=== axis_width_split ===
Fig. 1: axis_width_split, metal layers overlaid
The bar under the picture is 20 um long. Only two layers are drawn.
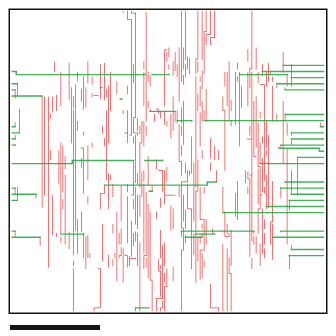

File: src/rtl/axis_width_split.sv
// AXI-Stream width splitter: breaks each wide slave word into RATIO narrow master beats with
// selectable slice order, strobe-driven null-slice skipping and an optional input skid register.
module axis_width_split #(
   parameter int unsigned C_M_AXIS_TDATA_WIDTH = 16,
   parameter int unsigned RATIO                = 2,
   parameter bit          MSH_FIRST            = 1'b0,
   parameter bit          ENABLE_TSTRB         = 1'b1,
   parameter bit          ENABLE_TLAST         = 1'b1,
   parameter bit          SKIP_NULL            = 1'b0,
   parameter              BUFFER_MODE          = "NONE"
) (
   input  logic                                    axis_aclk,
   input  logic                                    axis_areset,
   input  logic                                    s_axis_tvalid,
   output logic                                    s_axis_tready,
   input  logic [C_M_AXIS_TDATA_WIDTH*RATIO-1:0]   s_axis_tdata,
   input  logic [C_M_AXIS_TDATA_WIDTH*RATIO/8-1:0] s_axis_tstrb,
   input  logic                                    s_axis_tlast,
   output logic                                    m_axis_tvalid,
   input  logic                                    m_axis_tready,
   output logic [C_M_AXIS_TDATA_WIDTH-1:0]         m_axis_tdata,
   output logic [C_M_AXIS_TDATA_WIDTH/8-1:0]       m_axis_tstrb,
   output logic                                    m_axis_tlast
);

   localparam int W    = int'(C_M_AXIS_TDATA_WIDTH);
   localparam int R    = int'(RATIO);
   localparam int SW   = W * R;
   localparam int MB   = W / 8;
   localparam int SB   = SW / 8;
   localparam int PW   = $clog2(R);
   localparam bit FULL = (BUFFER_MODE == "FULL");
   localparam bit SKIP = SKIP_NULL && ENABLE_TSTRB;

   typedef enum logic [0:0] {StIdle, StSend} state_e;

   // Positions count in emission order; slice_idx maps them onto word slices.
   function automatic int slice_idx(input int p);
      return MSH_FIRST ? (R - 1 - p) : p;
   endfunction

   function automatic logic slice_live(input logic [SB-1:0] strb, input int p);
      return !SKIP || (strb[slice_idx(p)*MB +: MB] != '0);
   endfunction

   // Next emitted position strictly after p, or R when p is the final one.
   function automatic int next_pos(input logic [SB-1:0] strb, input int p);
      int n;
      n = R;
      for (int k = R - 1; k >= 0; k--) begin
         if (k > p && slice_live(strb, k)) n = k;
      end
      return n;
   endfunction

   function automatic logic [W-1:0] get_data(input logic [SW-1:0] d, input int p);
      return d[slice_idx(p)*W +: W];
   endfunction

   function automatic logic [MB-1:0] get_strb(input logic [SB-1:0] s, input int p);
      return s[slice_idx(p)*MB +: MB];
   endfunction

   state_e          r_state;
   logic [PW-1:0]   r_pos;
   logic [SW-1:0]   r_data;
   logic [SB-1:0]   r_strb;
   logic            r_last;
   logic            r_m_tvalid;
   logic [W-1:0]    r_m_tdata;
   logic [MB-1:0]   r_m_tstrb;
   logic            r_m_tlast;
   logic            r_skid_full;
   logic [SW-1:0]   r_skid_data;
   logic [SB-1:0]   r_skid_strb;
   logic            r_skid_last;

   logic [SB-1:0]   w_in_strb;
   logic            w_in_last;
   logic            w_final;
   int              w_nxt_pos;
   logic            w_nxt_last;
   logic            w_m_hs;
   logic            w_last_hs;
   logic            w_s_ready;
   logic            w_s_hs;
   logic            w_load_skid;
   logic            w_load_in;
   logic            w_to_skid;
   logic [SW-1:0]   w_ld_data;
   logic [SB-1:0]   w_ld_strb;
   logic            w_ld_last;
   int              w_ld_pos;
   logic            w_ld_final;

   // With strobes disabled every slice is treated as fully valid.
   assign w_in_strb = ENABLE_TSTRB ? s_axis_tstrb : '1;
   assign w_in_last = ENABLE_TLAST && s_axis_tlast;

   always_comb begin
      w_final     = (next_pos(r_strb, int'(r_pos)) == R);
      w_nxt_pos   = w_final ? int'(r_pos) : next_pos(r_strb, int'(r_pos));
      w_nxt_last  = r_last && (next_pos(r_strb, w_nxt_pos) == R);
      w_m_hs      = r_m_tvalid && m_axis_tready;
      w_last_hs   = w_m_hs && w_final;
      w_s_ready   = FULL ? !r_skid_full
                         : ((r_state == StIdle) || (w_final && m_axis_tready));
      w_s_hs      = s_axis_tvalid && w_s_ready && !axis_areset;
      w_load_skid = FULL && r_skid_full && w_last_hs;
      w_load_in   = w_s_hs && ((r_state == StIdle) || (w_last_hs && !r_skid_full));
      w_to_skid   = FULL && w_s_hs && !w_load_in;
      w_ld_data   = w_load_skid ? r_skid_data : s_axis_tdata;
      w_ld_strb   = w_load_skid ? r_skid_strb : w_in_strb;
      w_ld_last   = w_load_skid ? r_skid_last : w_in_last;
      // An all-null word still emits its final slice so tlast is never lost.
      w_ld_pos    = next_pos(w_ld_strb, -1);
      if (w_ld_pos == R) w_ld_pos = R - 1;
      w_ld_final  = (next_pos(w_ld_strb, w_ld_pos) == R);
   end

   always_ff @(posedge axis_aclk) begin
      if (axis_areset) begin
         r_state     <= StIdle;
         r_pos       <= '0;
         r_data      <= '0;
         r_strb      <= '0;
         r_last      <= 1'b0;
         r_m_tvalid  <= 1'b0;
         r_m_tdata   <= '0;
         r_m_tstrb   <= '0;
         r_m_tlast   <= 1'b0;
         r_skid_full <= 1'b0;
         r_skid_data <= '0;
         r_skid_strb <= '0;
         r_skid_last <= 1'b0;
      end else begin
         if (w_to_skid) begin
            r_skid_full <= 1'b1;
            r_skid_data <= s_axis_tdata;
            r_skid_strb <= w_in_strb;
            r_skid_last <= w_in_last;
         end else if (w_load_skid) begin
            r_skid_full <= 1'b0;
         end

         if (w_load_skid || w_load_in) begin
            r_state    <= StSend;
            r_data     <= w_ld_data;
            r_strb     <= w_ld_strb;
            r_last     <= w_ld_last;
            r_pos      <= PW'(w_ld_pos);
            r_m_tvalid <= 1'b1;
            r_m_tdata  <= get_data(w_ld_data, w_ld_pos);
            r_m_tstrb  <= get_strb(w_ld_strb, w_ld_pos);
            r_m_tlast  <= w_ld_last && w_ld_final;
         end else if (w_m_hs) begin
            if (w_final) begin
               r_state    <= StIdle;
               r_m_tvalid <= 1'b0;
            end else begin
               r_pos     <= PW'(w_nxt_pos);
               r_m_tdata <= get_data(r_data, w_nxt_pos);
               r_m_tstrb <= get_strb(r_strb, w_nxt_pos);
               r_m_tlast <= w_nxt_last;
            end
         end
      end
   end

   assign s_axis_tready = w_s_ready && !axis_areset;
   assign m_axis_tvalid = r_m_tvalid;
   assign m_axis_tdata  = r_m_tdata;
   assign m_axis_tstrb  = r_m_tstrb;
   assign m_axis_tlast  = r_m_tlast;

endmodule

File: config.mk
export PLATFORM = sky130hd
export DESIGN_NAME = axis_width_split
export DESIGN_NICKNAME = d
export VERILOG_FILES = /design/src/rtl/axis_width_split.sv
export SDC_FILE = /design/constraint.sdc
export NUM_CORES = 1
export LEC_CHECK = 0
export CORE_AREA = 5 5 65 62
export CTS_CLUSTER_DIAMETER = 60
export DETAILED_ROUTE_END_ITERATION = 7
export DIE_AREA = 0 0 70 67
export DONT_BUFFER_PORTS = 1
export MAX_ROUTING_LAYER = met4
export PLACE_DENSITY_LB_ADDON = 0.1
export SYNTH_ARGS = -nofsm -noshare
export SYNTH_HDL_FRONTEND = slang
export SYNTH_SLANG_ARGS = --single-unit
File: constraint.sdc
create_clock -name axis_aclk -period 1.6 [get_ports axis_aclk]
set_input_delay 0.32 -clock axis_aclk [delete_from_list [all_inputs] [get_ports axis_aclk]]
set_output_delay 0.32 -clock axis_aclk [all_outputs]
set_load 0.03 [all_outputs]
=== noise_sched ===
<file path="src/rtl/noise_pkg.sv">
// Shared definitions for the noise burst scheduler: FSM state encodings,
// config register addresses and the power-on config values.
package noise_pkg;

  typedef logic [1:0] state_t;

  localparam state_t S_IDLE = 2'd0;
  localparam state_t S_SEED = 2'd1;
  localparam state_t S_RUN  = 2'd2;
  localparam state_t S_DONE = 2'd3;

  localparam logic [1:0] A_PER_LO = 2'd0;
  localparam logic [1:0] A_PER_HI = 2'd1;
  localparam logic [1:0] A_LEN    = 2'd2;
  localparam logic [1:0] A_CTRL   = 2'd3;

  localparam logic [15:0] PERIOD_DEF = 16'h00FF;
  localparam logic [7:0]  LEN_DEF    = 8'h10;
  localparam logic [1:0]  CTRL_DEF   = 2'b01;

endpackage

</file>
<file path="src/rtl/step_divider.sv">
// Down-counting step divider: load sets the count, en decrements it until it
// reaches zero, and zero flags the terminal count.
module step_divider #(
  parameter int W = 16
) (
  input  logic         clk,
  input  logic         rst,
  input  logic         load,
  input  logic         en,
  input  logic [W-1:0] load_val,
  output logic         zero
);

  logic [W-1:0] count;

  always_ff @(posedge clk) begin
    if (rst)
      count <= '0;
    else if (load)
      count <= load_val;
    else if (en && count != '0)
      count <= count - W'(1);
  end

  assign zero = (count == '0);

endmodule

</file>
<file path="src/rtl/noise_sched.sv">
// Noise burst scheduler: paces LFSR shifts and gates noise to audio_out.
// Define NOISE_SCHED_RESEED_EN to enable the SEED state and the lfsr_rst pulse.
module noise_sched
  import noise_pkg::*;
#(
  parameter int PERIOD_W = 16,  // at most 16: period register is two bytes
  parameter int LEN_W    = 8    // at most 8: length register is one byte
) (
  input  logic       clk,
  input  logic       rst,
  input  logic       cfg_wr,
  input  logic [1:0] cfg_addr,
  input  logic [7:0] cfg_data,
  input  logic       trig,
  input  logic       stop,
  input  logic       noise_in,
  output logic       en_step,
  output logic       lfsr_rst,
  output logic       audio_out,
  output logic       busy,
  output logic       done
);

`ifdef NOISE_SCHED_RESEED_EN
  localparam logic RESEED_OK = 1'b1;
`else
  localparam logic RESEED_OK = 1'b0;
`endif

  state_t state, nxt;

  logic [15:0] cfg_period;
  logic [7:0]  cfg_len;
  logic [1:0]  cfg_ctrl;

  logic [PERIOD_W-1:0] act_period;
  logic [LEN_W-1:0]    act_len;
  logic                act_loop;
  logic [LEN_W-1:0]    step_cnt;

  logic run, reseed, abort, start, last_step, div_load, div_zero;
  logic [PERIOD_W-1:0] div_val;

  assign run       = (state == S_RUN);
  assign busy      = (state == S_SEED) || run;
  assign done      = (state == S_DONE);
  assign lfsr_rst  = RESEED_OK & (state == S_SEED);
  assign en_step   = run && div_zero;
  assign reseed    = RESEED_OK & cfg_ctrl[0];
  // stop only aborts an active burst, and then overrides a same-cycle trig
  assign abort     = stop && busy;
  assign start     = trig && !abort;
  assign last_step = en_step && (act_len != '0) && (step_cnt == act_len - LEN_W'(1));

  always_comb begin
    nxt = state;
    if (abort)
      nxt = S_IDLE;
    else if (start)
      nxt = reseed ? S_SEED : S_RUN;
    else begin
      case (state)
        S_SEED:  nxt = S_RUN;
        S_RUN:   if (last_step && !act_loop) nxt = S_DONE;
        S_DONE:  nxt = S_IDLE;
        default: nxt = S_IDLE;
      endcase
    end
  end

  // Divider is primed while entering RUN, so period 0 steps on the first RUN cycle
  assign div_load = en_step || ((nxt == S_RUN) && (!run || start));
  assign div_val  = start ? cfg_period[PERIOD_W-1:0] : act_period;

  step_divider #(.W(PERIOD_W)) u_div (
    .clk      (clk),
    .rst      (rst),
    .load     (div_load),
    .en       (run),
    .load_val (div_val),
    .zero     (div_zero)
  );

  always_ff @(posedge clk) begin
    if (rst) begin
      state      <= S_IDLE;
      step_cnt   <= '0;
      audio_out  <= 1'b0;
      cfg_period <= PERIOD_DEF;
      cfg_len    <= LEN_DEF;
      cfg_ctrl   <= CTRL_DEF & {1'b1, RESEED_OK};
    end else begin
      state     <= nxt;
      audio_out <= run & noise_in;
      if (start)
        step_cnt <= '0;
      else if (en_step)
        step_cnt <= last_step ? '0 : step_cnt + LEN_W'(1);
      if (cfg_wr) begin
        case (cfg_addr)
          A_PER_LO: cfg_period[7:0]  <= cfg_data;
          A_PER_HI: cfg_period[15:8] <= cfg_data;
          A_LEN:    cfg_len          <= cfg_data;
          default:  cfg_ctrl         <= {cfg_data[1], cfg_data[0] & RESEED_OK};
        endcase
      end
    end
  end

  // Active copies are taken from the pre-write config, so a same-cycle write lands on the next trig
  always_ff @(posedge clk) begin
    if (start) begin
      act_period <= cfg_period[PERIOD_W-1:0];
      act_len    <= cfg_len[LEN_W-1:0];
      act_loop   <= cfg_ctrl[1];
    end
  end

endmodule
</file>
<file path="config.mk">
export PLATFORM = sky130hd
export DESIGN_NAME = noise_sched
export DESIGN_NICKNAME = d
export VERILOG_FILES = /design/src/rtl/noise_pkg.sv /design/src/rtl/step_divider.sv /design/src/rtl/noise_sched.sv
export SDC_FILE = /design/constraint.sdc
export NUM_CORES = 1
export LEC_CHECK = 0
export ABC_CLOCK_PERIOD_IN_PS = 2500
export CORE_UTILIZATION = 35
export CTS_CLUSTER_SIZE = 28
export DETAILED_ROUTE_END_ITERATION = 10
export HOLD_SLACK_MARGIN = 0.12
export SKIP_LAST_GASP = 1
export SYNTH_ARGS = -nofsm -noshare
export SYNTH_HDL_FRONTEND = slang
export SYNTH_SLANG_ARGS = --single-unit
</file>
<file path="constraint.sdc">
create_clock -name clk -period 2.5 [get_ports clk]
set_input_delay 0.375 -clock clk [delete_from_list [all_inputs] [get_ports clk]]
set_output_delay 0.375 -clock clk [all_outputs]
set_load 0.03 [all_outputs]
</file>
=== cpu_tx_mailbox ===
===== src/rtl/cpu_tx_mailbox.sv =====
// Memory-mapped transmit mailbox: CPU stores words into a FIFO via an I/O window,
// the host drains them first-word-fall-through through the pipe-out read strobe.
module cpu_tx_mailbox #(
    parameter int unsigned DEPTH       = 16,
    parameter logic [31:0] BASE_ADDR   = 32'hFFFF_FF00,
    parameter int unsigned BLOCK_WORDS = 8
) (
    input  logic        clk,
    input  logic        rst_n,
    input  logic        wr_en,
    input  logic [31:0] mem_addr,
    input  logic [31:0] w_data,
    output logic        io_sel,
    output logic [31:0] io_r_data,
    input  logic        pipe_read,
    output logic [31:0] pipe_data,
    output logic        blk_ready,
    output logic        empty,
    output logic        full
);

    localparam int unsigned AW = $clog2(DEPTH);
    localparam int unsigned CW = AW + 1;
    localparam int unsigned WAW = 30;

    localparam logic [WAW-1:0] BASE_WORD = BASE_ADDR[31:2];
    localparam logic [WAW-1:0] OFF_DATA  = WAW'(0);
    localparam logic [WAW-1:0] OFF_STAT  = WAW'(1);
    localparam logic [WAW-1:0] OFF_CTRL  = WAW'(2);

    logic [31:0]    mem_q [DEPTH];
    logic [AW-1:0]  wr_ptr_q, wr_ptr_d;
    logic [AW-1:0]  rd_ptr_q, rd_ptr_d;
    logic [CW-1:0]  count_q, count_d;
    logic           underflow_q, underflow_d;
    logic [7:0]     ovf_cnt_q, ovf_cnt_d;
    logic [31:0]    io_r_data_q, io_r_data_d;
    logic           blk_ready_q, blk_ready_d;

    logic [WAW-1:0] word_off;
    logic           flush, clr_sticky, push_req, push_ok, pop_ok;
    logic [31:0]    status;
    logic           unused_addr_bits;

    // Window decode ignores the byte-lane bits so misaligned accesses hit the aligned word.
    assign word_off         = mem_addr[31:2] - BASE_WORD;
    assign io_sel           = (mem_addr[31:2] >= BASE_WORD) && (word_off < WAW'(3));
    assign unused_addr_bits = ^mem_addr[1:0];

    assign empty     = (count_q == CW'(0));
    assign full      = (count_q == CW'(DEPTH));
    assign pipe_data = empty ? 32'h0 : mem_q[rd_ptr_q];
    assign io_r_data = io_r_data_q;
    assign blk_ready = blk_ready_q;

    assign status = {ovf_cnt_q, 5'b0, underflow_q, empty, full, 16'(count_q)};

    assign flush      = wr_en && io_sel && (word_off == OFF_CTRL) && w_data[0];
    assign clr_sticky = wr_en && io_sel && (word_off == OFF_CTRL) && w_data[1];
    assign push_req   = wr_en && io_sel && (word_off == OFF_DATA) && !flush;
    assign pop_ok     = pipe_read && !empty && !flush;
    assign push_ok    = push_req && (!full || pop_ok);

    // Next-state for pointers, count, stickies and registered outputs.
    always_comb begin
        wr_ptr_d    = wr_ptr_q;
        rd_ptr_d    = rd_ptr_q;
        count_d     = count_q;
        underflow_d = underflow_q;
        ovf_cnt_d   = ovf_cnt_q;
        io_r_data_d = io_r_data_q;
        blk_ready_d = (count_q >= CW'(BLOCK_WORDS));

        if (io_sel && !wr_en) begin
            io_r_data_d = (word_off == OFF_STAT) ? status : 32'h0;
        end

        if (flush) begin
            wr_ptr_d    = '0;
            rd_ptr_d    = '0;
            count_d     = '0;
            underflow_d = 1'b0;
            ovf_cnt_d   = 8'h0;
        end else begin
            if (clr_sticky) begin
                underflow_d = 1'b0;
                ovf_cnt_d   = 8'h0;
            end
            // A fresh underflow in the same cycle as a sticky clear is kept.
            if (pipe_read && empty) begin
                underflow_d = 1'b1;
            end
            if (push_req && !push_ok && (ovf_cnt_q != 8'hFF)) begin
                ovf_cnt_d = ovf_cnt_q + 8'h1;
            end
            if (push_ok) begin
                wr_ptr_d = AW'(wr_ptr_q + AW'(1));
            end
            if (pop_ok) begin
                rd_ptr_d = AW'(rd_ptr_q + AW'(1));
            end
            case ({push_ok, pop_ok})
                2'b10:   count_d = CW'(count_q + CW'(1));
                2'b01:   count_d = CW'(count_q - CW'(1));
                default: count_d = count_q;
            endcase
        end
    end

    always_ff @(posedge clk) begin
        if (!rst_n) begin
            wr_ptr_q    <= '0;
            rd_ptr_q    <= '0;
            count_q     <= '0;
            underflow_q <= 1'b0;
            ovf_cnt_q   <= 8'h0;
            io_r_data_q <= 32'h0;
            blk_ready_q <= 1'b0;
        end else begin
            wr_ptr_q    <= wr_ptr_d;
            rd_ptr_q    <= rd_ptr_d;
            count_q     <= count_d;
            underflow_q <= underflow_d;
            ovf_cnt_q   <= ovf_cnt_d;
            io_r_data_q <= io_r_data_d;
            blk_ready_q <= blk_ready_d;
        end
    end

    // Storage needs no reset; count and pointers define what is valid.
    always_ff @(posedge clk) begin
        if (rst_n && push_ok) begin
            mem_q[wr_ptr_q] <= w_data;
        end
    end

endmodule


===== config.mk =====
export PLATFORM = sky130hd
export DESIGN_NAME = cpu_tx_mailbox
export DESIGN_NICKNAME = d
export VERILOG_FILES = /design/src/rtl/cpu_tx_mailbox.sv
export SDC_FILE = /design/constraint.sdc
export NUM_CORES = 1
export LEC_CHECK = 0
export CORE_ASPECT_RATIO = 0.75
export CORE_MARGIN = 1.5
export CORE_UTILIZATION = 23
export CTS_BUF_LIST = sky130_fd_sc_hd__clkbuf_4 sky130_fd_sc_hd__clkbuf_8 sky130_fd_sc_hd__clkbuf_16
export DETAILED_ROUTE_END_ITERATION = 8
export SYNTH_ARGS = -nofsm -noshare
export SYNTH_HDL_FRONTEND = slang
export SYNTH_SLANG_ARGS = --single-unit

===== constraint.sdc =====
create_clock -name clk -period 4 [get_ports clk]
set_clock_uncertainty 0.2 [all_clocks]
set_input_delay 0.6 -clock clk [delete_from_list [all_inputs] [get_ports clk]]
set_output_delay 0.6 -clock clk [all_outputs]
set_load 0.02 [all_outputs]

=== mem_ctrl_multi ===
<file path="config.mk">
export PLATFORM = sky130hd
export DESIGN_NAME = mem_ctrl_multi
export DESIGN_NICKNAME = d
export VERILOG_FILES = /design/src/rtl/mem_ctrl_multi.sv
export SDC_FILE = /design/constraint.sdc
export NUM_CORES = 1
export LEC_CHECK = 0
export ABC_CLOCK_PERIOD_IN_PS = 10210
export CAP_MARGIN = 20
export CORE_AREA = 3 3 124 126
export CTS_BUF_LIST = sky130_fd_sc_hd__clkbuf_4
export DETAILED_ROUTE_END_ITERATION = 10
export DIE_AREA = 0 0 127 129
export MAX_ROUTING_LAYER = met4
export PLACE_DENSITY = 0.79
export SLEW_MARGIN = 20
export SYNTH_ARGS = -nofsm -noshare
export SYNTH_HDL_FRONTEND = slang
export SYNTH_SLANG_ARGS = --single-unit
</file>
<file path="constraint.sdc">
create_clock -name clk -period 10.21 [get_ports clk]
set_clock_uncertainty 0.1 [all_clocks]
set_input_delay 1.5315 -clock clk [delete_from_list [all_inputs] [get_ports clk]]
set_output_delay 1.5315 -clock clk [all_outputs]
set_load 0.005 [all_outputs]
</file>
<file path="src/rtl/mem_ctrl_multi.sv">
// mem_ctrl_multi
// Multi-channel byte-serial memory controller. Up to four requesters share one
// byte-wide RAM port. Requests are granted round-robin, then moved one byte per
// cycle (little-endian) at base+k. Writes into the I/O window wait for the UART
// buffer to drain before the first byte goes out.
//
// Ports
//   clk, rst          clock, asynchronous active-high reset
//   rdy               global enable; low freezes every register and masks strobes
//   ch_req/ch_wr      per-channel request (held until ch_done) and direction
//   ch_addr/ch_wdata  per-channel byte address and write data, 32 bits per channel
//   ch_size           per-channel size code (0:1, 1:2, 2/3:4 bytes)
//   flush/flush_mask  rollback strobe and the channels it applies to
//   ch_done           one-hot completion pulse
//   rdata             zero-extended read result, valid with ch_done
//   mem_a/mem_wr/mem_dout/mem_din  byte-wide RAM port (read data one cycle late)
//   io_buffer_full    UART buffer full; stalls I/O-space writes

module mem_ctrl_multi #(
    parameter int         NUM_CH = 2,
    parameter logic [1:0] IO_HI  = 2'b11
) (
    input  logic                  clk,
    input  logic                  rst,
    input  logic                  rdy,
    input  logic [NUM_CH-1:0]     ch_req,
    input  logic [NUM_CH-1:0]     ch_wr,
    input  logic [32*NUM_CH-1:0]  ch_addr,
    input  logic [32*NUM_CH-1:0]  ch_wdata,
    input  logic [2*NUM_CH-1:0]   ch_size,
    input  logic                  flush,
    input  logic [NUM_CH-1:0]     flush_mask,
    output logic [NUM_CH-1:0]     ch_done,
    output logic [31:0]           rdata,
    input  logic [7:0]            mem_din,
    output logic [7:0]            mem_dout,
    output logic [31:0]           mem_a,
    output logic                  mem_wr,
    input  logic                  io_buffer_full
);

    localparam int GW = $clog2(NUM_CH);
    // One extra bit so last_grant+1+i can be range-reduced with a single subtract.
    localparam int CW = GW + 1;

    typedef enum logic [1:0] {
        IDLE,
        IO_WAIT,
        XFER,
        LAST
    } state_t;

    state_t state, state_next;

    logic [GW-1:0] last_grant;
    logic [GW-1:0] cur_ch;
    logic          cur_wr;
    logic [31:0]   base;
    logic [31:0]   cur_wdata;
    logic [1:0]    last_idx;
    logic [1:0]    byte_idx;
    logic [31:0]   cap;

    logic [NUM_CH-1:0] eligible;
    logic              grant_found;
    logic [GW-1:0]     grant_idx;
    logic [CW-1:0]     cand;
    logic [31:0]       sel_addr;
    logic [31:0]       sel_wdata;
    logic [1:0]        sel_size;
    logic              sel_wr;
    logic [1:0]        sel_last;
    logic              flush_hit;

    // Round-robin arbiter: the first eligible channel after the last winner.
    // Channels being flushed this cycle are not eligible.
    always_comb begin
        eligible    = ch_req & ~(flush ? flush_mask : '0);
        grant_found = 1'b0;
        grant_idx   = '0;
        cand        = '0;
        for (int i = 0; i < NUM_CH; i++) begin
            cand = {1'b0, last_grant} + CW'(i + 1);
            if (cand >= CW'(NUM_CH)) begin
                cand = cand - CW'(NUM_CH);
            end
            if (!grant_found && eligible[cand[GW-1:0]]) begin
                grant_found = 1'b1;
                grant_idx   = cand[GW-1:0];
            end
        end
    end

    assign sel_addr  = ch_addr[{grant_idx, 5'b00000} +: 32];
    assign sel_wdata = ch_wdata[{grant_idx, 5'b00000} +: 32];
    assign sel_size  = ch_size[{grant_idx, 1'b0} +: 2];
    assign sel_wr    = ch_wr[grant_idx];

    // Size code 3 is treated as a full word.
    always_comb begin
        case (sel_size)
            2'd0:    sel_last = 2'd0;
            2'd1:    sel_last = 2'd1;
            default: sel_last = 2'd3;
        endcase
    end

    // Only reads can be rolled back; a write always runs to completion.
    assign flush_hit = flush && flush_mask[cur_ch] && !cur_wr;

    // State register.
    always_ff @(posedge clk or posedge rst) begin
        if (rst) begin
            state <= IDLE;
        end else if (rdy) begin
            state <= state_next;
        end
    end

    // Next state and RAM-side outputs. mem_a is decoded from frozen state, so it
    // holds while rdy is low; the strobes are gated by rdy instead.
    always_comb begin
        state_next = state;
        mem_a      = '0;
        mem_wr     = 1'b0;
        mem_dout   = '0;
        ch_done    = '0;
        rdata      = '0;
        case (state)
            IDLE: begin
                if (grant_found) begin
                    if (sel_wr && (sel_addr[17:16] == IO_HI)) begin
                        state_next = IO_WAIT;
                    end else begin
                        state_next = XFER;
                    end
                end
            end
            IO_WAIT: begin
                if (!io_buffer_full) begin
                    state_next = XFER;
                end
            end
            XFER: begin
                mem_a    = base + {30'b0, byte_idx};
                mem_wr   = cur_wr & rdy;
                mem_dout = cur_wr ? cur_wdata[{byte_idx, 3'b000} +: 8] : 8'h00;
                if (flush_hit) begin
                    state_next = IDLE;
                end else if (byte_idx == last_idx) begin
                    if (cur_wr) begin
                        state_next       = IDLE;
                        ch_done[cur_ch]  = rdy;
                    end else begin
                        state_next = LAST;
                    end
                end
            end
            LAST: begin
                // The final byte arrives on mem_din this cycle and is merged in
                // directly so rdata is valid alongside ch_done.
                rdata      = cap | ({24'b0, mem_din} << {last_idx, 3'b000});
                state_next = IDLE;
                if (!flush_hit) begin
                    ch_done[cur_ch] = rdy;
                end
            end
            default: begin
                state_next = IDLE;
            end
        endcase
    end

    // Transfer context latched at grant, byte counter and read capture register.
    // The capture register is cleared at grant so unused upper bytes read as zero.
    always_ff @(posedge clk or posedge rst) begin
        if (rst) begin
            last_grant <= GW'(NUM_CH - 1);
            cur_ch     <= '0;
            cur_wr     <= 1'b0;
            base       <= '0;
            cur_wdata  <= '0;
            last_idx   <= '0;
            byte_idx   <= '0;
            cap        <= '0;
        end else if (rdy) begin
            if (state == IDLE && grant_found) begin
                last_grant <= grant_idx;
                cur_ch     <= grant_idx;
                cur_wr     <= sel_wr;
                base       <= sel_addr;
                cur_wdata  <= sel_wdata;
                last_idx   <= sel_last;
                byte_idx   <= 2'd0;
                cap        <= '0;
            end else if (state == XFER) begin
                // mem_din now carries the byte addressed in the previous cycle.
                if (!cur_wr && byte_idx != 2'd0) begin
                    cap[{byte_idx - 2'd1, 3'b000} +: 8] <= mem_din;
                end
                if (byte_idx != last_idx) begin
                    byte_idx <= byte_idx + 2'd1;
                end
            end
        end
    end

endmodule

</file>

==> notes/layouts.md <==
Pictures saved along the way, in no particular order.

The clock network.
Plate I
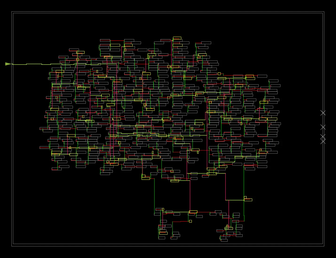
Plate II
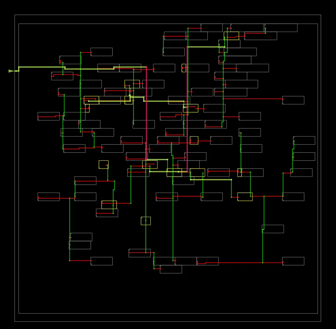
Plate III
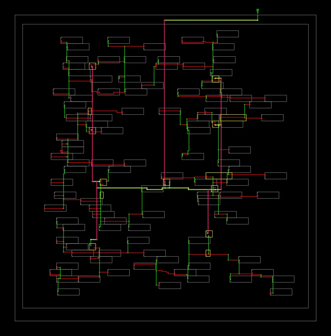
Plate IV
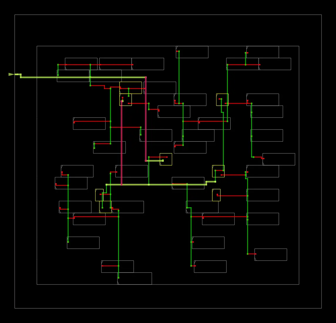
cpu_tx_mailbox -> Plate I
mem_ctrl_multi -> Plate III
noise_sched -> Plate II
axis_width_split -> Plate IV

Fig. 2: axis_width_split, PDN straps and rails
The bar under the picture is 20 um long. Pins as bars on the die edge.
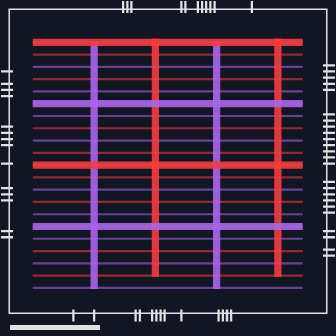
net	colour
VSS	purple
VDD	red
met5 straps	4
signal pins	62
met1 rails	21
Die X: 70 um
vertical die dimension: 67 um
core box area: 3253 um2
worst vdd ir: 0.4982 mV

About Fig. 1:
layer	colour	wire length
met3	green	411 um
met2	red	1910 um
total length of routed wires: 4.310 mm
total track usage: 19.29%
wire per inst: 17.52 um
routed vias: 1480

==> run notes, axis_width_split <==
The flow ran to the end, and the final reports show no timing, DRC or antenna violations. The internal portion of the total power is 0.001342 W. Of the cells placed in the final design, the portion with a size suffix greater than 1 is 11.88%. With the cell total in the yosys stat output at 205, the chip area in the Yosys report is 1723 um2.

The fraction of met1 tracks used by global routing came out at 24.50%. The run gives 0.2699 ns as the worst slack after detailed placement. The library cell with the highest instance count after synthesis is sky130_fd_sc_hd__dfxtp_1. The met1 wire length was 1.921 mm.

The first global-routing pass estimated 7.024 mm of wire. On met2, the global router reports a usage of 28.18%. Looking at the hold checks, the worst path lands on r_data[29]. Yosys reported that registers with async set or reset make up 0%. In the detailed route, the total length drawn on met3 is 410 um.

The worst register-to-register path has a depth of 3. The tools report the latest clock arrival within the worst-skew pair as 0.34 ns. Number of antenna cells inserted: 0. The top achievable clock speed was 659.7 MHz. The top cell types in the final layout, fill and taps aside, are sky130_fd_sc_hd__dfxtp_1 (39), sky130_fd_sc_hd__nand2_1 (38), sky130_fd_sc_hd__a21oi_1 (20).

Cell at the slowest stage of the critical path: sky130_fd_sc_hd__dfxtp_2. The run gives 4690 um2 as the overall die area. The number of setup buffers added after CTS is 0. The run gives 1723 um2 as the synthesized area.

Setup repair after global routing left no endpoint under its margin. The run gives 28.1% for the part of the total power dissipated in the clock network. The number of global-route vias before repair was 1450. Per the placement log, port buffering inserted 0 buffers. Per the synthesis report, the number of distinct cell types is 26. In this run the worst setup path begins at r_state. Main flop type: sky130_fd_sc_hd__dfxtp_1. Global routing used 7.240% of the available met3 tracks. The setup TNS was 0 ns; the actual slew at the worst max-slew pin was 0.3576 ns. The kind of start point of the critical path was a flop. In the final report, the number of pins over their slew limit comes to 0. The dominant non-sequential cell family after synthesis is AND-OR/OR-AND gates.

Clock-pin slew on the worst setup and hold paths: 0.12 ns.
axis_width_split: area by class of cell:
cell class                      instances  area [um2]
Timing Repair Buffer                   10       87.58
Inverter                                1       3.754
Clock buffer                            6       51.30
Sequential cell                        40       802.0
Clock inverter                          2       10.01
Multi-Input combinational cell        143       788.3
Fill cell                             330        1455
Tap cell                               44       55.05
axis_width_split: registers in the layout, summed over array words and instances, names as in the netlist:
name,count
m_axis_tdata,16
m_axis_tlast,1
m_axis_tstrb,2
r_data,16
r_last,1
r_pos,1
r_state,1
r_strb,2
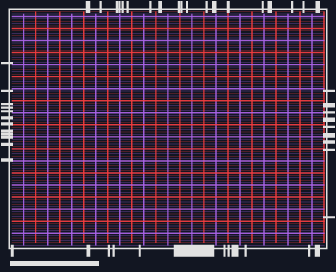
Fig. 3. PDN straps and rails (cpu_tx_mailbox).
The bar under the picture is 100 um long. Pins as bars on the die edge.
net	colour
VDD	red
VSS	purple
signal pins	136
met4 straps	26
rows	97
met1 rails	98
met5 straps	19
core box area: 93210 um2
Die X: 356.8 um

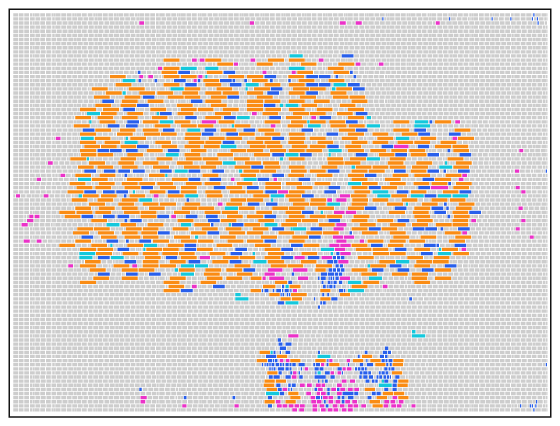
Fig. 4. Cell classes on the final placement (cpu_tx_mailbox).
Fill, decap, tap and diode cells in grey.
class	colour	cells	share of their area
flip-flops	orange	555	65%
all other logic	blue	387	20%
clock drivers and dummy loads	cyan	104	7.5%
other buffers and delay cells	magenta	161	7.5%
number of cell rows: 97
end-of-flow core utilization: 28.64%
fraction of area in registers: 60.86%
final non-filler cell area: 26690 um2

==> run notes, cpu_tx_mailbox <==
The flow ran to the end, but the final reports show violations. The final reports fail on DRC. The run gives 0.000167 W for the power drawn by the combinational cells. The non-clock buffer total of the final layout came out at 161. By instance count, the leading cell after synthesis is sky130_fd_sc_hd__edfxtp_1. Peak ir drop on the vdd network: 0.3471 mV. STA classifies the critical path startpoint as a flop. The run gives 21.86 um2 for the synthesized area divided by synthesized cell count. Per the detail_route log, met3 wirelength is 2.768 mm.

The power report lists cell-internal power as 0.009495 W. The share of synthesized area spent on multiplexers was 16.83%. Count of pins over their slew limit: 0. The commonest non-fill, non-tap cell in the layout was sky130_fd_sc_hd__edfxtp_1. For the top achievable clock speed, the log shows 256.6 MHz. For this run, the slowest stage of the critical path takes 0.55 ns. The post-cts gate resize count came out at 29. The area share of buffers outside the clock network was 7.068%.

The count of flip-flops with a built-in enable after synthesis works out to 512. Once placement finished, the instance area stood at 24670 um2. With the quantity of hold-fixing buffers added after cts at 0, the overall die area is 95760 um2.

The required time at the worst endpoint is listed as 3.20 ns. The met2 layer wire length in the routed design is 23.61 mm. After the flow finishes, the layout carries non-filler instances totaling 2448. The peak fanout along the critical path works out to 13.

The power group with the highest consumption was registers. STA classifies the critical path endpoint as an output port. After synthesis, the cell types taking the most area are sky130_fd_sc_hd__edfxtp_1 (71%), sky130_fd_sc_hd__mux4_2 (17%), sky130_fd_sc_hd__dfxtp_1 (4.0%), sky130_fd_sc_hd__nor2b_1 (0.98%), sky130_fd_sc_hd__buf_4 (0.70%). After the last flow step, the layout net total stands at 1240.

The logs give 988 for the cell total in the yosys stat output and 136 for the count of boundary I/O pins. Detailed-route iteration 0 reported a violation count of 976. Across the whole layout, storage elements account for 16250 um2.

Before placement the cells fill 23.17% of the core. After detailed routing, the total wire length is 49.09 mm. After detailed routing, the number of remaining DRC violations is 8.

The cell type that accounts for the most area after synthesis is sky130_fd_sc_hd__edfxtp_1. The detailed-route wire length per cell is 20.05 um. Clock tree synthesis selected as its root buffer the cell sky130_fd_sc_hd__clkbuf_16. Ranking logic cells in the layout by count gives the top entries sky130_fd_sc_hd__edfxtp_1 (512), sky130_fd_sc_hd__mux4_2 (160), sky130_fd_sc_hd__clkdlybuf4s50_1 (87). Per the hold report, the tightest min-delay path originates at io_r_data[17]. Entering global routing, the biggest net connects 53 pins. The initial antenna violation count was 8; the area share of xor/xnor cells in the synthesized design was 0.2433%. After synthesis, the chip area reported by Yosys is 21600 um2.
[cpu_tx_mailbox: sequential cells by signal (all words and copies together) (netlist names), named ones only]
name	flops
mem_q	512
io_r_data	16
ovf_cnt_q	8
count_q	5
rd_ptr_q	4
wr_ptr_q	4
blk_ready	1
underflow_q	1
[cpu_tx_mailbox: layer usage]
layer	global-route usage, %	up-vias
met2	16.73	266
met4	2.565	4
met1	13.86	5488
met5	0	-
met3	2.194	85
li1	-	4480
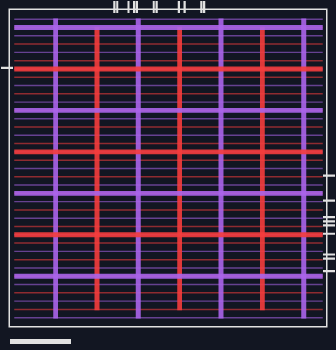
Fig. 5. PDN straps and rails (noise_sched).
The bar under the picture is 20 um long. Pins as bars on the die edge.
net	colour
VSS	purple
VDD	red
rows	36
signal pins	21
met4 straps	7
met5 straps	7
met1 rails	37
Die X: 103.7 um
core box area: 9910 um2
worst vdd ir: 0.2457 mV

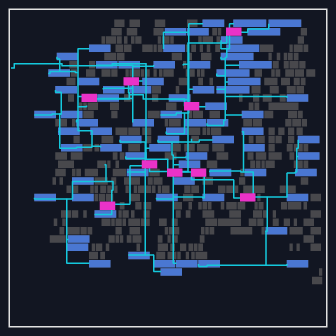
Fig. 6. Clock network drawn from the DEF (noise_sched).
[flip-flops] blue | count: 77
[cells driving clock nets] magenta | count: 9
[clock wires] cyan | length: 1010 um
routed clock nets	10
flops lie	spread over the die
clock network latency to the later pin of the worst-skew pair: 0.35 ns
clock-net power: 0.000819 W
Clk network pwr share: 30.0%
clock tree skew after final layout: 0.008417 ns

==> run notes, noise_sched <==
The fraction of final cell area spent on non-clock buffers in this run is 7.100%. The tools report the startpoint of the worst setup timing path as u_div.count[0]. The pre-antenna-repair detailed-routing pass consisted of 5 iterations. Once the floorplan was initialized, standard cells occupied 36.50% of the core.

Final period utilization: 93.53%. The flow reports that combinational logic draws 19.2% of the design power. Sorting the synthesis cell report by count puts at the top sky130_fd_sc_hd__dfxtp_1.

With the area fraction of the dominant cell type after synthesis at 37.63%, the clock-pin slew on the worst setup and hold paths is 0.08 ns. The kind of start point of the critical path was a flop. The largest registers in the layout are act_period (16), cfg_period (16), u_div.count (16). RePlAce ended its routability-driven mode at a weighted congestion of 0.8809.

Inverter count of the layout excluding clock inverters: 15. The synthesis report lists the Yosys warning total as 0. Looking at the area split, the leading class of cells is logic gates.

Sequential power for this build is 0.00139 W. In the layout the commonest cells are sky130_fd_sc_hd__dfxtp_1 (68), sky130_fd_sc_hd__nor2_1 (35), sky130_fd_sc_hd__nand2_1 (31). The worst hold path terminates at act_len[7].

After layout, the clock buffer instance count stands at 10. The non-clock buffer total of the final layout works out to 30. The critical path arrival is 2.56 ns. Actual slew at the worst max-slew pin: 0.6154 ns. Data required time at the worst endpoint: 2.72 ns. After detailed routing, the number of vias per cell comes to 5.123. For the count of pins over their slew limit, the log shows 0. The count of nets left with antenna violations once routing finished came out at 0. The cell repeated most along the worst path was sky130_fd_sc_hd__or3_1. The flow ran to the end, and the final reports show no timing, DRC or antenna violations.

The net count of the finished layout was 422. The number of DRC markers in iteration 0 is 144. Across all layers, the routed design uses 2751 vias. In this run the count of I/O pins placed on the die edge is 21. The count of endpoints failing hold in the final timing report is 0. Per the detail_route report, DRC violations left total 0. For the total setup buffers inserted after CTS, the log shows 0.

Along the worst hold path, the cell count comes to 0.
==> noise_sched: metrics by stage <==
step | area, um2 | worst slack, ns
final | 4159 | 0.1619
after global routing | 4159 | 0.02485
after CTS | 4159 | 0.1214
after detailed placement | 3991 | 0.1823
after global placement | 3991 | 0.2272
after floorplan | 3617 | 0.2274
==> noise_sched: cell families after synthesis <==
family / share of synthesized area, %
AND-OR/OR-AND: 12.25
adder cells (fa/ha/maj): 2.421
XOR/XNOR: 4.116
multiplexers: 9.651
flip-flops: 45.11
buffers and inverters: 3.978
other: 0.1037
AND/OR/NAND/NOR: 22.38
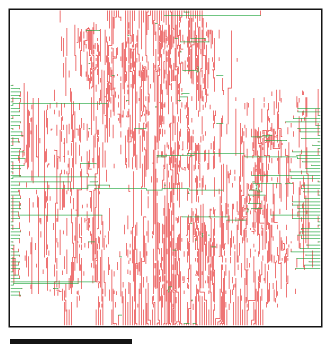
Fig. 7. Metal layers overlaid (mem_ctrl_multi).
The bar under the picture is 50 um long. Only two layers are drawn.
layer	colour	wire length
met3	green	1110 um
met2	red	8890 um
routed vias: 5955
total length of routed wires: 18.34 mm
wire per inst: 16.98 um

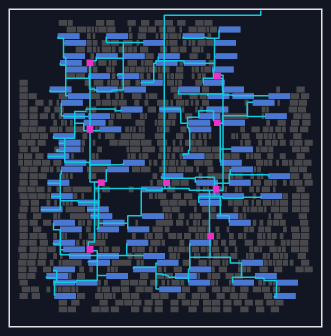
Fig. 8. Clock network drawn from the DEF (mem_ctrl_multi).
[cells driving clock nets] magenta | count: 9
[flip-flops] blue | count: 105
[clock wires] cyan | length: 1280 um
routed clock nets	10
clock-net power: 0.000227 W
clock network latency to the later pin of the worst-skew pair: 0.46 ns
Clk network pwr share: 12.7%

==> run notes, mem_ctrl_multi <==
The flow ran to the end, and the final reports show no timing, DRC or antenna violations. The logs give 22.91% for the global-route usage over all layers and 44 for the standard-cell row count. The net switching power in the latest report is 0.0006999 W. The final power report lists total power as 0.001788 W. After its last routability iteration, the placer logged a weighted congestion of 0.8837. Ranked by power, first place goes to combinational cells. The logs give 36.74% for the global-route track usage on met2 and 9 for the number of clock buffers in the layout.

The tools report the worst flop-to-flop path endpoint as cap[18]. Sorting the synthesized cells by area gives the leading types as sky130_fd_sc_hd__dfrtp_1 (40%), sky130_fd_sc_hd__mux2i_1 (11%), sky130_fd_sc_hd__o21ai_0 (6.0%), sky130_fd_sc_hd__nand2_1 (5.2%), sky130_fd_sc_hd__a21oi_1 (3.9%). The initial antenna violation count is 2. The path class of the tightest hold or removal check is flop to flop.

The non-clock buffer total of the final layout was 229; the async set-reset flop share out of synthesis was 100.0%. Counting cells, the worst reg-to-reg path comes to 6. There are 105 flip-flops and latches. According to the timing report, the arrival time at the worst endpoint equals 3.82 ns. The most critical setup path has its startpoint at byte_idx[0].

The startpoint of the lowest-slack hold path was cur_wdata[21]. The biggest area contributor in the post-synthesis netlist is sky130_fd_sc_hd__dfrtp_1. The routed design could run at a clock period as short as 5.456 ns. The share of synthesized area spent on multiplexers is 16.99%. The count of endpoints failing hold in the final timing report was 0. The clock distribution area overhead in the final layout is 1.570%.

The tools report the worst min-delay path endpoint as cur_wdata[21]. In this run the power density over the cells is 200.3 nW/um2.
-- mem_ctrl_multi: kinds of logic after synthesis --
logic type | count (synthesis)
flip-flops | 105
XOR/XNOR | 13
AND/OR/NAND/NOR | 241
buffers and inverters | 56
adder cells (fa/ha/maj) | 9
multiplexers | 97
AND-OR/OR-AND | 174
-- mem_ctrl_multi: registers in the layout (all words and copies together) (netlist names) --
signal / cells
cur_wdata: 32
last_grant: 1
cur_ch: 1
byte_idx: 2
cap: 32
state: 2
base: 32
cur_wr: 1
last_idx: 2

=== fifo_rd_adapter ===
Fig. 9: fifo_rd_adapter, clock network drawn from the DEF
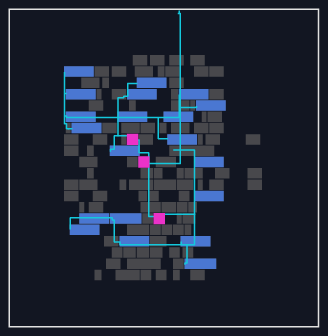

File: src/rtl/fifo_pkg.sv
// Shared FIFO definitions: default geometry and the read-adapter buffer
// occupancy encoding.
package fifo_pkg;

  localparam int DEF_FIFO_WIDTH = 8;
  localparam int DEF_FIFO_DEPTH = 32;

  // Output buffer occupancy; encoding doubles as the numeric word count.
  typedef enum logic [1:0] {
    OCC_EMPTY = 2'd0,
    OCC_ONE   = 2'd1,
    OCC_TWO   = 2'd2
  } occ_e;

endpackage

File: src/rtl/fifo_rd_skid.sv
// Two-entry head/tail output buffer for the FIFO read adapter. The head
// register is the presented word; the tail only holds a word captured while
// the head is stalled. A capture and a pop in state ONE replace the head on
// the same edge, so streaming never inserts a bubble.
module fifo_rd_skid
  import fifo_pkg::*;
#(
  parameter int DATA_WIDTH = DEF_FIFO_WIDTH
) (
  input  logic                  clk,
  input  logic                  rst,
  input  logic                  i_push,
  input  logic [DATA_WIDTH-1:0] i_push_data,
  input  logic                  i_pop,
  output logic                  o_valid,
  output logic [DATA_WIDTH-1:0] o_data,
  output occ_e                  o_occ
);

  occ_e                  r_occ;
  logic                  r_valid;
  logic [DATA_WIDTH-1:0] r_head;
  logic [DATA_WIDTH-1:0] r_tail;

  // Occupancy FSM with registered valid and head/tail data movement.
  always_ff @(posedge clk) begin
    if (rst) begin
      r_occ   <= OCC_EMPTY;
      r_valid <= 1'b0;
      r_head  <= '0;
      r_tail  <= '0;
    end else begin
      case (r_occ)
        OCC_EMPTY: begin
          if (i_push) begin
            r_head  <= i_push_data;
            r_occ   <= OCC_ONE;
            r_valid <= 1'b1;
          end
        end
        OCC_ONE: begin
          if (i_push && i_pop) begin
            r_head <= i_push_data;
          end else if (i_push) begin
            r_tail <= i_push_data;
            r_occ  <= OCC_TWO;
          end else if (i_pop) begin
            r_occ   <= OCC_EMPTY;
            r_valid <= 1'b0;
          end
        end
        OCC_TWO: begin
          if (i_pop) begin
            r_head <= r_tail;
            r_occ  <= OCC_ONE;
          end
        end
        default: begin
          r_occ   <= OCC_EMPTY;
          r_valid <= 1'b0;
        end
      endcase
    end
  end

  assign o_valid = r_valid;
  assign o_data  = r_head;
  assign o_occ   = r_occ;

`ifndef SYNTHESIS
  // The read-issue credit rule never lets a word land on a full buffer.
  a_no_capture_when_full: assert property (
    @(posedge clk) disable iff (rst) !(r_occ == OCC_TWO && i_push));
`endif

endmodule

File: src/rtl/fifo_rd_adapter.sv
// Read-side adapter for the fifo block: issues rd_en, captures data_out one
// cycle later into a 2-entry buffer, and presents a valid/ready stream at
// one word per cycle.
// Optional feature macro: FIFO_RD_ADAPTER_STATS_EN adds saturating
// accepted-beat and back-pressure counters on stat_words / stat_stalls.
module fifo_rd_adapter
  import fifo_pkg::*;
#(
  parameter int DATA_WIDTH = DEF_FIFO_WIDTH,
  parameter int STAT_WIDTH = 32
) (
  input  logic                  clk,
  input  logic                  rst,
  input  logic                  fifo_empty,
  output logic                  fifo_rd_en,
  input  logic [DATA_WIDTH-1:0] fifo_data,
  output logic                  m_valid,
  input  logic                  m_ready,
  output logic [DATA_WIDTH-1:0] m_data
`ifdef FIFO_RD_ADAPTER_STATS_EN
  ,
  output logic [STAT_WIDTH-1:0] stat_words,
  output logic [STAT_WIDTH-1:0] stat_stalls
`endif
);

  logic       r_inflight;
  logic       w_pop;
  occ_e       w_occ;
  logic [2:0] w_lvl;

  assign w_pop = m_valid && m_ready;

  // Projected occupancy after this edge; crediting the pop keeps a read
  // issued every cycle while the consumer drains.
  assign w_lvl = {1'b0, w_occ} + {2'b00, r_inflight} - {2'b00, w_pop};

  assign fifo_rd_en = !rst && !fifo_empty && (w_lvl < 3'd2);

  // A read issued this cycle returns data on the next one.
  always_ff @(posedge clk) begin
    if (rst) r_inflight <= 1'b0;
    else     r_inflight <= fifo_rd_en;
  end

  fifo_rd_skid #(
    .DATA_WIDTH (DATA_WIDTH)
  ) u_skid (
    .clk         (clk),
    .rst         (rst),
    .i_push      (r_inflight),
    .i_push_data (fifo_data),
    .i_pop       (w_pop),
    .o_valid     (m_valid),
    .o_data      (m_data),
    .o_occ       (w_occ)
  );

`ifdef FIFO_RD_ADAPTER_STATS_EN
  logic [STAT_WIDTH-1:0] r_words;
  logic [STAT_WIDTH-1:0] r_stalls;

  // Saturating beat and stall counters; cleared only by reset.
  always_ff @(posedge clk) begin
    if (rst) begin
      r_words  <= '0;
      r_stalls <= '0;
    end else begin
      if (w_pop && (r_words != '1))
        r_words <= r_words + 1'b1;
      if (m_valid && !m_ready && (r_stalls != '1))
        r_stalls <= r_stalls + 1'b1;
    end
  end

  assign stat_words  = r_words;
  assign stat_stalls = r_stalls;
`endif

endmodule

File: config.mk
export PLATFORM = sky130hd
export DESIGN_NAME = fifo_rd_adapter
export DESIGN_NICKNAME = d
export VERILOG_FILES = /design/src/rtl/fifo_pkg.sv /design/src/rtl/fifo_rd_skid.sv /design/src/rtl/fifo_rd_adapter.sv
export SDC_FILE = /design/constraint.sdc
export NUM_CORES = 1
export LEC_CHECK = 0
export CAP_MARGIN = 40
export CORE_AREA = 10 10 64 66
export CTS_BUF_LIST = sky130_fd_sc_hd__clkbuf_4 sky130_fd_sc_hd__clkbuf_8 sky130_fd_sc_hd__clkbuf_16
export DETAILED_ROUTE_END_ITERATION = 10
export DIE_AREA = 0 0 74 76
export GPL_ROUTABILITY_DRIVEN = 0
export PLACE_DENSITY = 0.65
export SYNTH_ARGS = -nofsm -noshare
export SYNTH_HDL_FRONTEND = slang
export SYNTH_SLANG_ARGS = --single-unit
File: constraint.sdc
create_clock -name clk -period 2.4 [get_ports clk]
set_input_delay 0.48 -clock clk [delete_from_list [all_inputs] [get_ports clk]]
set_output_delay 0.48 -clock clk [all_outputs]
set_load 0.01 [all_outputs]
=== sopc_reset_sequencer ===
### config.mk
export PLATFORM = sky130hd
export DESIGN_NAME = sopc_reset_sequencer
export DESIGN_NICKNAME = d
export VERILOG_FILES = /design/src/rtl/sopc_reset_sequencer.sv
export SDC_FILE = /design/constraint.sdc
export NUM_CORES = 1
export LEC_CHECK = 0
export CORE_MARGIN = 1
export CORE_UTILIZATION = 50
export DETAILED_ROUTE_END_ITERATION = 10
export HOLD_SLACK_MARGIN = 0.02
export PLACE_DENSITY = 0.78
export SLEW_MARGIN = 20
export SYNTH_ARGS = -nofsm -noshare
export SYNTH_HDL_FRONTEND = slang
export SYNTH_SLANG_ARGS = --single-unit
### constraint.sdc
create_clock -name clk -period 3.3 [get_ports clk]
set_clock_uncertainty 0.05 [all_clocks]
set_input_delay 0.495 -clock clk [delete_from_list [all_inputs] [get_ports clk]]
set_output_delay 0.495 -clock clk [all_outputs]
set_load 0.05 [all_outputs]
### src/rtl/sopc_reset_sequencer.sv
// sopc_reset_sequencer
//   Power-on / external / software reset controller for the openmips SOPC.
//   Holds every domain reset for HOLD_CYCLES after a synchronised release,
//   releases domain 0 first and then one domain every STAGE_GAP cycles,
//   then runs a RUN_CYCLES watchdog that raises a sticky expiry flag.
//
//   Optional build macro: RSTSEQ_EXPIRE_RESTART_EN
//     defined   : watchdog expiry re-asserts all domains and replays the full
//                 release sequence (expiry flag stays set).
//     undefined : expiry only raises the flag; domains keep running.
module sopc_reset_sequencer #(
   parameter int NUM_DOMAINS = 2,
   parameter int HOLD_CYCLES = 10,
   parameter int STAGE_GAP   = 4,
   parameter int RUN_CYCLES  = 50,
   parameter int CNT_W       = 16
) (
   input  logic                   clk,
   input  logic                   rst,
   input  logic                   ext_rst_req,
   input  logic                   sw_rst_pulse,
   output logic [NUM_DOMAINS-1:0] dom_rst_o,
   output logic                   all_released_o,
   output logic                   run_expired_o,
   output logic [1:0]             state_o
);

   // stage_idx only has to name domains 1..NUM_DOMAINS-1
   localparam int IDX_W = (NUM_DOMAINS > 1) ? $clog2(NUM_DOMAINS) : 1;

   localparam logic [CNT_W-1:0] HOLD_LAST = CNT_W'(HOLD_CYCLES - 1);
   localparam logic [CNT_W-1:0] GAP_LAST  = CNT_W'(STAGE_GAP - 1);
   localparam logic [CNT_W-1:0] RUN_LAST  = CNT_W'((RUN_CYCLES > 0) ? RUN_CYCLES - 1 : 0);
   localparam logic [IDX_W-1:0] LAST_DOM  = IDX_W'(NUM_DOMAINS - 1);

   typedef enum logic [1:0] {
      S_HOLD    = 2'd0,
      S_STAGE   = 2'd1,
      S_RUN     = 2'd2,
      S_EXPIRED = 2'd3
   } state_t;

   state_t                 state, state_n;
   logic [CNT_W-1:0]       hold_cnt, hold_n;
   logic [CNT_W-1:0]       gap_cnt, gap_n;
   logic [CNT_W-1:0]       run_cnt, run_n;
   logic [IDX_W-1:0]       stage_idx, idx_n;
   logic [NUM_DOMAINS-1:0] dom_rst, dom_n;
   logic                   all_rel, all_n;
   logic                   run_exp, exp_n;
   // One idle HOLD cycle after a watchdog restart, so a restart replays the
   // same release timing as a cold start (which pays the synchroniser delay).
   logic                   arm, arm_n;

   logic rst_meta, rst_sync;
   logic ext_meta, ext_sync;

   // Saturating increment: counters stick at all-ones instead of wrapping.
   function automatic logic [CNT_W-1:0] sat_inc(input logic [CNT_W-1:0] v);
      return (v == '1) ? v : v + CNT_W'(1);
   endfunction

   // Reset release synchroniser: asserts asynchronously, releases after two edges.
   always_ff @(posedge clk or negedge rst) begin
      if (!rst) begin
         rst_meta <= 1'b0;
         rst_sync <= 1'b0;
      end else begin
         rst_meta <= 1'b1;
         rst_sync <= rst_meta;
      end
   end

   // External reset request synchroniser (level, asynchronous source).
   always_ff @(posedge clk or negedge rst) begin
      if (!rst) begin
         ext_meta <= 1'b0;
         ext_sync <= 1'b0;
      end else begin
         ext_meta <= ext_rst_req;
         ext_sync <= ext_meta;
      end
   end

   // Sequencer state and registered outputs.
   always_ff @(posedge clk or negedge rst) begin
      if (!rst) begin
         state     <= S_HOLD;
         hold_cnt  <= '0;
         gap_cnt   <= '0;
         run_cnt   <= '0;
         stage_idx <= '0;
         dom_rst   <= '1;
         all_rel   <= 1'b0;
         run_exp   <= 1'b0;
         arm       <= 1'b0;
      end else begin
         state     <= state_n;
         hold_cnt  <= hold_n;
         gap_cnt   <= gap_n;
         run_cnt   <= run_n;
         stage_idx <= idx_n;
         dom_rst   <= dom_n;
         all_rel   <= all_n;
         run_exp   <= exp_n;
         arm       <= arm_n;
      end
   end

   // Next-state logic; priority: pending reset release > ext > sw > expiry > advance.
   always_comb begin
      state_n = state;
      hold_n  = hold_cnt;
      gap_n   = gap_cnt;
      run_n   = run_cnt;
      idx_n   = stage_idx;
      dom_n   = dom_rst;
      all_n   = all_rel;
      exp_n   = run_exp;
      arm_n   = arm;

      if (!rst_sync || ext_sync || sw_rst_pulse) begin
         state_n = S_HOLD;
         hold_n  = '0;
         gap_n   = '0;
         run_n   = '0;
         idx_n   = '0;
         dom_n   = '1;
         all_n   = 1'b0;
         exp_n   = 1'b0;
         arm_n   = 1'b0;
      end else begin
         case (state)
            S_HOLD: begin
               if (arm) begin
                  arm_n = 1'b0;
               end else if (hold_cnt == HOLD_LAST) begin
                  // Domain 0 leaves reset on the same edge that ends HOLD.
                  dom_n[0] = 1'b0;
                  hold_n   = '0;
                  if (NUM_DOMAINS == 1) begin
                     state_n = S_RUN;
                     all_n   = 1'b1;
                     run_n   = '0;
                  end else begin
                     state_n = S_STAGE;
                     gap_n   = '0;
                     idx_n   = IDX_W'(1);
                  end
               end else begin
                  hold_n = sat_inc(hold_cnt);
               end
            end

            S_STAGE: begin
               if (gap_cnt == GAP_LAST) begin
                  for (int i = 0; i < NUM_DOMAINS; i++) begin
                     if (IDX_W'(i) == stage_idx) dom_n[i] = 1'b0;
                  end
                  gap_n = '0;
                  if (stage_idx == LAST_DOM) begin
                     state_n = S_RUN;
                     all_n   = 1'b1;
                     run_n   = '0;
                  end else begin
                     idx_n = stage_idx + IDX_W'(1);
                  end
               end else begin
                  gap_n = sat_inc(gap_cnt);
               end
            end

            S_RUN: begin
               if (RUN_CYCLES != 0 && run_cnt == RUN_LAST) begin
                  state_n = S_EXPIRED;
                  exp_n   = 1'b1;
`ifdef RSTSEQ_EXPIRE_RESTART_EN
                  dom_n   = '1;
                  all_n   = 1'b0;
`endif
               end else begin
                  run_n = sat_inc(run_cnt);
               end
            end

            S_EXPIRED: begin
`ifdef RSTSEQ_EXPIRE_RESTART_EN
               // Domains were re-asserted on entry; replay the whole sequence.
               state_n = S_HOLD;
               hold_n  = '0;
               gap_n   = '0;
               run_n   = '0;
               idx_n   = '0;
               arm_n   = 1'b1;
`else
               // Terminal: flag stays up, domains keep running.
               state_n = S_EXPIRED;
`endif
            end

            default: state_n = S_HOLD;
         endcase
      end
   end

   assign dom_rst_o      = dom_rst;
   assign all_released_o = all_rel;
   assign run_expired_o  = run_exp;
   assign state_o        = state;

endmodule

Fig. 10: sopc_reset_sequencer, PDN straps and rails
The bar under the picture is 20 um long. Pins as bars on the die edge.
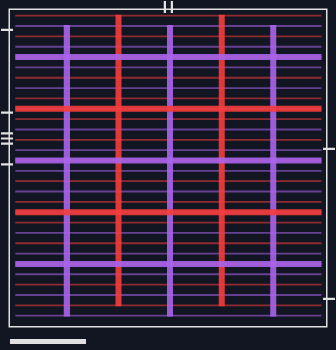
net	colour
VDD	red
VSS	purple
signal pins	10
met4 straps	5
rows	29
Die X: 83.10 um
worst vdd ir: 0.2706 mV

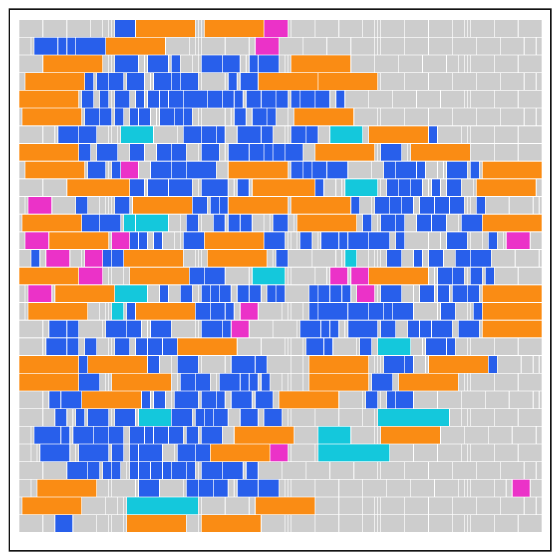
Fig. 11. Cell classes on the final placement (sopc_reset_sequencer).
Fill, decap, tap and diode cells in grey.
class	colour	cells	share of their area
all other logic	blue	285	48%
clock drivers and dummy loads	cyan	15	6.4%
flip-flops	orange	59	41%
other buffers and delay cells	magenta	18	4.3%
final non-filler cell area: 3700 um2
number of cell rows: 29
end-of-flow core utilization: 58.27%

==> run notes, sopc_reset_sequencer <==
Latest clock arrival within the worst-skew pair: 0.33 ns. The logs give 0 for the total global routing overflow and 1.551 nW for the leakage dissipation. The clock net in this run drives a total of 59 sinks. The run gives 0 as the quantity of hold-fixing buffers added after cts. Number of buffer and inverter stages on the critical path: 0. The tools report the final cell count without fillers as 454.

In this run, the synthesized area fraction spent on and/or/nand/nor cells is recorded as 27.74%. Setup repair after global routing left no endpoint under its margin. With the post-cts gate resize count at 0, the share of synthesized cell area in full adder, half adder and majority cells is 1.903%. Looking at the setup timing report, the critical path kind is flop to flop. The first-pass detailed-route iteration total was 4.

The cell-internal power was 0.001237 W; the placer's final routability congestion estimate was 0.9065. The flow ran to the end, and the final reports show no timing, DRC or antenna violations. In the power breakdown, the biggest contributor is clock.

In this run, power in the clock network comes to 0.000774 W. The actual slew at the worst max-slew pin was 0.7726 ns.
-- sopc_reset_sequencer: routing by layer --
layer	vias up	wire length [um]	track usage, %
li1	1372	-	-
met1	1361	3340	31.52
met2	98	3022	30.77
met3	14	401	4.672
met4	0	142	10.82
met5	-	0	0
-- sopc_reset_sequencer: flip-flops by register name, summed over array words and instances (netlist names), 2 cells and up --
register   flops
gap_cnt       16
hold_cnt      16
run_cnt       16
dom_rst_o      2
state_o        2
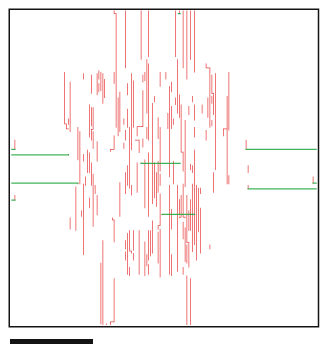
Fig. 12. Metal layers overlaid (fifo_rd_adapter).
The bar under the picture is 20 um long. Only two layers are drawn.
layer	colour	wire length
met3	green	82.1 um
met2	red	1180 um
total track usage: 8.425%
wire per inst: 15.07 um
total length of routed wires: 2.305 mm

Notes on Fig. 9 above:
[flip-flops] blue | count: 20
[cells driving clock nets] magenta | count: 3
[clock wires] cyan | length: 239 um
routed clock nets	4
clock tree skew after final layout: 0.001076 ns
clock-net power: 0.000273 W

==> run notes, fifo_rd_adapter <==
Including well taps, the total number of placed cells is 148. Along the worst path, the maximum fanout reaches 3. Input and output buffers added on the ports amount to 21. In the hold timing report, the worst path depth is 2. The tools report the detailed-route via count as 762. The run gives 0.000273 W as the power drawn by the combinational cells.

The tools report the leakage dissipation as 0.5960 nW. The flop-to-flop setup slack came out at 0.84 ns. The die is 76 um tall. Counting flops with a built-in enable in the synthesized netlist gives 0. The synthesized area divided by synthesized cell count is 10.91 um2. Traced cell by cell, the critical path runs through nand2_4 > and2_4 > o21ai_2 > fa_2 > xor2_2 > nor4b_2 > buf_2. The tools report the total non-filler cell area in the finished layout as 1354 um2. The post-synthesis share of cell area spent on and, or, nand and nor gates is 18.73%. From the final report, the count of setup violators was given as 0. Among all flip-flop cells after synthesis, the most frequent one is sky130_fd_sc_hd__dfxtp_1. The power report attributes to the sequential group a share of 41.5%. The clock-pin slew on the worst setup and hold paths works out to 0.11 ns. The area fraction of the dominant cell type after synthesis was 40.76%.

The cell at the root of the clock tree was sky130_fd_sc_hd__clkbuf_4. The floorplan step records an initial core utilization of 33.55%. The worst pin sits at a relative slew slack of 72.65%. In this run the count of I/O pins placed on the die edge is 22. The highest clock rate this design can be run at is 431.5 MHz.

The flow ran to the end, and the final reports show no timing, DRC or antenna violations. Setup TNS: 0 ns. Sequential elements use 40.76% of the synthesized area. Clock latency on the worst-skew pair, taken at its later pin, is 0.30 ns. The script computed the net switching share of total power as 27.09%. The critical path's largest stage delay was 0.36 ns; the first-pass detailed-route iteration total was 4. In this run the worst setup path begins at u_skid.o_valid. In the placement report, post-DP HPWL is listed as 1.658 mm. Counting flops with an async set or reset pin after synthesis yields a share of 0%. The overall die area is 5624 um2. The dominant non-sequential cell family after synthesis was simple AND/OR/NAND/NOR gates. The cell type with the highest aggregate area in the netlist is sky130_fd_sc_hd__dfxtp_1.

For the number of antenna cells inserted, the log shows 0. Ranking logic cells in the layout by count gives the top entries sky130_fd_sc_hd__clkdlybuf4s50_1 (19), sky130_fd_sc_hd__dfxtp_1 (18), sky130_fd_sc_hd__mux2i_1 (16). The clock period could shrink to 2.318 ns. In this run the power spent charging and discharging nets is 0.0002525 W.
fifo_rd_adapter: layer usage:
layer	up-vias	track usage [%]	part of all wire, %
li1	384	-	-
met1	365	9.925	44
met2	11	13.74	51
met3	2	1.563	3.6
met4	0	4.478	1.6
met5	-	0	0
fifo_rd_adapter: cell type report:
type                       count  area (um2)
clock buffer                   3       22.52
multi-input combinational     66       589.3
sequential                    20       402.9
fill                         279        1574
timing repair buffer          30       267.8
tap                           33       41.29
clock inverter                 1       30.03

## Gallery

The clock network.
panel A
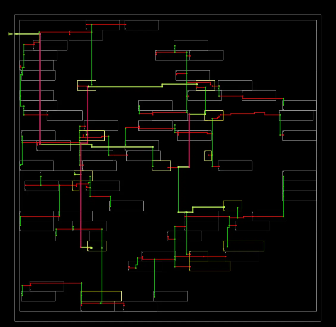
panel B
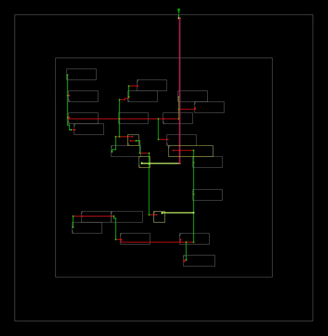
The one with the most clock buffers is panel A.
The one with the most sequential cells is panel A.
panel B -> fifo_rd_adapter
panel A -> sopc_reset_sequencer


=== gpr_writeback_arbiter ===
Fig. 13: gpr_writeback_arbiter, cell classes on the final placement
Fill, decap, tap and diode cells in grey.
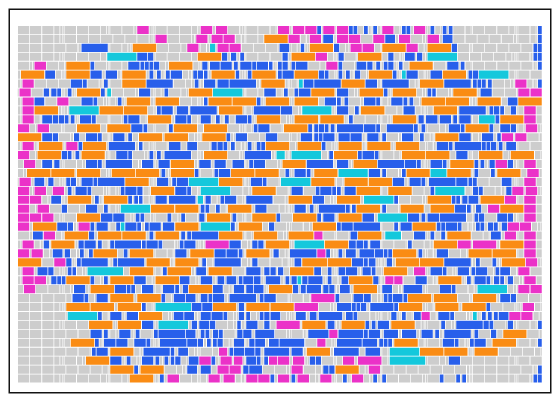

**config.mk**
```make
export PLATFORM = sky130hd
export DESIGN_NAME = gpr_writeback_arbiter
export DESIGN_NICKNAME = d
export VERILOG_FILES = /design/src/rtl/gpr_writeback_arbiter.sv
export SDC_FILE = /design/constraint.sdc
export NUM_CORES = 1
export LEC_CHECK = 0
export CORE_ASPECT_RATIO = 0.7
export CORE_MARGIN = 2
export CORE_UTILIZATION = 54
export DETAILED_ROUTE_END_ITERATION = 8
export HOLD_SLACK_MARGIN = 0.02
export PLACE_DENSITY_LB_ADDON = 0.25
export SKIP_LAST_GASP = 1
export SLEW_MARGIN = 0
export SYNTH_ARGS = -nofsm -noshare
export SYNTH_HDL_FRONTEND = slang
export SYNTH_SLANG_ARGS = --single-unit
```
**constraint.sdc**
```tcl
create_clock -name clock -period 4.4 [get_ports clock]
set_input_delay 0.88 -clock clock [delete_from_list [all_inputs] [get_ports clock]]
set_output_delay 0.88 -clock clock [all_outputs]
set_load 0.03 [all_outputs]
```
**src/rtl/gpr_writeback_arbiter.sv**
```systemverilog
// gpr_writeback_arbiter
//   Single write port arbiter for the general purpose register file.
//   Primary (ALU/load) results always win; secondary (mul/div) results are
//   buffered in a DEPTH-entry FIFO and drained when the primary is idle.
//   A primary write squashes older queued writes to the same register (WAW).
//   A starvation counter raises an advisory stall once draining has been
//   blocked for STARVE_LIMIT cycles.
//   Optional feature macro: WB_SCOREBOARD_EN (registered pending-write mask).
module gpr_writeback_arbiter #(
  parameter int DEPTH        = 4,
  parameter int STARVE_LIMIT = 8
) (
  input  logic        clock,
  input  logic        reset,
  input  logic        i_pri_valid,
  input  logic [4:0]  i_pri_reg,
  input  logic [31:0] i_pri_data,
  input  logic        i_sec_valid,
  output logic        o_sec_ready,
  input  logic [4:0]  i_sec_reg,
  input  logic [31:0] i_sec_data,
  output logic        o_write_enable,
  output logic [4:0]  o_write_reg,
  output logic [31:0] o_write_data,
  output logic        o_stall_pri,
  output logic [31:0] o_pending_mask
);

  localparam int PTR_W = (DEPTH > 1) ? $clog2(DEPTH) : 1;
  localparam int CNT_W = PTR_W + 1;
  localparam int STV_W = $clog2(STARVE_LIMIT + 1);

  // Queue storage and control state
  logic [4:0]       fifo_reg_r  [DEPTH];
  logic [31:0]      fifo_data_r [DEPTH];
  logic [DEPTH-1:0] fifo_vld_r;
  logic [PTR_W-1:0] rd_ptr_r;
  logic [PTR_W-1:0] wr_ptr_r;
  logic [CNT_W-1:0] count_r;
  logic [STV_W-1:0] starve_r;
  logic             stall_r;
  logic             we_r;
  logic [4:0]       wreg_r;
  logic [31:0]      wdata_r;

  // Next-state values
  logic [4:0]       fifo_reg_s  [DEPTH];
  logic [31:0]      fifo_data_s [DEPTH];
  logic [DEPTH-1:0] fifo_vld_s;
  logic [PTR_W-1:0] rd_ptr_s;
  logic [PTR_W-1:0] wr_ptr_s;
  logic [CNT_W-1:0] count_s;
  logic [STV_W-1:0] starve_s;
  logic             stall_s;
  logic             we_s;
  logic [4:0]       wreg_s;
  logic [31:0]      wdata_s;

  logic pri_wr_s;
  logic sec_acc_s;
  logic empty_s;
  logic any_vld_s;
  logic sec_squash_s;
  logic push_s;
  logic pop_s;

  // Ready depends on occupancy only, never on a same-cycle pop
  assign o_sec_ready    = (count_r < CNT_W'(DEPTH));
  assign o_write_enable = we_r;
  assign o_write_reg    = wreg_r;
  assign o_write_data   = wdata_r;
  assign o_stall_pri    = stall_r;

  // Arbitration, squash, push/pop and starvation next-state logic
  always_comb begin
    pri_wr_s     = i_pri_valid && (i_pri_reg != 5'd0);
    sec_acc_s    = i_sec_valid && o_sec_ready;
    empty_s      = (count_r == CNT_W'(0));
    any_vld_s    = |fifo_vld_r;
    sec_squash_s = pri_wr_s && (i_sec_reg == i_pri_reg);

    fifo_reg_s  = fifo_reg_r;
    fifo_data_s = fifo_data_r;
    fifo_vld_s  = fifo_vld_r;
    rd_ptr_s    = rd_ptr_r;
    wr_ptr_s    = wr_ptr_r;
    count_s     = count_r;
    we_s        = 1'b0;
    wreg_s      = wreg_r;
    wdata_s     = wdata_r;
    pop_s       = 1'b0;
    push_s      = 1'b0;

    if (pri_wr_s) begin
      we_s    = 1'b1;
      wreg_s  = i_pri_reg;
      wdata_s = i_pri_data;
      // Older queued writes to the same register are now stale
      for (int i = 0; i < DEPTH; i++) begin
        if (fifo_reg_r[i] == i_pri_reg) begin
          fifo_vld_s[i] = 1'b0;
        end else begin
          fifo_vld_s[i] = fifo_vld_s[i];
        end
      end
    end else if (!empty_s) begin
      pop_s = 1'b1;
      if (fifo_vld_r[rd_ptr_r]) begin
        we_s    = 1'b1;
        wreg_s  = fifo_reg_r[rd_ptr_r];
        wdata_s = fifo_data_r[rd_ptr_r];
      end else begin
        we_s = 1'b0;
      end
      fifo_vld_s[rd_ptr_r] = 1'b0;
      rd_ptr_s             = rd_ptr_r + PTR_W'(1);
    end else if (sec_acc_s && (i_sec_reg != 5'd0)) begin
      // Bypass: empty queue and idle primary, write straight through
      we_s    = 1'b1;
      wreg_s  = i_sec_reg;
      wdata_s = i_sec_data;
    end else begin
      we_s = 1'b0;
    end

    push_s = sec_acc_s && (i_sec_reg != 5'd0) && !sec_squash_s && (pri_wr_s || !empty_s);
    if (push_s) begin
      fifo_reg_s[wr_ptr_r]  = i_sec_reg;
      fifo_data_s[wr_ptr_r] = i_sec_data;
      fifo_vld_s[wr_ptr_r]  = 1'b1;
      wr_ptr_s              = wr_ptr_r + PTR_W'(1);
    end else begin
      wr_ptr_s = wr_ptr_r;
    end

    case ({push_s, pop_s})
      2'b10:   count_s = count_r + CNT_W'(1);
      2'b01:   count_s = count_r - CNT_W'(1);
      default: count_s = count_r;
    endcase

    if (pop_s || empty_s) begin
      starve_s = STV_W'(0);
    end else if (pri_wr_s && any_vld_s && (starve_r < STV_W'(STARVE_LIMIT))) begin
      starve_s = starve_r + STV_W'(1);
    end else begin
      starve_s = starve_r;
    end
    stall_s = (starve_s == STV_W'(STARVE_LIMIT));
  end

  // State register with synchronous active-low reset
  always_ff @(posedge clock) begin
    if (!reset) begin
      for (int i = 0; i < DEPTH; i++) begin
        fifo_reg_r[i]  <= 5'd0;
        fifo_data_r[i] <= 32'd0;
      end
      fifo_vld_r <= '0;
      rd_ptr_r   <= '0;
      wr_ptr_r   <= '0;
      count_r    <= '0;
      starve_r   <= '0;
      stall_r    <= 1'b0;
      we_r       <= 1'b0;
      wreg_r     <= 5'd0;
      wdata_r    <= 32'd0;
    end else begin
      fifo_reg_r  <= fifo_reg_s;
      fifo_data_r <= fifo_data_s;
      fifo_vld_r  <= fifo_vld_s;
      rd_ptr_r    <= rd_ptr_s;
      wr_ptr_r    <= wr_ptr_s;
      count_r     <= count_s;
      starve_r    <= starve_s;
      stall_r     <= stall_s;
      we_r        <= we_s;
      wreg_r      <= wreg_s;
      wdata_r     <= wdata_s;
    end
  end

`ifdef WB_SCOREBOARD_EN
  logic [31:0] mask_s;
  logic [31:0] mask_r;

  function automatic logic [31:0] reg_onehot(input logic [4:0] r);
    logic [31:0] v;
    v    = 32'h0;
    v[r] = 1'b1;
    return v;
  endfunction

  // Pending mask reflects the queue contents after this edge's push/pop/squash
  always_comb begin
    mask_s = 32'h0;
    for (int i = 0; i < DEPTH; i++) begin
      if (fifo_vld_s[i]) begin
        mask_s = mask_s | reg_onehot(fifo_reg_s[i]);
      end else begin
        mask_s = mask_s;
      end
    end
  end

  // Pending mask register
  always_ff @(posedge clock) begin
    if (!reset) begin
      mask_r <= 32'h0;
    end else begin
      mask_r <= mask_s;
    end
  end

  assign o_pending_mask = mask_r;
`else
  assign o_pending_mask = 32'h0;
`endif

endmodule
```
=== seq_divider ===
===== config.mk =====
export PLATFORM = sky130hd
export DESIGN_NAME = seq_divider
export DESIGN_NICKNAME = d
export VERILOG_FILES = /design/src/rtl/seq_divider.sv
export SDC_FILE = /design/constraint.sdc
export NUM_CORES = 1
export LEC_CHECK = 0
export ABC_AREA = 1
export CAP_MARGIN = 40
export CORE_UTILIZATION = 23
export CTS_BUF_LIST = sky130_fd_sc_hd__clkbuf_16
export DETAILED_ROUTE_END_ITERATION = 10
export GPL_ROUTABILITY_DRIVEN = 0
export PLACE_DENSITY = 0.42
export SYNTH_ARGS = -nofsm -noshare
export SYNTH_HDL_FRONTEND = slang
export SYNTH_SLANG_ARGS = --single-unit

===== constraint.sdc =====
create_clock -name clk -period 5 [get_ports clk]
set_input_delay 0.5 -clock clk [delete_from_list [all_inputs] [get_ports clk]]
set_output_delay 0.5 -clock clk [all_outputs]
set_load 0.01 [all_outputs]

===== src/rtl/seq_divider.sv =====
// Sequential signed 32-bit divider with MIPS DIV semantics.
// A restoring divider that takes one quotient bit per cycle. The quotient
// truncates toward zero and the remainder takes the sign of the dividend.
// A zero divisor completes at once with div_zero set and leaves hi/lo as they were.
//
// state | meaning
// ------+-------------------------------------------------------------
// IDLE  | waiting for start; operands are sampled on the start edge
// RUN   | 32 restoring-division steps, one per cycle
// FIX   | apply signs to quotient/remainder, register into lo/hi
// DONE  | one-cycle ready (and div_zero) pulse, then back to IDLE

module seq_divider (
    input  logic        clk,
    input  logic        reset,
    input  logic        start,
    input  logic [31:0] a,
    input  logic [31:0] b,
    output logic [31:0] hi,
    output logic [31:0] lo,
    output logic        ready,
    output logic        div_zero,
    output logic        busy
);

    typedef enum logic [1:0] {
        IDLE = 2'd0,
        RUN  = 2'd1,
        FIX  = 2'd2,
        DONE = 2'd3
    } state_t;

    state_t      state;
    logic [5:0]  count;
    logic [32:0] dvs;        // divisor magnitude; bit 32 keeps |0x80000000| exact
    logic [31:0] q;          // dividend magnitude shifting out, quotient shifting in
    logic [31:0] rem;        // partial remainder, always below the divisor magnitude
    logic        sign_q;
    logic        sign_r;

    logic [32:0] rem_shift;
    logic [32:0] diff;

    // Two's-complement magnitude widened to 33 bits so the most negative value is exact.
    function automatic logic [32:0] abs33(input logic [31:0] v);
        return v[31] ? (33'd0 - {1'b1, v}) : {1'b0, v};
    endfunction

    // One restoring step: shift the next dividend bit in, trial-subtract the divisor.
    always_comb begin
        rem_shift = {rem, q[31]};
        diff      = rem_shift - dvs;
    end

    // Control FSM and datapath registers; all outputs are registered.
    always_ff @(posedge clk or posedge reset) begin
        if (reset) begin
            state    <= IDLE;
            count    <= 6'd0;
            dvs      <= 33'd0;
            q        <= 32'd0;
            rem      <= 32'd0;
            sign_q   <= 1'b0;
            sign_r   <= 1'b0;
            hi       <= 32'd0;
            lo       <= 32'd0;
            ready    <= 1'b0;
            div_zero <= 1'b0;
            busy     <= 1'b0;
        end else begin
            case (state)
                IDLE: begin
                    ready    <= 1'b0;
                    div_zero <= 1'b0;
                    if (start) begin
                        busy <= 1'b1;
                        if (b == 32'd0) begin
                            ready    <= 1'b1;
                            div_zero <= 1'b1;
                            state    <= DONE;
                        end else begin
                            dvs    <= abs33(b);
                            q      <= 32'(abs33(a));
                            rem    <= 32'd0;
                            sign_q <= a[31] ^ b[31];
                            sign_r <= a[31];
                            count  <= 6'd32;
                            state  <= RUN;
                        end
                    end
                end
                RUN: begin
                    // A borrow in bit 32 means the trial subtraction failed: restore.
                    if (!diff[32]) begin
                        rem <= diff[31:0];
                        q   <= {q[30:0], 1'b1};
                    end else begin
                        rem <= rem_shift[31:0];
                        q   <= {q[30:0], 1'b0};
                    end
                    count <= count - 6'd1;
                    if (count == 6'd1) begin
                        state <= FIX;
                    end
                end
                FIX: begin
                    // 0x80000000 / -1 wraps back to 0x80000000 here, matching MIPS.
                    lo    <= sign_q ? (32'd0 - q) : q;
                    hi    <= sign_r ? (32'd0 - rem) : rem;
                    ready <= 1'b1;
                    state <= DONE;
                end
                DONE: begin
                    ready    <= 1'b0;
                    div_zero <= 1'b0;
                    busy     <= 1'b0;
                    state    <= IDLE;
                end
                default: begin
                    state <= IDLE;
                    busy  <= 1'b0;
                end
            endcase
        end
    end

endmodule


=== limn2600_mem_arbiter ===
[src/rtl/limn2600_mem_arbiter.sv]
// Two-port (instruction/data) arbiter in front of a single-ported synchronous SRAM.
// One transaction in flight; alternating priority; misalignment and timeout complete with an error.
module limn2600_mem_arbiter #(
  parameter int unsigned TIMEOUT = 15
) (
  input  logic        clk,
  input  logic        rst,
  input  logic        i_req,
  input  logic [31:0] i_addr,
  output logic        i_ack,
  output logic [31:0] i_rdata,
  output logic        i_err,
  input  logic        d_req,
  input  logic        d_we,
  input  logic [31:0] d_addr,
  input  logic [31:0] d_wdata,
  output logic        d_ack,
  output logic [31:0] d_rdata,
  output logic        d_err,
  output logic        mem_cs,
  output logic        mem_we,
  output logic [31:0] mem_addr,
  output logic [31:0] mem_wdata,
  input  logic        mem_rdy,
  input  logic [31:0] mem_rdata
);

  typedef enum logic [1:0] {IDLE, ISSUE, WAIT} state_t;

  localparam logic [7:0] CNT_LAST = 8'(TIMEOUT - 1);

  state_t      state, state_d;
  logic        prio;            // 1 selects the data port on contention
  logic [7:0]  cnt, cnt_d;
  logic        lat_port;        // 1 = data port owns the transaction
  logic        lat_we;
  logic [31:0] lat_addr, lat_wdata;

  logic        i_elig, d_elig;
  logic        grant, grant_port;
  logic [31:0] grant_addr;
  logic        done, done_err, done_port;
  logic [31:0] done_rdata;

  always_comb begin
    state_d    = state;
    cnt_d      = cnt;
    grant      = 1'b0;
    grant_port = 1'b0;
    grant_addr = i_addr;
    done       = 1'b0;
    done_err   = 1'b0;
    done_rdata = '0;
    // A request still high during its own ack cycle is the one just served
    i_elig     = i_req & ~i_ack;
    d_elig     = d_req & ~d_ack;
    case (state)
      IDLE: begin
        if (i_elig | d_elig) begin
          grant      = 1'b1;
          grant_port = (i_elig & d_elig) ? prio : d_elig;
          grant_addr = grant_port ? d_addr : i_addr;
          if (grant_addr[1:0] != 2'b00) begin
            done     = 1'b1;
            done_err = 1'b1;
          end else begin
            state_d = ISSUE;
          end
        end
      end
      ISSUE: begin
        state_d = WAIT;
        cnt_d   = '0;
      end
      WAIT: begin
        if (mem_rdy) begin
          done       = 1'b1;
          done_rdata = lat_we ? '0 : mem_rdata;
          state_d    = IDLE;
        end else if (cnt == CNT_LAST) begin
          done     = 1'b1;
          done_err = 1'b1;
          state_d  = IDLE;
        end else begin
          cnt_d = cnt + 8'd1;
        end
      end
      default: state_d = IDLE;
    endcase
    // Misaligned completions happen in the grant cycle, before the latch updates
    done_port = grant ? grant_port : lat_port;
  end

  always_ff @(posedge clk or posedge rst) begin
    if (rst) begin
      state     <= IDLE;
      prio      <= 1'b1;
      cnt       <= '0;
      lat_port  <= 1'b0;
      lat_we    <= 1'b0;
      lat_addr  <= '0;
      lat_wdata <= '0;
      i_ack     <= 1'b0;
      i_err     <= 1'b0;
      i_rdata   <= '0;
      d_ack     <= 1'b0;
      d_err     <= 1'b0;
      d_rdata   <= '0;
    end else begin
      state <= state_d;
      cnt   <= cnt_d;
      if (grant) begin
        lat_port  <= grant_port;
        lat_addr  <= grant_addr;
        lat_we    <= grant_port & d_we;
        lat_wdata <= grant_port ? d_wdata : '0;
        prio      <= ~grant_port;
      end
      i_ack <= done & ~done_port;
      i_err <= done & done_err & ~done_port;
      d_ack <= done & done_port;
      d_err <= done & done_err & done_port;
      if (done & ~done_port) i_rdata <= done_rdata;
      if (done & done_port)  d_rdata <= done_rdata;
    end
  end

  assign mem_cs    = (state == ISSUE);
  assign mem_we    = lat_we;
  assign mem_addr  = lat_addr;
  assign mem_wdata = lat_wdata;

endmodule

[config.mk]
export PLATFORM = sky130hd
export DESIGN_NAME = limn2600_mem_arbiter
export DESIGN_NICKNAME = d
export VERILOG_FILES = /design/src/rtl/limn2600_mem_arbiter.sv
export SDC_FILE = /design/constraint.sdc
export NUM_CORES = 1
export LEC_CHECK = 0
export CORE_UTILIZATION = 45
export DETAILED_ROUTE_END_ITERATION = 10
export DONT_BUFFER_PORTS = 1
export PLACE_DENSITY = 0.65
export SLEW_MARGIN = 30
export SYNTH_ARGS = -nofsm -noshare
export SYNTH_HDL_FRONTEND = slang
export SYNTH_SLANG_ARGS = --single-unit
[constraint.sdc]
create_clock -name clk -period 5.5 [get_ports clk]
set_input_delay 0.825 -clock clk [delete_from_list [all_inputs] [get_ports clk]]
set_output_delay 0.825 -clock clk [all_outputs]
set_load 0.01 [all_outputs]
=== synth_cfg_bank ===
`src/rtl/synth_cfg_bank.sv`:
```
// Runtime configuration bank for the synth voices: a 3-wire serial link loads
// per-channel shadow registers, and a commit frame moves all of them to the outputs at once.
module synth_cfg_chan #(
    parameter int OSC_W   = 16,
    parameter int DEF_AI  = 64,
    parameter int DEF_DI  = 16,
    parameter int DEF_S   = 128,
    parameter int DEF_RI  = 2,
    parameter int DEF_OSC = 66,
    parameter int DEF_FA  = 17546
) (
    input  logic             clk,
    input  logic             rst,
    input  logic             wr_en,
    input  logic [3:0]       wr_reg,
    input  logic [15:0]      wr_data,
    input  logic             commit,
    input  logic             trig,
    output logic [7:0]       ai,
    output logic [7:0]       di,
    output logic [7:0]       s,
    output logic [7:0]       ri,
    output logic [OSC_W-1:0] osc,
    output logic [15:0]      fa,
    output logic [15:0]      fb,
    output logic             trig_out
);
    logic [7:0]       sh_ai, sh_di, sh_s, sh_ri;
    logic [OSC_W-1:0] sh_osc;
    logic [15:0]      sh_fa;
    logic             sh_en, sh_st, act_en, act_st;

    always_ff @(posedge clk) begin
        if (rst) begin
            sh_ai  <= 8'(DEF_AI);  ai  <= 8'(DEF_AI);
            sh_di  <= 8'(DEF_DI);  di  <= 8'(DEF_DI);
            sh_s   <= 8'(DEF_S);   s   <= 8'(DEF_S);
            sh_ri  <= 8'(DEF_RI);  ri  <= 8'(DEF_RI);
            sh_osc <= OSC_W'(DEF_OSC); osc <= OSC_W'(DEF_OSC);
            sh_fa  <= 16'(DEF_FA); fa  <= 16'(DEF_FA);
            sh_en  <= 1'b1;        act_en <= 1'b1;
            sh_st  <= 1'b0;        act_st <= 1'b0;
        end else begin
            if (wr_en) begin
                case (wr_reg)
                    4'd0: sh_ai  <= wr_data[7:0];
                    4'd1: sh_di  <= wr_data[7:0];
                    4'd2: sh_s   <= wr_data[7:0];
                    4'd3: sh_ri  <= wr_data[7:0];
                    4'd4: sh_osc <= OSC_W'(wr_data);
                    4'd5: sh_fa  <= wr_data;
                    4'd6: begin sh_en <= wr_data[0]; sh_st <= wr_data[1]; end
                    default: ;
                endcase
            end
            // Writes and commits come from distinct frames, so they never collide.
            if (commit) begin
                ai <= sh_ai; di <= sh_di; s <= sh_s; ri <= sh_ri;
                osc <= sh_osc; fa <= sh_fa;
                act_en <= sh_en; act_st <= sh_st;
            end
        end
    end

    assign fb       = 16'hFFFF - fa;
    assign trig_out = act_en & (trig | act_st);
endmodule

module synth_cfg_bank #(
    parameter int NCH     = 1,
    parameter int OSC_W   = 16,
    parameter int DEF_AI  = 64,
    parameter int DEF_DI  = 16,
    parameter int DEF_S   = 128,
    parameter int DEF_RI  = 2,
    parameter int DEF_OSC = 66,
    parameter int DEF_FA  = 17546
) (
    input  logic                 clk,
    input  logic                 rst,
    input  logic                 cfg_sclk,
    input  logic                 cfg_sdi,
    input  logic                 cfg_csn,
    input  logic                 trig,
    output logic [NCH-1:0]       trig_out,
    output logic [8*NCH-1:0]     adsr_ai,
    output logic [8*NCH-1:0]     adsr_di,
    output logic [8*NCH-1:0]     adsr_s,
    output logic [8*NCH-1:0]     adsr_ri,
    output logic [OSC_W*NCH-1:0] osc_count,
    output logic [16*NCH-1:0]    filter_a,
    output logic [16*NCH-1:0]    filter_b,
    output logic                 cfg_commit,
    output logic                 cfg_err
);
    localparam logic [4:0] NCH5 = 5'(NCH);

    // [0],[1] synchronise; [2] is the previous value for edge detection.
    logic [2:0] sclk_q, csn_q;
    logic [1:0] sdi_q;
    always_ff @(posedge clk) begin
        sclk_q <= {sclk_q[1:0], cfg_sclk};
        csn_q  <= {csn_q[1:0], cfg_csn};
        sdi_q  <= {sdi_q[0], cfg_sdi};
    end

    logic sclk_rise, csn_fall, csn_rise;
    assign sclk_rise = sclk_q[1] & ~sclk_q[2];
    assign csn_fall  = ~csn_q[1] & csn_q[2];
    assign csn_rise  = csn_q[1] & ~csn_q[2];

    // frame_act only rises on a seen csn fall, so a frame cut by reset is never decoded.
    logic [4:0]  bit_cnt;
    logic [23:0] shreg;
    logic        frame_act;
    always_ff @(posedge clk) begin
        if (rst) begin
            bit_cnt   <= '0;
            shreg     <= '0;
            frame_act <= 1'b0;
        end else if (csn_fall) begin
            bit_cnt   <= '0;
            shreg     <= '0;
            frame_act <= 1'b1;
        end else if (csn_rise) begin
            frame_act <= 1'b0;
        end else if (frame_act && sclk_rise) begin
            if (bit_cnt != 5'd25) bit_cnt <= bit_cnt + 5'd1;
            if (bit_cnt < 5'd24)  shreg   <= {shreg[22:0], sdi_q[1]};
        end
    end

    logic [3:0]  ch, rix;
    logic [15:0] data;
    logic        wr_en, do_commit, set_err, clr_err;
    assign ch   = shreg[23:20];
    assign rix  = shreg[19:16];
    assign data = shreg[15:0];

    always_comb begin
        wr_en     = 1'b0;
        do_commit = 1'b0;
        set_err   = 1'b0;
        clr_err   = 1'b0;
        if (csn_rise && frame_act) begin
            if (bit_cnt != 5'd24)             set_err   = 1'b1;
            else if (shreg[23:16] == 8'hFF)   begin
                if (data == 16'hA5C3)         do_commit = 1'b1;
                else                          set_err   = 1'b1;
            end
            else if ({1'b0, ch} >= NCH5)      set_err   = 1'b1;
            else if (rix == 4'd15)            clr_err   = 1'b1;
            else if (rix >= 4'd7)             set_err   = 1'b1;
            else                              wr_en     = 1'b1;
        end
    end

    always_ff @(posedge clk) begin
        if (rst) begin
            cfg_commit <= 1'b0;
            cfg_err    <= 1'b0;
        end else begin
            cfg_commit <= do_commit;
            if (set_err)      cfg_err <= 1'b1;
            else if (clr_err) cfg_err <= 1'b0;
        end
    end

    for (genvar c = 0; c < NCH; c++) begin : g_ch
        synth_cfg_chan #(
            .OSC_W(OSC_W), .DEF_AI(DEF_AI), .DEF_DI(DEF_DI), .DEF_S(DEF_S),
            .DEF_RI(DEF_RI), .DEF_OSC(DEF_OSC), .DEF_FA(DEF_FA)
        ) u_ch (
            .clk      (clk),
            .rst      (rst),
            .wr_en    (wr_en && (ch == 4'(c))),
            .wr_reg   (rix),
            .wr_data  (data),
            .commit   (do_commit),
            .trig     (trig),
            .ai       (adsr_ai[8*c +: 8]),
            .di       (adsr_di[8*c +: 8]),
            .s        (adsr_s[8*c +: 8]),
            .ri       (adsr_ri[8*c +: 8]),
            .osc      (osc_count[OSC_W*c +: OSC_W]),
            .fa       (filter_a[16*c +: 16]),
            .fb       (filter_b[16*c +: 16]),
            .trig_out (trig_out[c])
        );
    end
endmodule
```
`config.mk`:
```
export PLATFORM = sky130hd
export DESIGN_NAME = synth_cfg_bank
export DESIGN_NICKNAME = d
export VERILOG_FILES = /design/src/rtl/synth_cfg_bank.sv
export SDC_FILE = /design/constraint.sdc
export NUM_CORES = 1
export LEC_CHECK = 0
export CAP_MARGIN = 10
export CELL_PAD_IN_SITES_DETAIL_PLACEMENT = 0
export CELL_PAD_IN_SITES_GLOBAL_PLACEMENT = 1
export CORE_MARGIN = 2
export CORE_UTILIZATION = 43
export CTS_BUF_LIST = sky130_fd_sc_hd__clkbuf_8
export DETAILED_ROUTE_END_ITERATION = 8
export GPL_TIMING_DRIVEN = 0
export PLACE_DENSITY_LB_ADDON = 0.1
export SETUP_SLACK_MARGIN = 0.4
export SYNTH_ARGS = -nofsm -noshare
export SYNTH_HDL_FRONTEND = slang
export SYNTH_HIERARCHICAL = 1
export SYNTH_SLANG_ARGS = --single-unit
```
`constraint.sdc`:
```
create_clock -name clk -period 2.77 [get_ports clk]
set_input_delay 0.4155 -clock clk [delete_from_list [all_inputs] [get_ports clk]]
set_output_delay 0.4155 -clock clk [all_outputs]
set_load 0.005 [all_outputs]
```
Fig. 14: seq_divider, cell classes on the final placement
Fill, decap, tap and diode cells in grey.
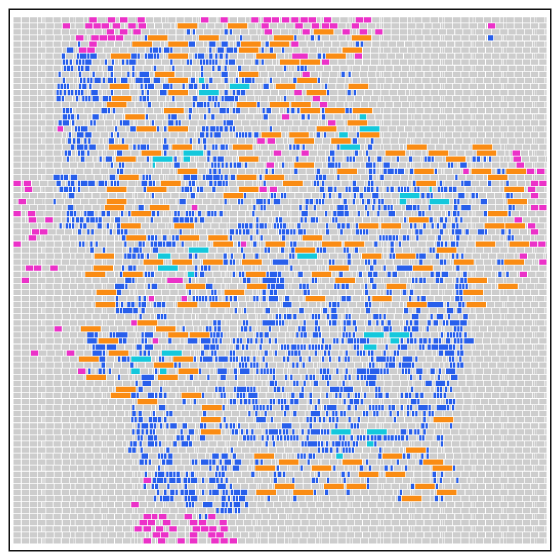
class	colour	cells	share of their area
all other logic	blue	1781	58%
flip-flops	orange	174	29%
other buffers and delay cells	magenta	144	9.6%
clock drivers and dummy loads	cyan	32	3.8%
number of cell rows: 87
final non-filler cell area: 15940 um2
fraction of area in registers: 27.31%

==> run notes, seq_divider <==
The run finished with clean final reports. The main flop type is sky130_fd_sc_hd__dfrtp_1. 0 antenna diodes ended up in the layout.

Synthesis inferred 174 register bits. The number of port buffers came out at 133. The largest individual stage delay along the critical path comes from the cell sky130_fd_sc_hd__nand2_1. The run gives 19.94% for the area growth from synthesis to final layout. Setup slack on the critical path of the routed design comes to 1.976 ns.

Per the detail_route report, the via count comes to 12790. The peak fanout along the critical path is 26, and the clock distribution area overhead in the final layout is 3.563%. The logs give 0 for the count of pins over their slew limit and 2855 for the number of placed cells counting well taps.

Ranking logic cells in the layout by count gives the top entries sky130_fd_sc_hd__nand2_1 (636), sky130_fd_sc_hd__inv_1 (269), sky130_fd_sc_hd__nor2_1 (198). Counting every net in the synthesized netlist gives 2124. Count of flip-flops and latches: 174. The logs give 46 for the number of distinct library cells after synthesis and 756 for the tapcell count. On the worst setup and hold paths after CTS, the clock-pin slew comes to 0.08 ns.

Global routing used 16.32% of the available tracks. The run gives 58760 um2 as the overall die area. Buffers added to address setup during post-CTS repair amount to 0. After layout, the clock buffer instance count stands at 17.

The cell type with the highest aggregate area in the netlist is sky130_fd_sc_hd__dfrtp_1. Worst flop-to-flop path endpoint: q[27]. Detailed placement finished with a half-perimeter wire length of 37.91 mm. The script extracted a total leakage power of 7.827 nW.

The count of flip-flops with a built-in enable after synthesis works out to 0. The logs give 933 for the number of DRC markers in iteration 0 and 174 for the total number of clock tree sinks. The number of hold buffers added after CTS was 0. The first global-routing pass estimated 74.26 mm of wire. Initial antenna violation count: 0. The startpoint of the worst setup timing path was b[31].
[seq_divider: per-layer routing]
metal / track usage, % / part of all wire [%] / vias to the layer above
met5: 0 / 0 / -
met3: 1.839 / 2.3 / 33
met1: 22.18 / 49 / 6003
li1: - / - / 6577
met4: 4.039 / 1.5 / 0
met2: 27.35 / 48 / 172
[seq_divider: power breakdown]
part           total [W]  switching (W)  internal (W)
logic            0.00730        0.00472       0.00258
registers        0.00279       0.000730       0.00206
clock network    0.00134       0.000679      0.000661
total             0.0114        0.00612       0.00530
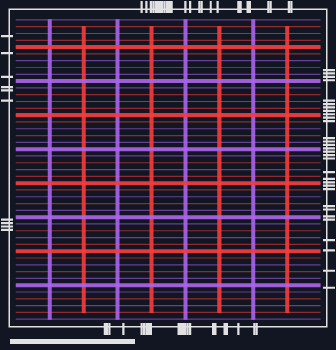
Fig. 15. PDN straps and rails (synth_cfg_bank).
The bar under the picture is 50 um long. Pins as bars on the die edge.
net	colour
VSS	purple
VDD	red
signal pins	89
met4 straps	8
met5 straps	8
rows	44
met1 rails	45
worst vdd ir: 0.3088 mV
core box area: 14590 um2
vertical die dimension: 126.4 um

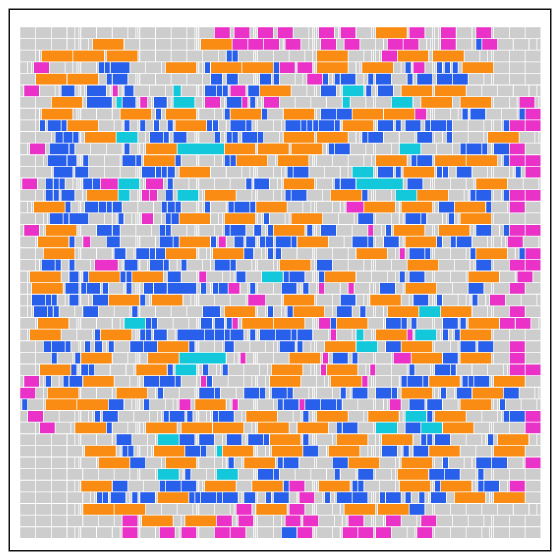
Fig. 16. Cell classes on the final placement (synth_cfg_bank).
Fill, decap, tap and diode cells in grey.
class	colour	cells	share of their area
all other logic	blue	445	36%
clock drivers and dummy loads	cyan	30	5.3%
flip-flops	orange	172	44%
other buffers and delay cells	magenta	124	14%
end-of-flow core utilization: 54.82%
final non-filler cell area: 7998 um2
number of cell rows: 44
fraction of area in registers: 43.05%

==> run notes, synth_cfg_bank <==
Per the synth stats, the proportion of register bits with asynchronous set or reset is 0%. Number of clock buffers in the layout: 21. For the top achievable clock speed, the log shows 444.3 MHz.

The tools report the switching power as 0.0009049 W. Adding up every negative setup slack in the final design gives 0 ns. The flow ran to the end, and the final reports show no timing, DRC or antenna violations. The post-synth register bit count is 172. After detailed placement, the design holds a cell count of 925. The count of flip-flops with a built-in enable after synthesis was 0; the critical path's largest stage delay was 0.54 ns.

The number of setup buffers added after CTS is 0. Counting the fill cells in the layout gives 1301. Sequential cell area: 3443 um2. The plain and repair buffers instantiated in the layout total 124. The final route contains 4749 vias. The run gives 0 as the count of maximum capacitance violations. The tools report the power dissipated in sequential cells as 0.00248 W. The cell at the slowest stage of the critical path is sky130_fd_sc_hd__or4b_1.

Counting instances in the post-synthesis netlist gives the leading cell types as sky130_fd_sc_hd__dfxtp_1 (172), sky130_fd_sc_hd__nand2_1 (135), sky130_fd_sc_hd__mux2i_1 (125). The instance area after placement was 7548 um2; the inverter count of the layout excluding clock inverters was 21. The logs give a warning total of 31. The count of endpoints failing hold in the final timing report was 0. The tools report the final cell count without fillers as 955. The clock network is responsible for 41.2% of the overall power.
-- synth_cfg_bank: critical path, delay by kind of cell, from the launching register on --
family / cells / cell delay [ns]
muxes: 1 / 0.22
and+or+nand+nor: 5 / 1.00
DFF: 1 / 0.36
buffers and inverters: 2 / 0.53
-- synth_cfg_bank: metal layers --
layer / share of wire, % / wire [um] / vias up / track usage [%]
met5: 0 / 0 / - / 0
met1: 46 / 7179 / 2258 / 26.28
met3: 3.6 / 562 / 20 / 3.669
li1: - / - / 2376 / -
met4: 1.9 / 298 / 0 / 7.434
met2: 48 / 7432 / 95 / 33.03
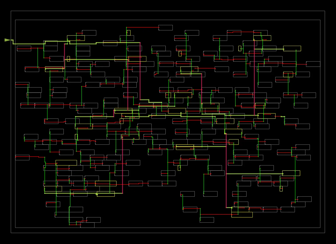
Fig. 17. The clock network (gpr_writeback_arbiter).
clock-net power: 0.00181 W
total number of clock tree sinks: 202

## Picture notes: Fig. 13
class	colour	cells	share of their area
flip-flops	orange	202	36%
other buffers and delay cells	magenta	133	12%
clock drivers and dummy loads	cyan	36	6.2%
all other logic	blue	716	46%
core box area: 17370 um2
final non-filler cell area: 11520 um2
end-of-flow core utilization: 66.35%
fraction of area in registers: 35.12%
number of cell rows: 40

==> run notes, gpr_writeback_arbiter <==
Top register by number of flip-flops: fifo_data_r. The run gives 202 for the number of storage elements in the synthesis netlist. The run gives 7271 for the number of global-route vias before repair. A synthesized cell averages 9.766 um2.

The longest clock path from root to sink contains 3 buffers. For this design, the slowest cell found on the critical path is sky130_fd_sc_hd__clkdlybuf4s50_1. The worst VDD IR drop from the latest analysis is 0.3022 mV. The number of buffer and inverter stages on the critical path works out to 3. The run gives 17.31 um for the detailed-route wire length per cell. The tools report the sequential cell area as 4046 um2. For reference, the critical path cell chain is clkdlybuf4s50_1 > or4_4 > o21a_2 > nand4_4 > and3_1 > inv_1 > ha_1 > inv_1 > fa_1 > xor2_1 > or3_1 > a21oi_1. The synthesized design devotes to its leading area cell type 41.62% of total area. The first global-routing pass estimated 37.27 mm of wire. The power report attributes to the clock group a share of 29.5%.

The power per cell area is 531.2 nW/um2. For the maximum number of pins on one net before global-route repair, the log shows 195. Of the total power, registers draw 36.0%.

The root buffer cell chosen for the clock tree is sky130_fd_sc_hd__clkbuf_16. In this run the vertical extent of the chip is 116.2 um. The synthesized design contains 0 enable-type register cells. The number of placed instances, taps included, is 1282.

The layout cell share with drive strength beyond 1 came out at 9.384%. The worst setup path is launched from a primary input. With the number of DRC markers in iteration 0 at 538, the synthesized area is 9717 um2. The startpoint identified for the worst register-to-register timing path is count_r[2].

The post-synthesis share of cell area spent on and, or, nand and nor gates was 13.65%; the initial antenna violation count was 0. For reference, XOR and XNOR gates occupy 2.704% of the area reported after synthesis. The flow ran to the end, and the final reports show no timing, DRC or antenna violations. As reported, the later end of the worst-skew pair has a clock insertion delay of 0.49 ns. Summed over all instances, the cell type with the most area after synthesis is sky130_fd_sc_hd__dfxtp_1. Cell class with the largest area share: logic gates. The global routing report lists combined usage of all routing layers as 24.22%.

After clock tree synthesis, the setup repair step added 0 buffers. The initial standard-cell utilization of the core was 55.95%. For this design, Yosys synthesis ends with a cell count of 995. After synthesis, the most frequently instantiated cells are sky130_fd_sc_hd__nand2_1 (265), sky130_fd_sc_hd__dfxtp_1 (202), sky130_fd_sc_hd__mux2i_1 (151).
[gpr_writeback_arbiter: power groups by stage]
stage	sequential (W)	clock [W]	combinational, W
after floorplan	0.00237	0	0.00137
after global placement	0.00224	0	0.00209
after detailed placement	0.00224	0	0.00210
after CTS	0.00220	0.00183	0.00211
after global routing	0.00223	0.00192	0.00227
final	0.00221	0.00181	0.00211
[gpr_writeback_arbiter: per-layer routing]
layer | wire length, um | vias to the layer above | track usage, %
li1 | - | 3533 | -
met1 | 10840 | 3533 | 34.02
met2 | 10260 | 221 | 39.97
met3 | 1449 | 28 | 4.119
met4 | 270 | 0 | 4.503
met5 | 0 | - | 0
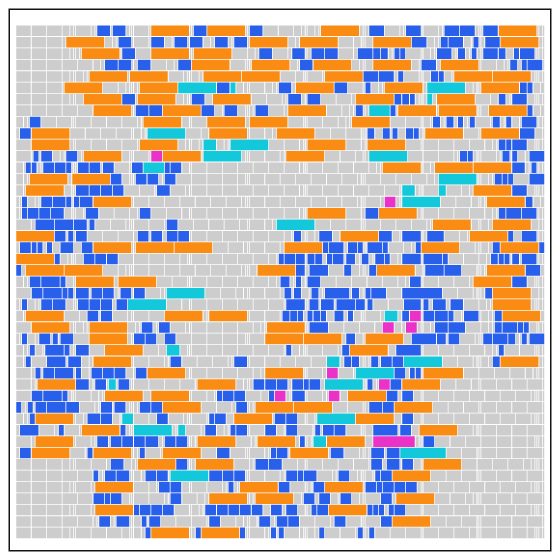
Fig. 18. Cell classes on the final placement (limn2600_mem_arbiter).
Fill, decap, tap and diode cells in grey.
class	colour	cells	share of their area
all other logic	blue	471	43%
other buffers and delay cells	magenta	10	1.3%
flip-flops	orange	145	48%
clock drivers and dummy loads	cyan	32	7.5%
core box area: 15430 um2
final non-filler cell area: 7853 um2
number of cell rows: 45
fraction of area in registers: 46.22%

==> run notes, limn2600_mem_arbiter <==
Summing every instance area after synthesis gives 7226 um2. The flow ran to the end, and the final reports show no timing, DRC or antenna violations. Dividing the final minimum period by the clock period gives 52.41%.

CTS built an H-tree with a depth of 4. Kind of start point of the critical path: a flop. The share of synthesized cell area in full adder, half adder and majority cells came out at 1.039%. Leaving out filler cells and counting taps, the final layout contains 869. In the final layout, the multi-input gates occupy 3136 um2. Data arrives at the worst endpoint at 3.16 ns. The cell at the root of the clock tree is sky130_fd_sc_hd__clkbuf_16. In the finished design the tool counted flip-flops and latches totalling 145. TritonCTS built the clock tree.

In the final design, more cell area goes to sequential cells than to any other class. For the net count of the finished layout, the log shows 785. Per the CTS log, the buffer count on the longest clock path is 2. Detailed placement finished with a half-perimeter wire length of 12.86 mm. Per the breakdown, switching nets consume 43.73% of all power.

Per the cell usage report, the commonest logic cells after layout are sky130_fd_sc_hd__o211ai_1 (150), sky130_fd_sc_hd__dfrtp_1 (144), sky130_fd_sc_hd__nand2_1 (68). The critical path depth in cells was 5. The clock-pin slew on the worst setup and hold paths works out to 0.06 ns.

Summed over its instances, the top area cell type makes up 49.87% of the synthesized netlist area. Summing all multiplexer cells gives an area fraction of 4.883%. The flow reported a cell area power density of 668.2 nW/um2.

The number of clock buffers in the layout was 21; the global-route usage over all layers was 23.46%. The final design utilization came out at 50.90%. The global-route track usage on met2 is 37.65%.

Summing the areas of all and, or, nand and nor instances in the mapped netlist gives 6.961% of the synthesized area. The logs give 2.348 ns for the worst slack after detailed placement and 46 for the number of distinct library cells after synthesis. For the worst setup path, the data required time is 5.77 ns. The worst flop-to-flop path endpoint is d_rdata[23]. The plain and repair buffers instantiated in the layout total 10.

In this run, the synthesized area fraction spent on xor and xnor cells is recorded as 0%.
[limn2600_mem_arbiter: worst min path at each step]
stage	startpoint	to	slack, ns
6_report	rst	mem_addr[9]	0.43
5_1_grt	rst	mem_addr[5]	0.49
4_1_cts	rst	mem_addr[17]	0.47
3_5_place_dp	prio	prio	0.51
3_3_place_gp	prio	prio	0.51
2_1_floorplan	cnt[4]	cnt[4]	0.47
[limn2600_mem_arbiter: kinds of logic (layout without fill, tap and decap cells)]
kind of cell	Yosys count	count (layout)
fa+ha+maj	6	6
flops	145	145
mux	35	35
simple gates	106	106
buf+inv	114	84
compound gates	282	282

=== axis_packetizer ===
Fig. 19: axis_packetizer, PDN straps and rails
The bar under the picture is 20 um long. Pins as bars on the die edge.
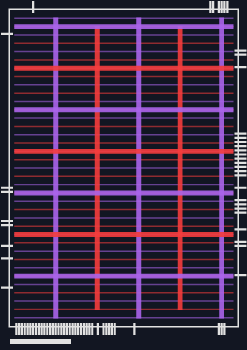

[config.mk]
export PLATFORM = sky130hd
export DESIGN_NAME = axis_packetizer
export DESIGN_NICKNAME = d
export VERILOG_FILES = /design/src/rtl/axis_pkg.sv /design/src/rtl/axis_pipe_reg.sv /design/src/rtl/axis_packetizer.sv
export SDC_FILE = /design/constraint.sdc
export NUM_CORES = 1
export LEC_CHECK = 0
export ABC_AREA = 1
export CORE_ASPECT_RATIO = 1.4
export CORE_UTILIZATION = 55
export DETAILED_ROUTE_END_ITERATION = 7
export PLACE_DENSITY_LB_ADDON = 0.12
export SLEW_MARGIN = 20
export SYNTH_ARGS = -nofsm -noshare
export SYNTH_HDL_FRONTEND = slang
export SYNTH_SLANG_ARGS = --single-unit
[constraint.sdc]
create_clock -name clk -period 8.7 [get_ports clk]
set_clock_uncertainty 0.2 [all_clocks]
set_input_delay 2.61 -clock clk [delete_from_list [all_inputs] [get_ports clk]]
set_output_delay 2.61 -clock clk [all_outputs]
set_load 0.02 [all_outputs]
[src/rtl/axis_pkg.sv]
// Shared types and default widths for the AXI-Stream packetizer.
package axis_pkg;

    // Hold-register occupancy
    typedef enum logic {EMPTY, HOLD} pktz_state_e;

    // Why the held beat was closed (END_NONE: not closed, or not yet known)
    typedef enum logic [2:0] {
        END_NONE,
        END_COUNT,
        END_FLUSH,
        END_TIMEOUT,
        END_IDCHG
    } pktz_end_e;

    localparam int DEF_DATA_WIDTH = 8;
    localparam int DEF_ID_WIDTH   = 8;
    localparam int DEF_DEST_WIDTH = 8;
    localparam int DEF_USER_WIDTH = 1;
    localparam int DEF_LEN_WIDTH  = 16;
    localparam int DEF_TIMEOUT    = 256;

    // Any end reason other than END_NONE closes the frame
    function automatic logic is_close(input pktz_end_e e);
        return e != END_NONE;
    endfunction

endpackage

[src/rtl/axis_pipe_reg.sv]
// Output register slice: one entry, valid/ready, contents stable while stalled.
module axis_pipe_reg #(
    parameter int WIDTH = 8
) (
    input  logic             i_clk,
    input  logic             i_rst,
    input  logic             i_valid,
    output logic             o_in_ready,
    input  logic [WIDTH-1:0] i_data,
    output logic             o_valid,
    output logic [WIDTH-1:0] o_data,
    input  logic             i_ready
);

    logic             r_valid;
    logic [WIDTH-1:0] r_data;

    assign o_in_ready = !r_valid || i_ready;
    assign o_valid    = r_valid;
    assign o_data     = r_data;

    // Load on upstream handshake, drop valid once downstream takes the beat
    always_ff @(posedge i_clk or posedge i_rst) begin
        if (i_rst) begin
            r_valid <= 1'b0;
            r_data  <= '0;
        end else if (i_valid && o_in_ready) begin
            r_valid <= 1'b1;
            r_data  <= i_data;
        end else if (i_ready) begin
            r_valid <= 1'b0;
        end
    end

endmodule

[src/rtl/axis_packetizer.sv]
// Frames an unframed AXI-Stream by inserting TLAST. A beat sits in the hold
// register until its TLAST is known (count end, flush, idle timeout, id/dest
// change, or the next beat arriving), then moves into the output slice.
// Optional: define AXIS_PACKETIZER_STATS_EN for stat_frames / stat_timeouts.
module axis_packetizer
    import axis_pkg::*;
#(
    parameter int DATA_WIDTH  = DEF_DATA_WIDTH,
    parameter int KEEP_ENABLE = (DATA_WIDTH > 8),
    parameter int KEEP_WIDTH  = (DATA_WIDTH + 7) / 8,
    parameter int ID_ENABLE   = 0,
    parameter int ID_WIDTH    = DEF_ID_WIDTH,
    parameter int DEST_ENABLE = 0,
    parameter int DEST_WIDTH  = DEF_DEST_WIDTH,
    parameter int USER_ENABLE = 0,
    parameter int USER_WIDTH  = DEF_USER_WIDTH,
    parameter int LEN_WIDTH   = DEF_LEN_WIDTH,
    parameter int TIMEOUT     = DEF_TIMEOUT
) (
    input  logic                  clk,
    input  logic                  rst,
    input  logic [LEN_WIDTH-1:0]  cfg_max_len,
    input  logic                  flush,
    input  logic [DATA_WIDTH-1:0] s_axis_tdata,
    input  logic                  s_axis_tvalid,
    output logic                  s_axis_tready,
    input  logic [KEEP_WIDTH-1:0] s_axis_tkeep,
    input  logic [USER_WIDTH-1:0] s_axis_tuser,
    input  logic [ID_WIDTH-1:0]   s_axis_tid,
    input  logic [DEST_WIDTH-1:0] s_axis_tdest,
    output logic [DATA_WIDTH-1:0] m_axis_tdata,
    output logic                  m_axis_tvalid,
    input  logic                  m_axis_tready,
    output logic                  m_axis_tlast,
    output logic [KEEP_WIDTH-1:0] m_axis_tkeep,
    output logic [USER_WIDTH-1:0] m_axis_tuser,
    output logic [ID_WIDTH-1:0]   m_axis_tid,
    output logic [DEST_WIDTH-1:0] m_axis_tdest
`ifdef AXIS_PACKETIZER_STATS_EN
    ,
    output logic [31:0]           stat_frames,
    output logic [31:0]           stat_timeouts
`endif
);

    localparam int IDLE_W = (TIMEOUT > 0) ? $clog2(TIMEOUT + 1) : 1;
    localparam int BUS_W  = DATA_WIDTH + KEEP_WIDTH + USER_WIDTH + ID_WIDTH + DEST_WIDTH + 1;

    pktz_state_e           r_state, w_state_nxt;
    logic [DATA_WIDTH-1:0] r_h_data;
    logic [KEEP_WIDTH-1:0] r_h_keep;
    logic [USER_WIDTH-1:0] r_h_user;
    logic [ID_WIDTH-1:0]   r_h_id;
    logic [DEST_WIDTH-1:0] r_h_dest;
    logic [LEN_WIDTH-1:0]  r_beat_cnt, r_len, w_cnt_nxt;
    logic [IDLE_W-1:0]     r_idle_cnt;

    pktz_end_e             w_end;
    logic                  w_h_valid, w_count_end, w_timeout, w_idchg;
    logic                  w_known, w_last, w_o_ready, w_move, w_accept;
    logic [BUS_W-1:0]      w_o_in, w_o_data;

    assign w_h_valid   = (r_state == HOLD);
    assign w_count_end = (r_beat_cnt == r_len - 1'b1);
    assign w_timeout   = (TIMEOUT != 0) && (r_idle_cnt == IDLE_W'(TIMEOUT));
    assign w_idchg     = ((ID_ENABLE != 0) && (s_axis_tid != r_h_id)) ||
                         ((DEST_ENABLE != 0) && (s_axis_tdest != r_h_dest));

    // Resolve the held beat's TLAST; a following beat with matching id/dest resolves it to 0
    always_comb begin
        w_end = END_NONE;
        if (w_h_valid) begin
            if (w_count_end)                   w_end = END_COUNT;
            else if (flush)                    w_end = END_FLUSH;
            else if (w_timeout)                w_end = END_TIMEOUT;
            else if (s_axis_tvalid && w_idchg) w_end = END_IDCHG;
        end
    end

    assign w_last        = is_close(w_end);
    assign w_known       = w_last || (w_h_valid && s_axis_tvalid);
    assign w_move        = w_known && w_o_ready;
    assign s_axis_tready = !rst && (!w_h_valid || w_move);
    assign w_accept      = s_axis_tvalid && s_axis_tready;
    assign w_cnt_nxt     = w_move ? (w_last ? '0 : r_beat_cnt + 1'b1) : r_beat_cnt;

    // Hold-register state register
    always_ff @(posedge clk or posedge rst) begin
        if (rst) r_state <= EMPTY;
        else     r_state <= w_state_nxt;
    end

    // Hold-register next state: fills on accept, empties on a move with nothing new
    always_comb begin
        w_state_nxt = r_state;
        case (r_state)
            EMPTY:   if (w_accept)            w_state_nxt = HOLD;
            HOLD:    if (w_move && !w_accept) w_state_nxt = EMPTY;
            default: w_state_nxt = EMPTY;
        endcase
    end

    // Hold data, beat counter, frame length latch and idle counter
    always_ff @(posedge clk or posedge rst) begin
        if (rst) begin
            r_h_data   <= '0;
            r_h_keep   <= '0;
            r_h_user   <= '0;
            r_h_id     <= '0;
            r_h_dest   <= '0;
            r_beat_cnt <= '0;
            r_len      <= '0;
            r_idle_cnt <= '0;
        end else begin
            r_beat_cnt <= w_cnt_nxt;
            if (w_accept) begin
                r_h_data <= s_axis_tdata;
                r_h_keep <= (KEEP_ENABLE != 0) ? s_axis_tkeep : '1;
                r_h_user <= (USER_ENABLE != 0) ? s_axis_tuser : '0;
                r_h_id   <= (ID_ENABLE != 0)   ? s_axis_tid   : '0;
                r_h_dest <= (DEST_ENABLE != 0) ? s_axis_tdest : '0;
                // first beat of a frame samples the length; later edits wait for the next frame
                if (w_cnt_nxt == '0)
                    r_len <= (cfg_max_len == '0) ? LEN_WIDTH'(1) : cfg_max_len;
            end
            if (w_accept || w_move)
                r_idle_cnt <= '0;
            else if ((TIMEOUT != 0) && w_h_valid && !s_axis_tvalid && !w_timeout)
                r_idle_cnt <= r_idle_cnt + 1'b1;
        end
    end

    assign w_o_in = {w_last, r_h_dest, r_h_id, r_h_user, r_h_keep, r_h_data};

    axis_pipe_reg #(.WIDTH(BUS_W)) u_out (
        .i_clk      (clk),
        .i_rst      (rst),
        .i_valid    (w_known),
        .o_in_ready (w_o_ready),
        .i_data     (w_o_in),
        .o_valid    (m_axis_tvalid),
        .o_data     (w_o_data),
        .i_ready    (m_axis_tready)
    );

    assign {m_axis_tlast, m_axis_tdest, m_axis_tid, m_axis_tuser, m_axis_tkeep, m_axis_tdata} = w_o_data;

`ifdef AXIS_PACKETIZER_STATS_EN
    logic [31:0] r_stat_frames, r_stat_timeouts;

    // Frames leaving on m_axis, and frames closed by the idle timeout
    always_ff @(posedge clk or posedge rst) begin
        if (rst) begin
            r_stat_frames   <= '0;
            r_stat_timeouts <= '0;
        end else begin
            if (m_axis_tvalid && m_axis_tready && m_axis_tlast)
                r_stat_frames <= r_stat_frames + 1'b1;
            if (w_move && (w_end == END_TIMEOUT))
                r_stat_timeouts <= r_stat_timeouts + 1'b1;
        end
    end

    assign stat_frames   = r_stat_frames;
    assign stat_timeouts = r_stat_timeouts;
`endif

endmodule
=== tt_hold_timer ===
$ cat src/rtl/tt_hold_timer.sv
// Hold counter for the truth-table checker. Counts cycles a pattern has
// been driven; tc flags the last hold cycle (count == HOLD_CYCLES-1) and
// the counter wraps to zero after it.
//   clk   : clock
//   rst   : synchronous active-high reset
//   clear : forces the count to zero (has priority over en)
//   en    : advance the count this cycle
//   tc    : terminal-count flag
module tt_hold_timer #(
  parameter int HOLD_CYCLES = 4
) (
  input  logic clk,
  input  logic rst,
  input  logic clear,
  input  logic en,
  output logic tc
);

  logic [7:0] cnt_q;

  assign tc = (cnt_q == 8'(HOLD_CYCLES - 1));

  always_ff @(posedge clk) begin
    if (rst || clear) begin
      cnt_q <= 8'd0;
    end else if (en) begin
      cnt_q <= tc ? 8'd0 : cnt_q + 8'd1;
    end
  end

endmodule

$ cat config.mk
export PLATFORM = sky130hd
export DESIGN_NAME = tt_hold_timer
export DESIGN_NICKNAME = d
export VERILOG_FILES = /design/src/rtl/tt_hold_timer.sv
export SDC_FILE = /design/constraint.sdc
export NUM_CORES = 1
export LEC_CHECK = 0
export ABC_CLOCK_PERIOD_IN_PS = 1900
export CORE_AREA = 2 2 39 41
export DETAILED_ROUTE_END_ITERATION = 6
export DIE_AREA = 0 0 41 43
export DONT_BUFFER_PORTS = 1
export PLACE_DENSITY = 0.42
export SLEW_MARGIN = 20
export SYNTH_ARGS = -nofsm -noshare
export SYNTH_HDL_FRONTEND = slang
export SYNTH_SLANG_ARGS = --single-unit
$ cat constraint.sdc
create_clock -name clk -period 1.9 [get_ports clk]
set_input_delay 0.19 -clock clk [delete_from_list [all_inputs] [get_ports clk]]
set_output_delay 0.19 -clock clk [all_outputs]
set_load 0.01 [all_outputs]
Fig. 20: axis_packetizer, cell classes on the final placement
Fill, decap, tap and diode cells in grey.
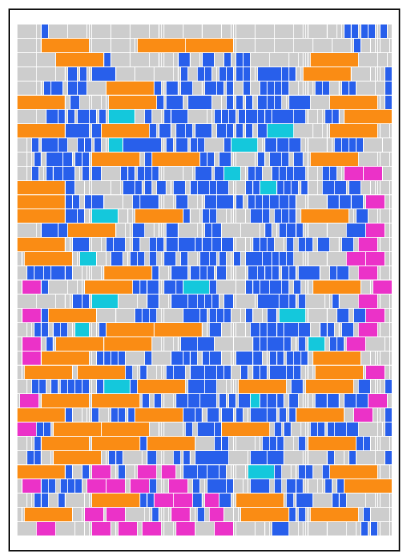
class	colour	cells	share of their area
clock drivers and dummy loads	cyan	16	4.0%
flip-flops	orange	62	35%
other buffers and delay cells	magenta	43	9.5%
all other logic	blue	481	52%
number of cell rows: 36
end-of-flow core utilization: 65.37%
final non-filler cell area: 4593 um2
core box area: 7027 um2

About Fig. 19:
net	colour
VDD	red
VSS	purple
met5 straps	7
met4 straps	5
Die X: 74.40 um
vertical die dimension: 103.4 um
worst vdd ir: 0.1432 mV

==> run notes, axis_packetizer <==
The worst setup path is launched from a primary input. The cell class with the largest area share was logic gates. Net switching is 45.69% of the power. Static timing analysis puts the maximum clock frequency at 137.8 MHz. With the initial antenna violation count at 0, the shortest clock period the worst path allows after layout is 7.259 ns. The clock-pin slew on the worst setup and hold paths came out at 0.07 ns. Recorded from the global router log, the overflow total was 0. The run gives 0 ns as the setup TNS. The flow ran to the end, and the final reports show no timing, DRC or antenna violations. The flow inserted 95 tap cells. For the total setup buffers inserted after CTS, the log shows 0. The die covers 7690 um2. The tree is rooted in a sky130_fd_sc_hd__clkbuf_8. Input and output buffers added on the ports amount to 40. Across all checked pins, the minimum headroom to the slew limit is 46.85%. The routed design shows a wire length per standard cell of 13.57 um.

After synthesis, the chip area reported by Yosys is 4036 um2. The count of maximum capacitance violations is 0. Layout cell share with drive strength beyond 1: 9.635%.
==> axis_packetizer: layout by cell type (no fill, tap or decap), drive strengths merged, types with 3 or more instances in the layout <==
master / n
clkdlybuf4s50: 40
nor2: 61
xor2: 22
ha: 4
o21ai: 11
buf: 3
clkbuf: 9
nor3: 6
xnor2: 5
dfrtp: 62
nand4: 38
nand3: 31
clkinv: 5
inv: 61
nand2: 203
conb: 17
nor4: 10
==> axis_packetizer: per-layer routing <==
layer / GRT usage (%) / share of wire [%]
met3: 3.391 / 2.5
met2: 51.14 / 54
met5: 0 / 0
met1: 28.54 / 40
met4: 14.66 / 3.3
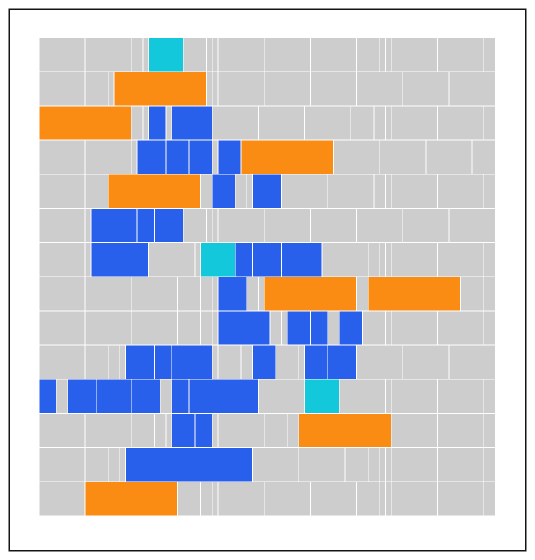
Fig. 21. Cell classes on the final placement (tt_hold_timer).
Fill, decap, tap and diode cells in grey.
class	colour	cells	share of their area
all other logic	blue	35	57%
flip-flops	orange	8	38%
cells driving clock nets	cyan	3	5.3%
core box area: 1384 um2
fraction of area in registers: 36.06%

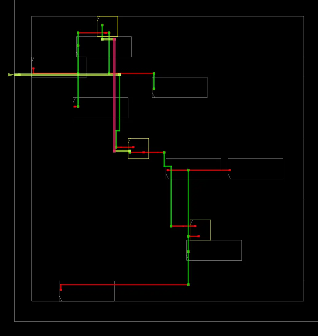
Fig. 22. The clock network (tt_hold_timer).
total number of clock tree sinks: 8
number of CTS-inserted buffers: 3
Clock Buffer Count: 3
clock tree skew after final layout: 0.003570 ns

==> run notes, tt_hold_timer <==
The critical path starts at cnt_q[4]. Across all layers, the routed design uses 331 vias. After synthesis, the share of flip-flops with an asynchronous set or reset is 0%. For the worst min-delay path, the startpoint reported by OpenROAD is en.

The count of buffers added on input and output ports is 0. The number of storage elements in the synthesis netlist is 8, and the cell total in the yosys stat output is 45. Global-route layer with the greatest usage: met1.

The final max-slew violation count recorded for this run is 0. The synthesized area divided by synthesized cell count is 9.120 um2, and the number of DRC markers in iteration 0 is 8. The instance area after placement was 421.7 um2; the smallest setup slack after layout was 0.08726 ns. Per the final layout report, the fraction of cells sized above drive strength 1 comes to 15.22%. The share of synthesized cell area in full adder, half adder and majority cells came out at 3.049%.

The run gives 8 for the flip-flop count of the largest register, all copies and words added. The run finished with clean final reports. Wire segments on met3 add up to 43 um in the final route.

The synthesized area was 410.4 um2. Leaving out filler cells and counting taps, the final layout contains 62. The report lists the number of cells resized after CTS as 0. Traced cell by cell, the critical path runs through or4_4 > nor4b_2.

By count the netlist is led by sky130_fd_sc_hd__dfxtp_1 (8), sky130_fd_sc_hd__a21oi_1 (4), sky130_fd_sc_hd__nor2_1 (4). The uppermost layer routed was met4. For the worst setup path, the data arrival time is 1.62 ns. At the end of the flow the core is filled with cells to 32.10%.

The maximum number of pins on one net before global-route repair came out at 9. The logs give 382 um for the met1 wire length and 15.91% for the fraction of met1 tracks used by global routing. On the worst setup and hold paths after CTS, the clock-pin slew comes to 0.06 ns. The number of global-route vias before repair was 287; the peak ir drop on the vdd network was 0.2446 mV. The kind of start point of the critical path was a flop. Measured against its own limit, the worst slew margin works out to 71.88%.

According to the finish report, the design has a final net count of 53. The class of the tightest hold or removal check is primary input to flop. The worst slack after detailed placement was 0.2812 ns.

In the final timing run, aggregate negative setup slack is 0 ns. In the routed layout, each cell is associated on average with a via count of 5.339. Looking at the max-slew report, the worst-margin pin has a slew of 0.4206 ns. The die covers 1763 um2.

The cell at the slowest stage of the critical path is sky130_fd_sc_hd__or4_4.
==> tt_hold_timer: final cells by class <==
cell class | instances | area [um2] | area share (%)
sequential | 8 | 160.2 | 36.06
multi-input combinational | 34 | 237.7 | 53.52
clock buffer | 3 | 22.52 | 5.070
inverter | 1 | 3.754 | 0.8451
tap | 16 | 20.02 | 4.507
==> tt_hold_timer: metrics by stage <==
stage	total power, W	hold WS (ns)
CTS	0.0003247	0.08446
detailed placement	0.0001852	0.3549
global route	0.0003358	0.09002
global placement	0.0001849	0.3541
floorplan	0.0001854	0.3847
finish	0.0003172	0.09100

## Gallery

Metal layers overlaid.
(a)
The bar under the picture is 10 um long. Only two layers are drawn.
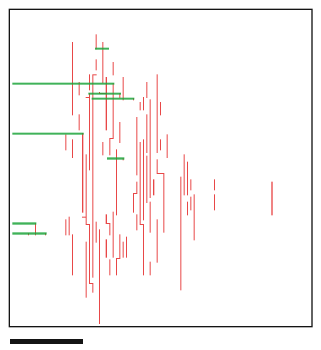
(b)
The bar under the picture is 20 um long. Only two layers are drawn.
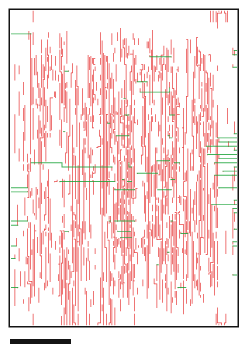
Of these, most wire: (b)
For tt_hold_timer, see (a).
For axis_packetizer, see (b).



==> notes/layouts.md <==
Pictures saved along the way, in no particular order.

The clock network.
picture 1
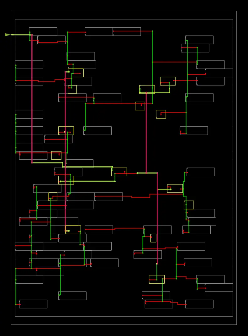
picture 2
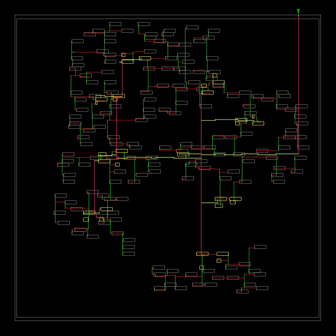
picture 3
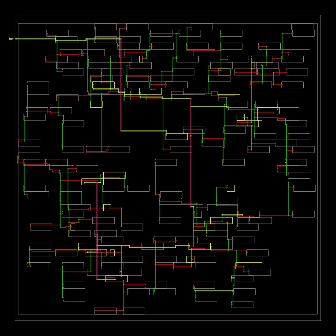
picture 4
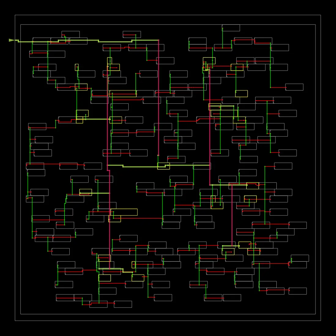
| from | picture |
|---|---|
| synth_cfg_bank | picture 4 |
| seq_divider | picture 2 |
| limn2600_mem_arbiter | picture 3 |
| axis_packetizer | picture 1 |


==> layout pictures side by side <==
Metal layers overlaid.
shot_01.png
The bar under the picture is 50 um long. Only two layers are drawn.
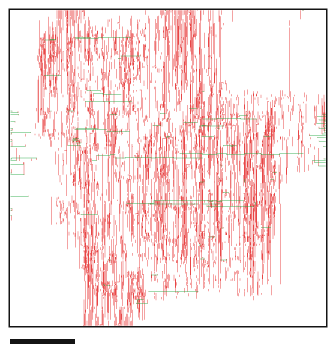
shot_02.png
The bar under the picture is 50 um long. Only two layers are drawn.
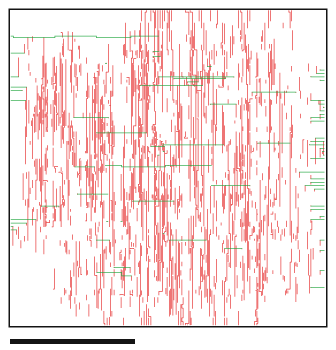
shot_03.png
The bar under the picture is 20 um long. Only two layers are drawn.
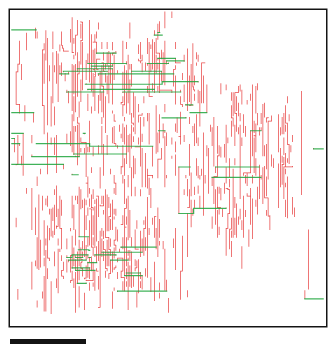
shot_04.png
The bar under the picture is 50 um long. Only two layers are drawn.
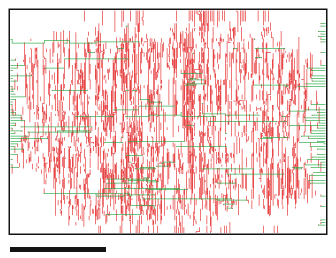
shot_05.png
The bar under the picture is 20 um long. Only two layers are drawn.
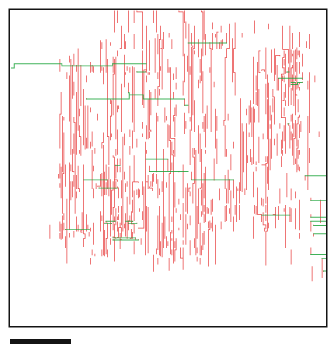
shot_06.png
The bar under the picture is 50 um long. Only two layers are drawn.
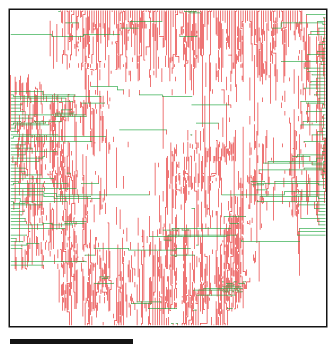
- shot_04.png = gpr_writeback_arbiter
- shot_03.png = sopc_reset_sequencer
- shot_02.png = synth_cfg_bank
- shot_06.png = limn2600_mem_arbiter
- shot_01.png = seq_divider
- shot_05.png = noise_sched

Key to shot_05.png:
layer	colour	wire length
met2	red	3700 um
met3	green	241 um

Power is estimated from default activity; no workload was simulated.
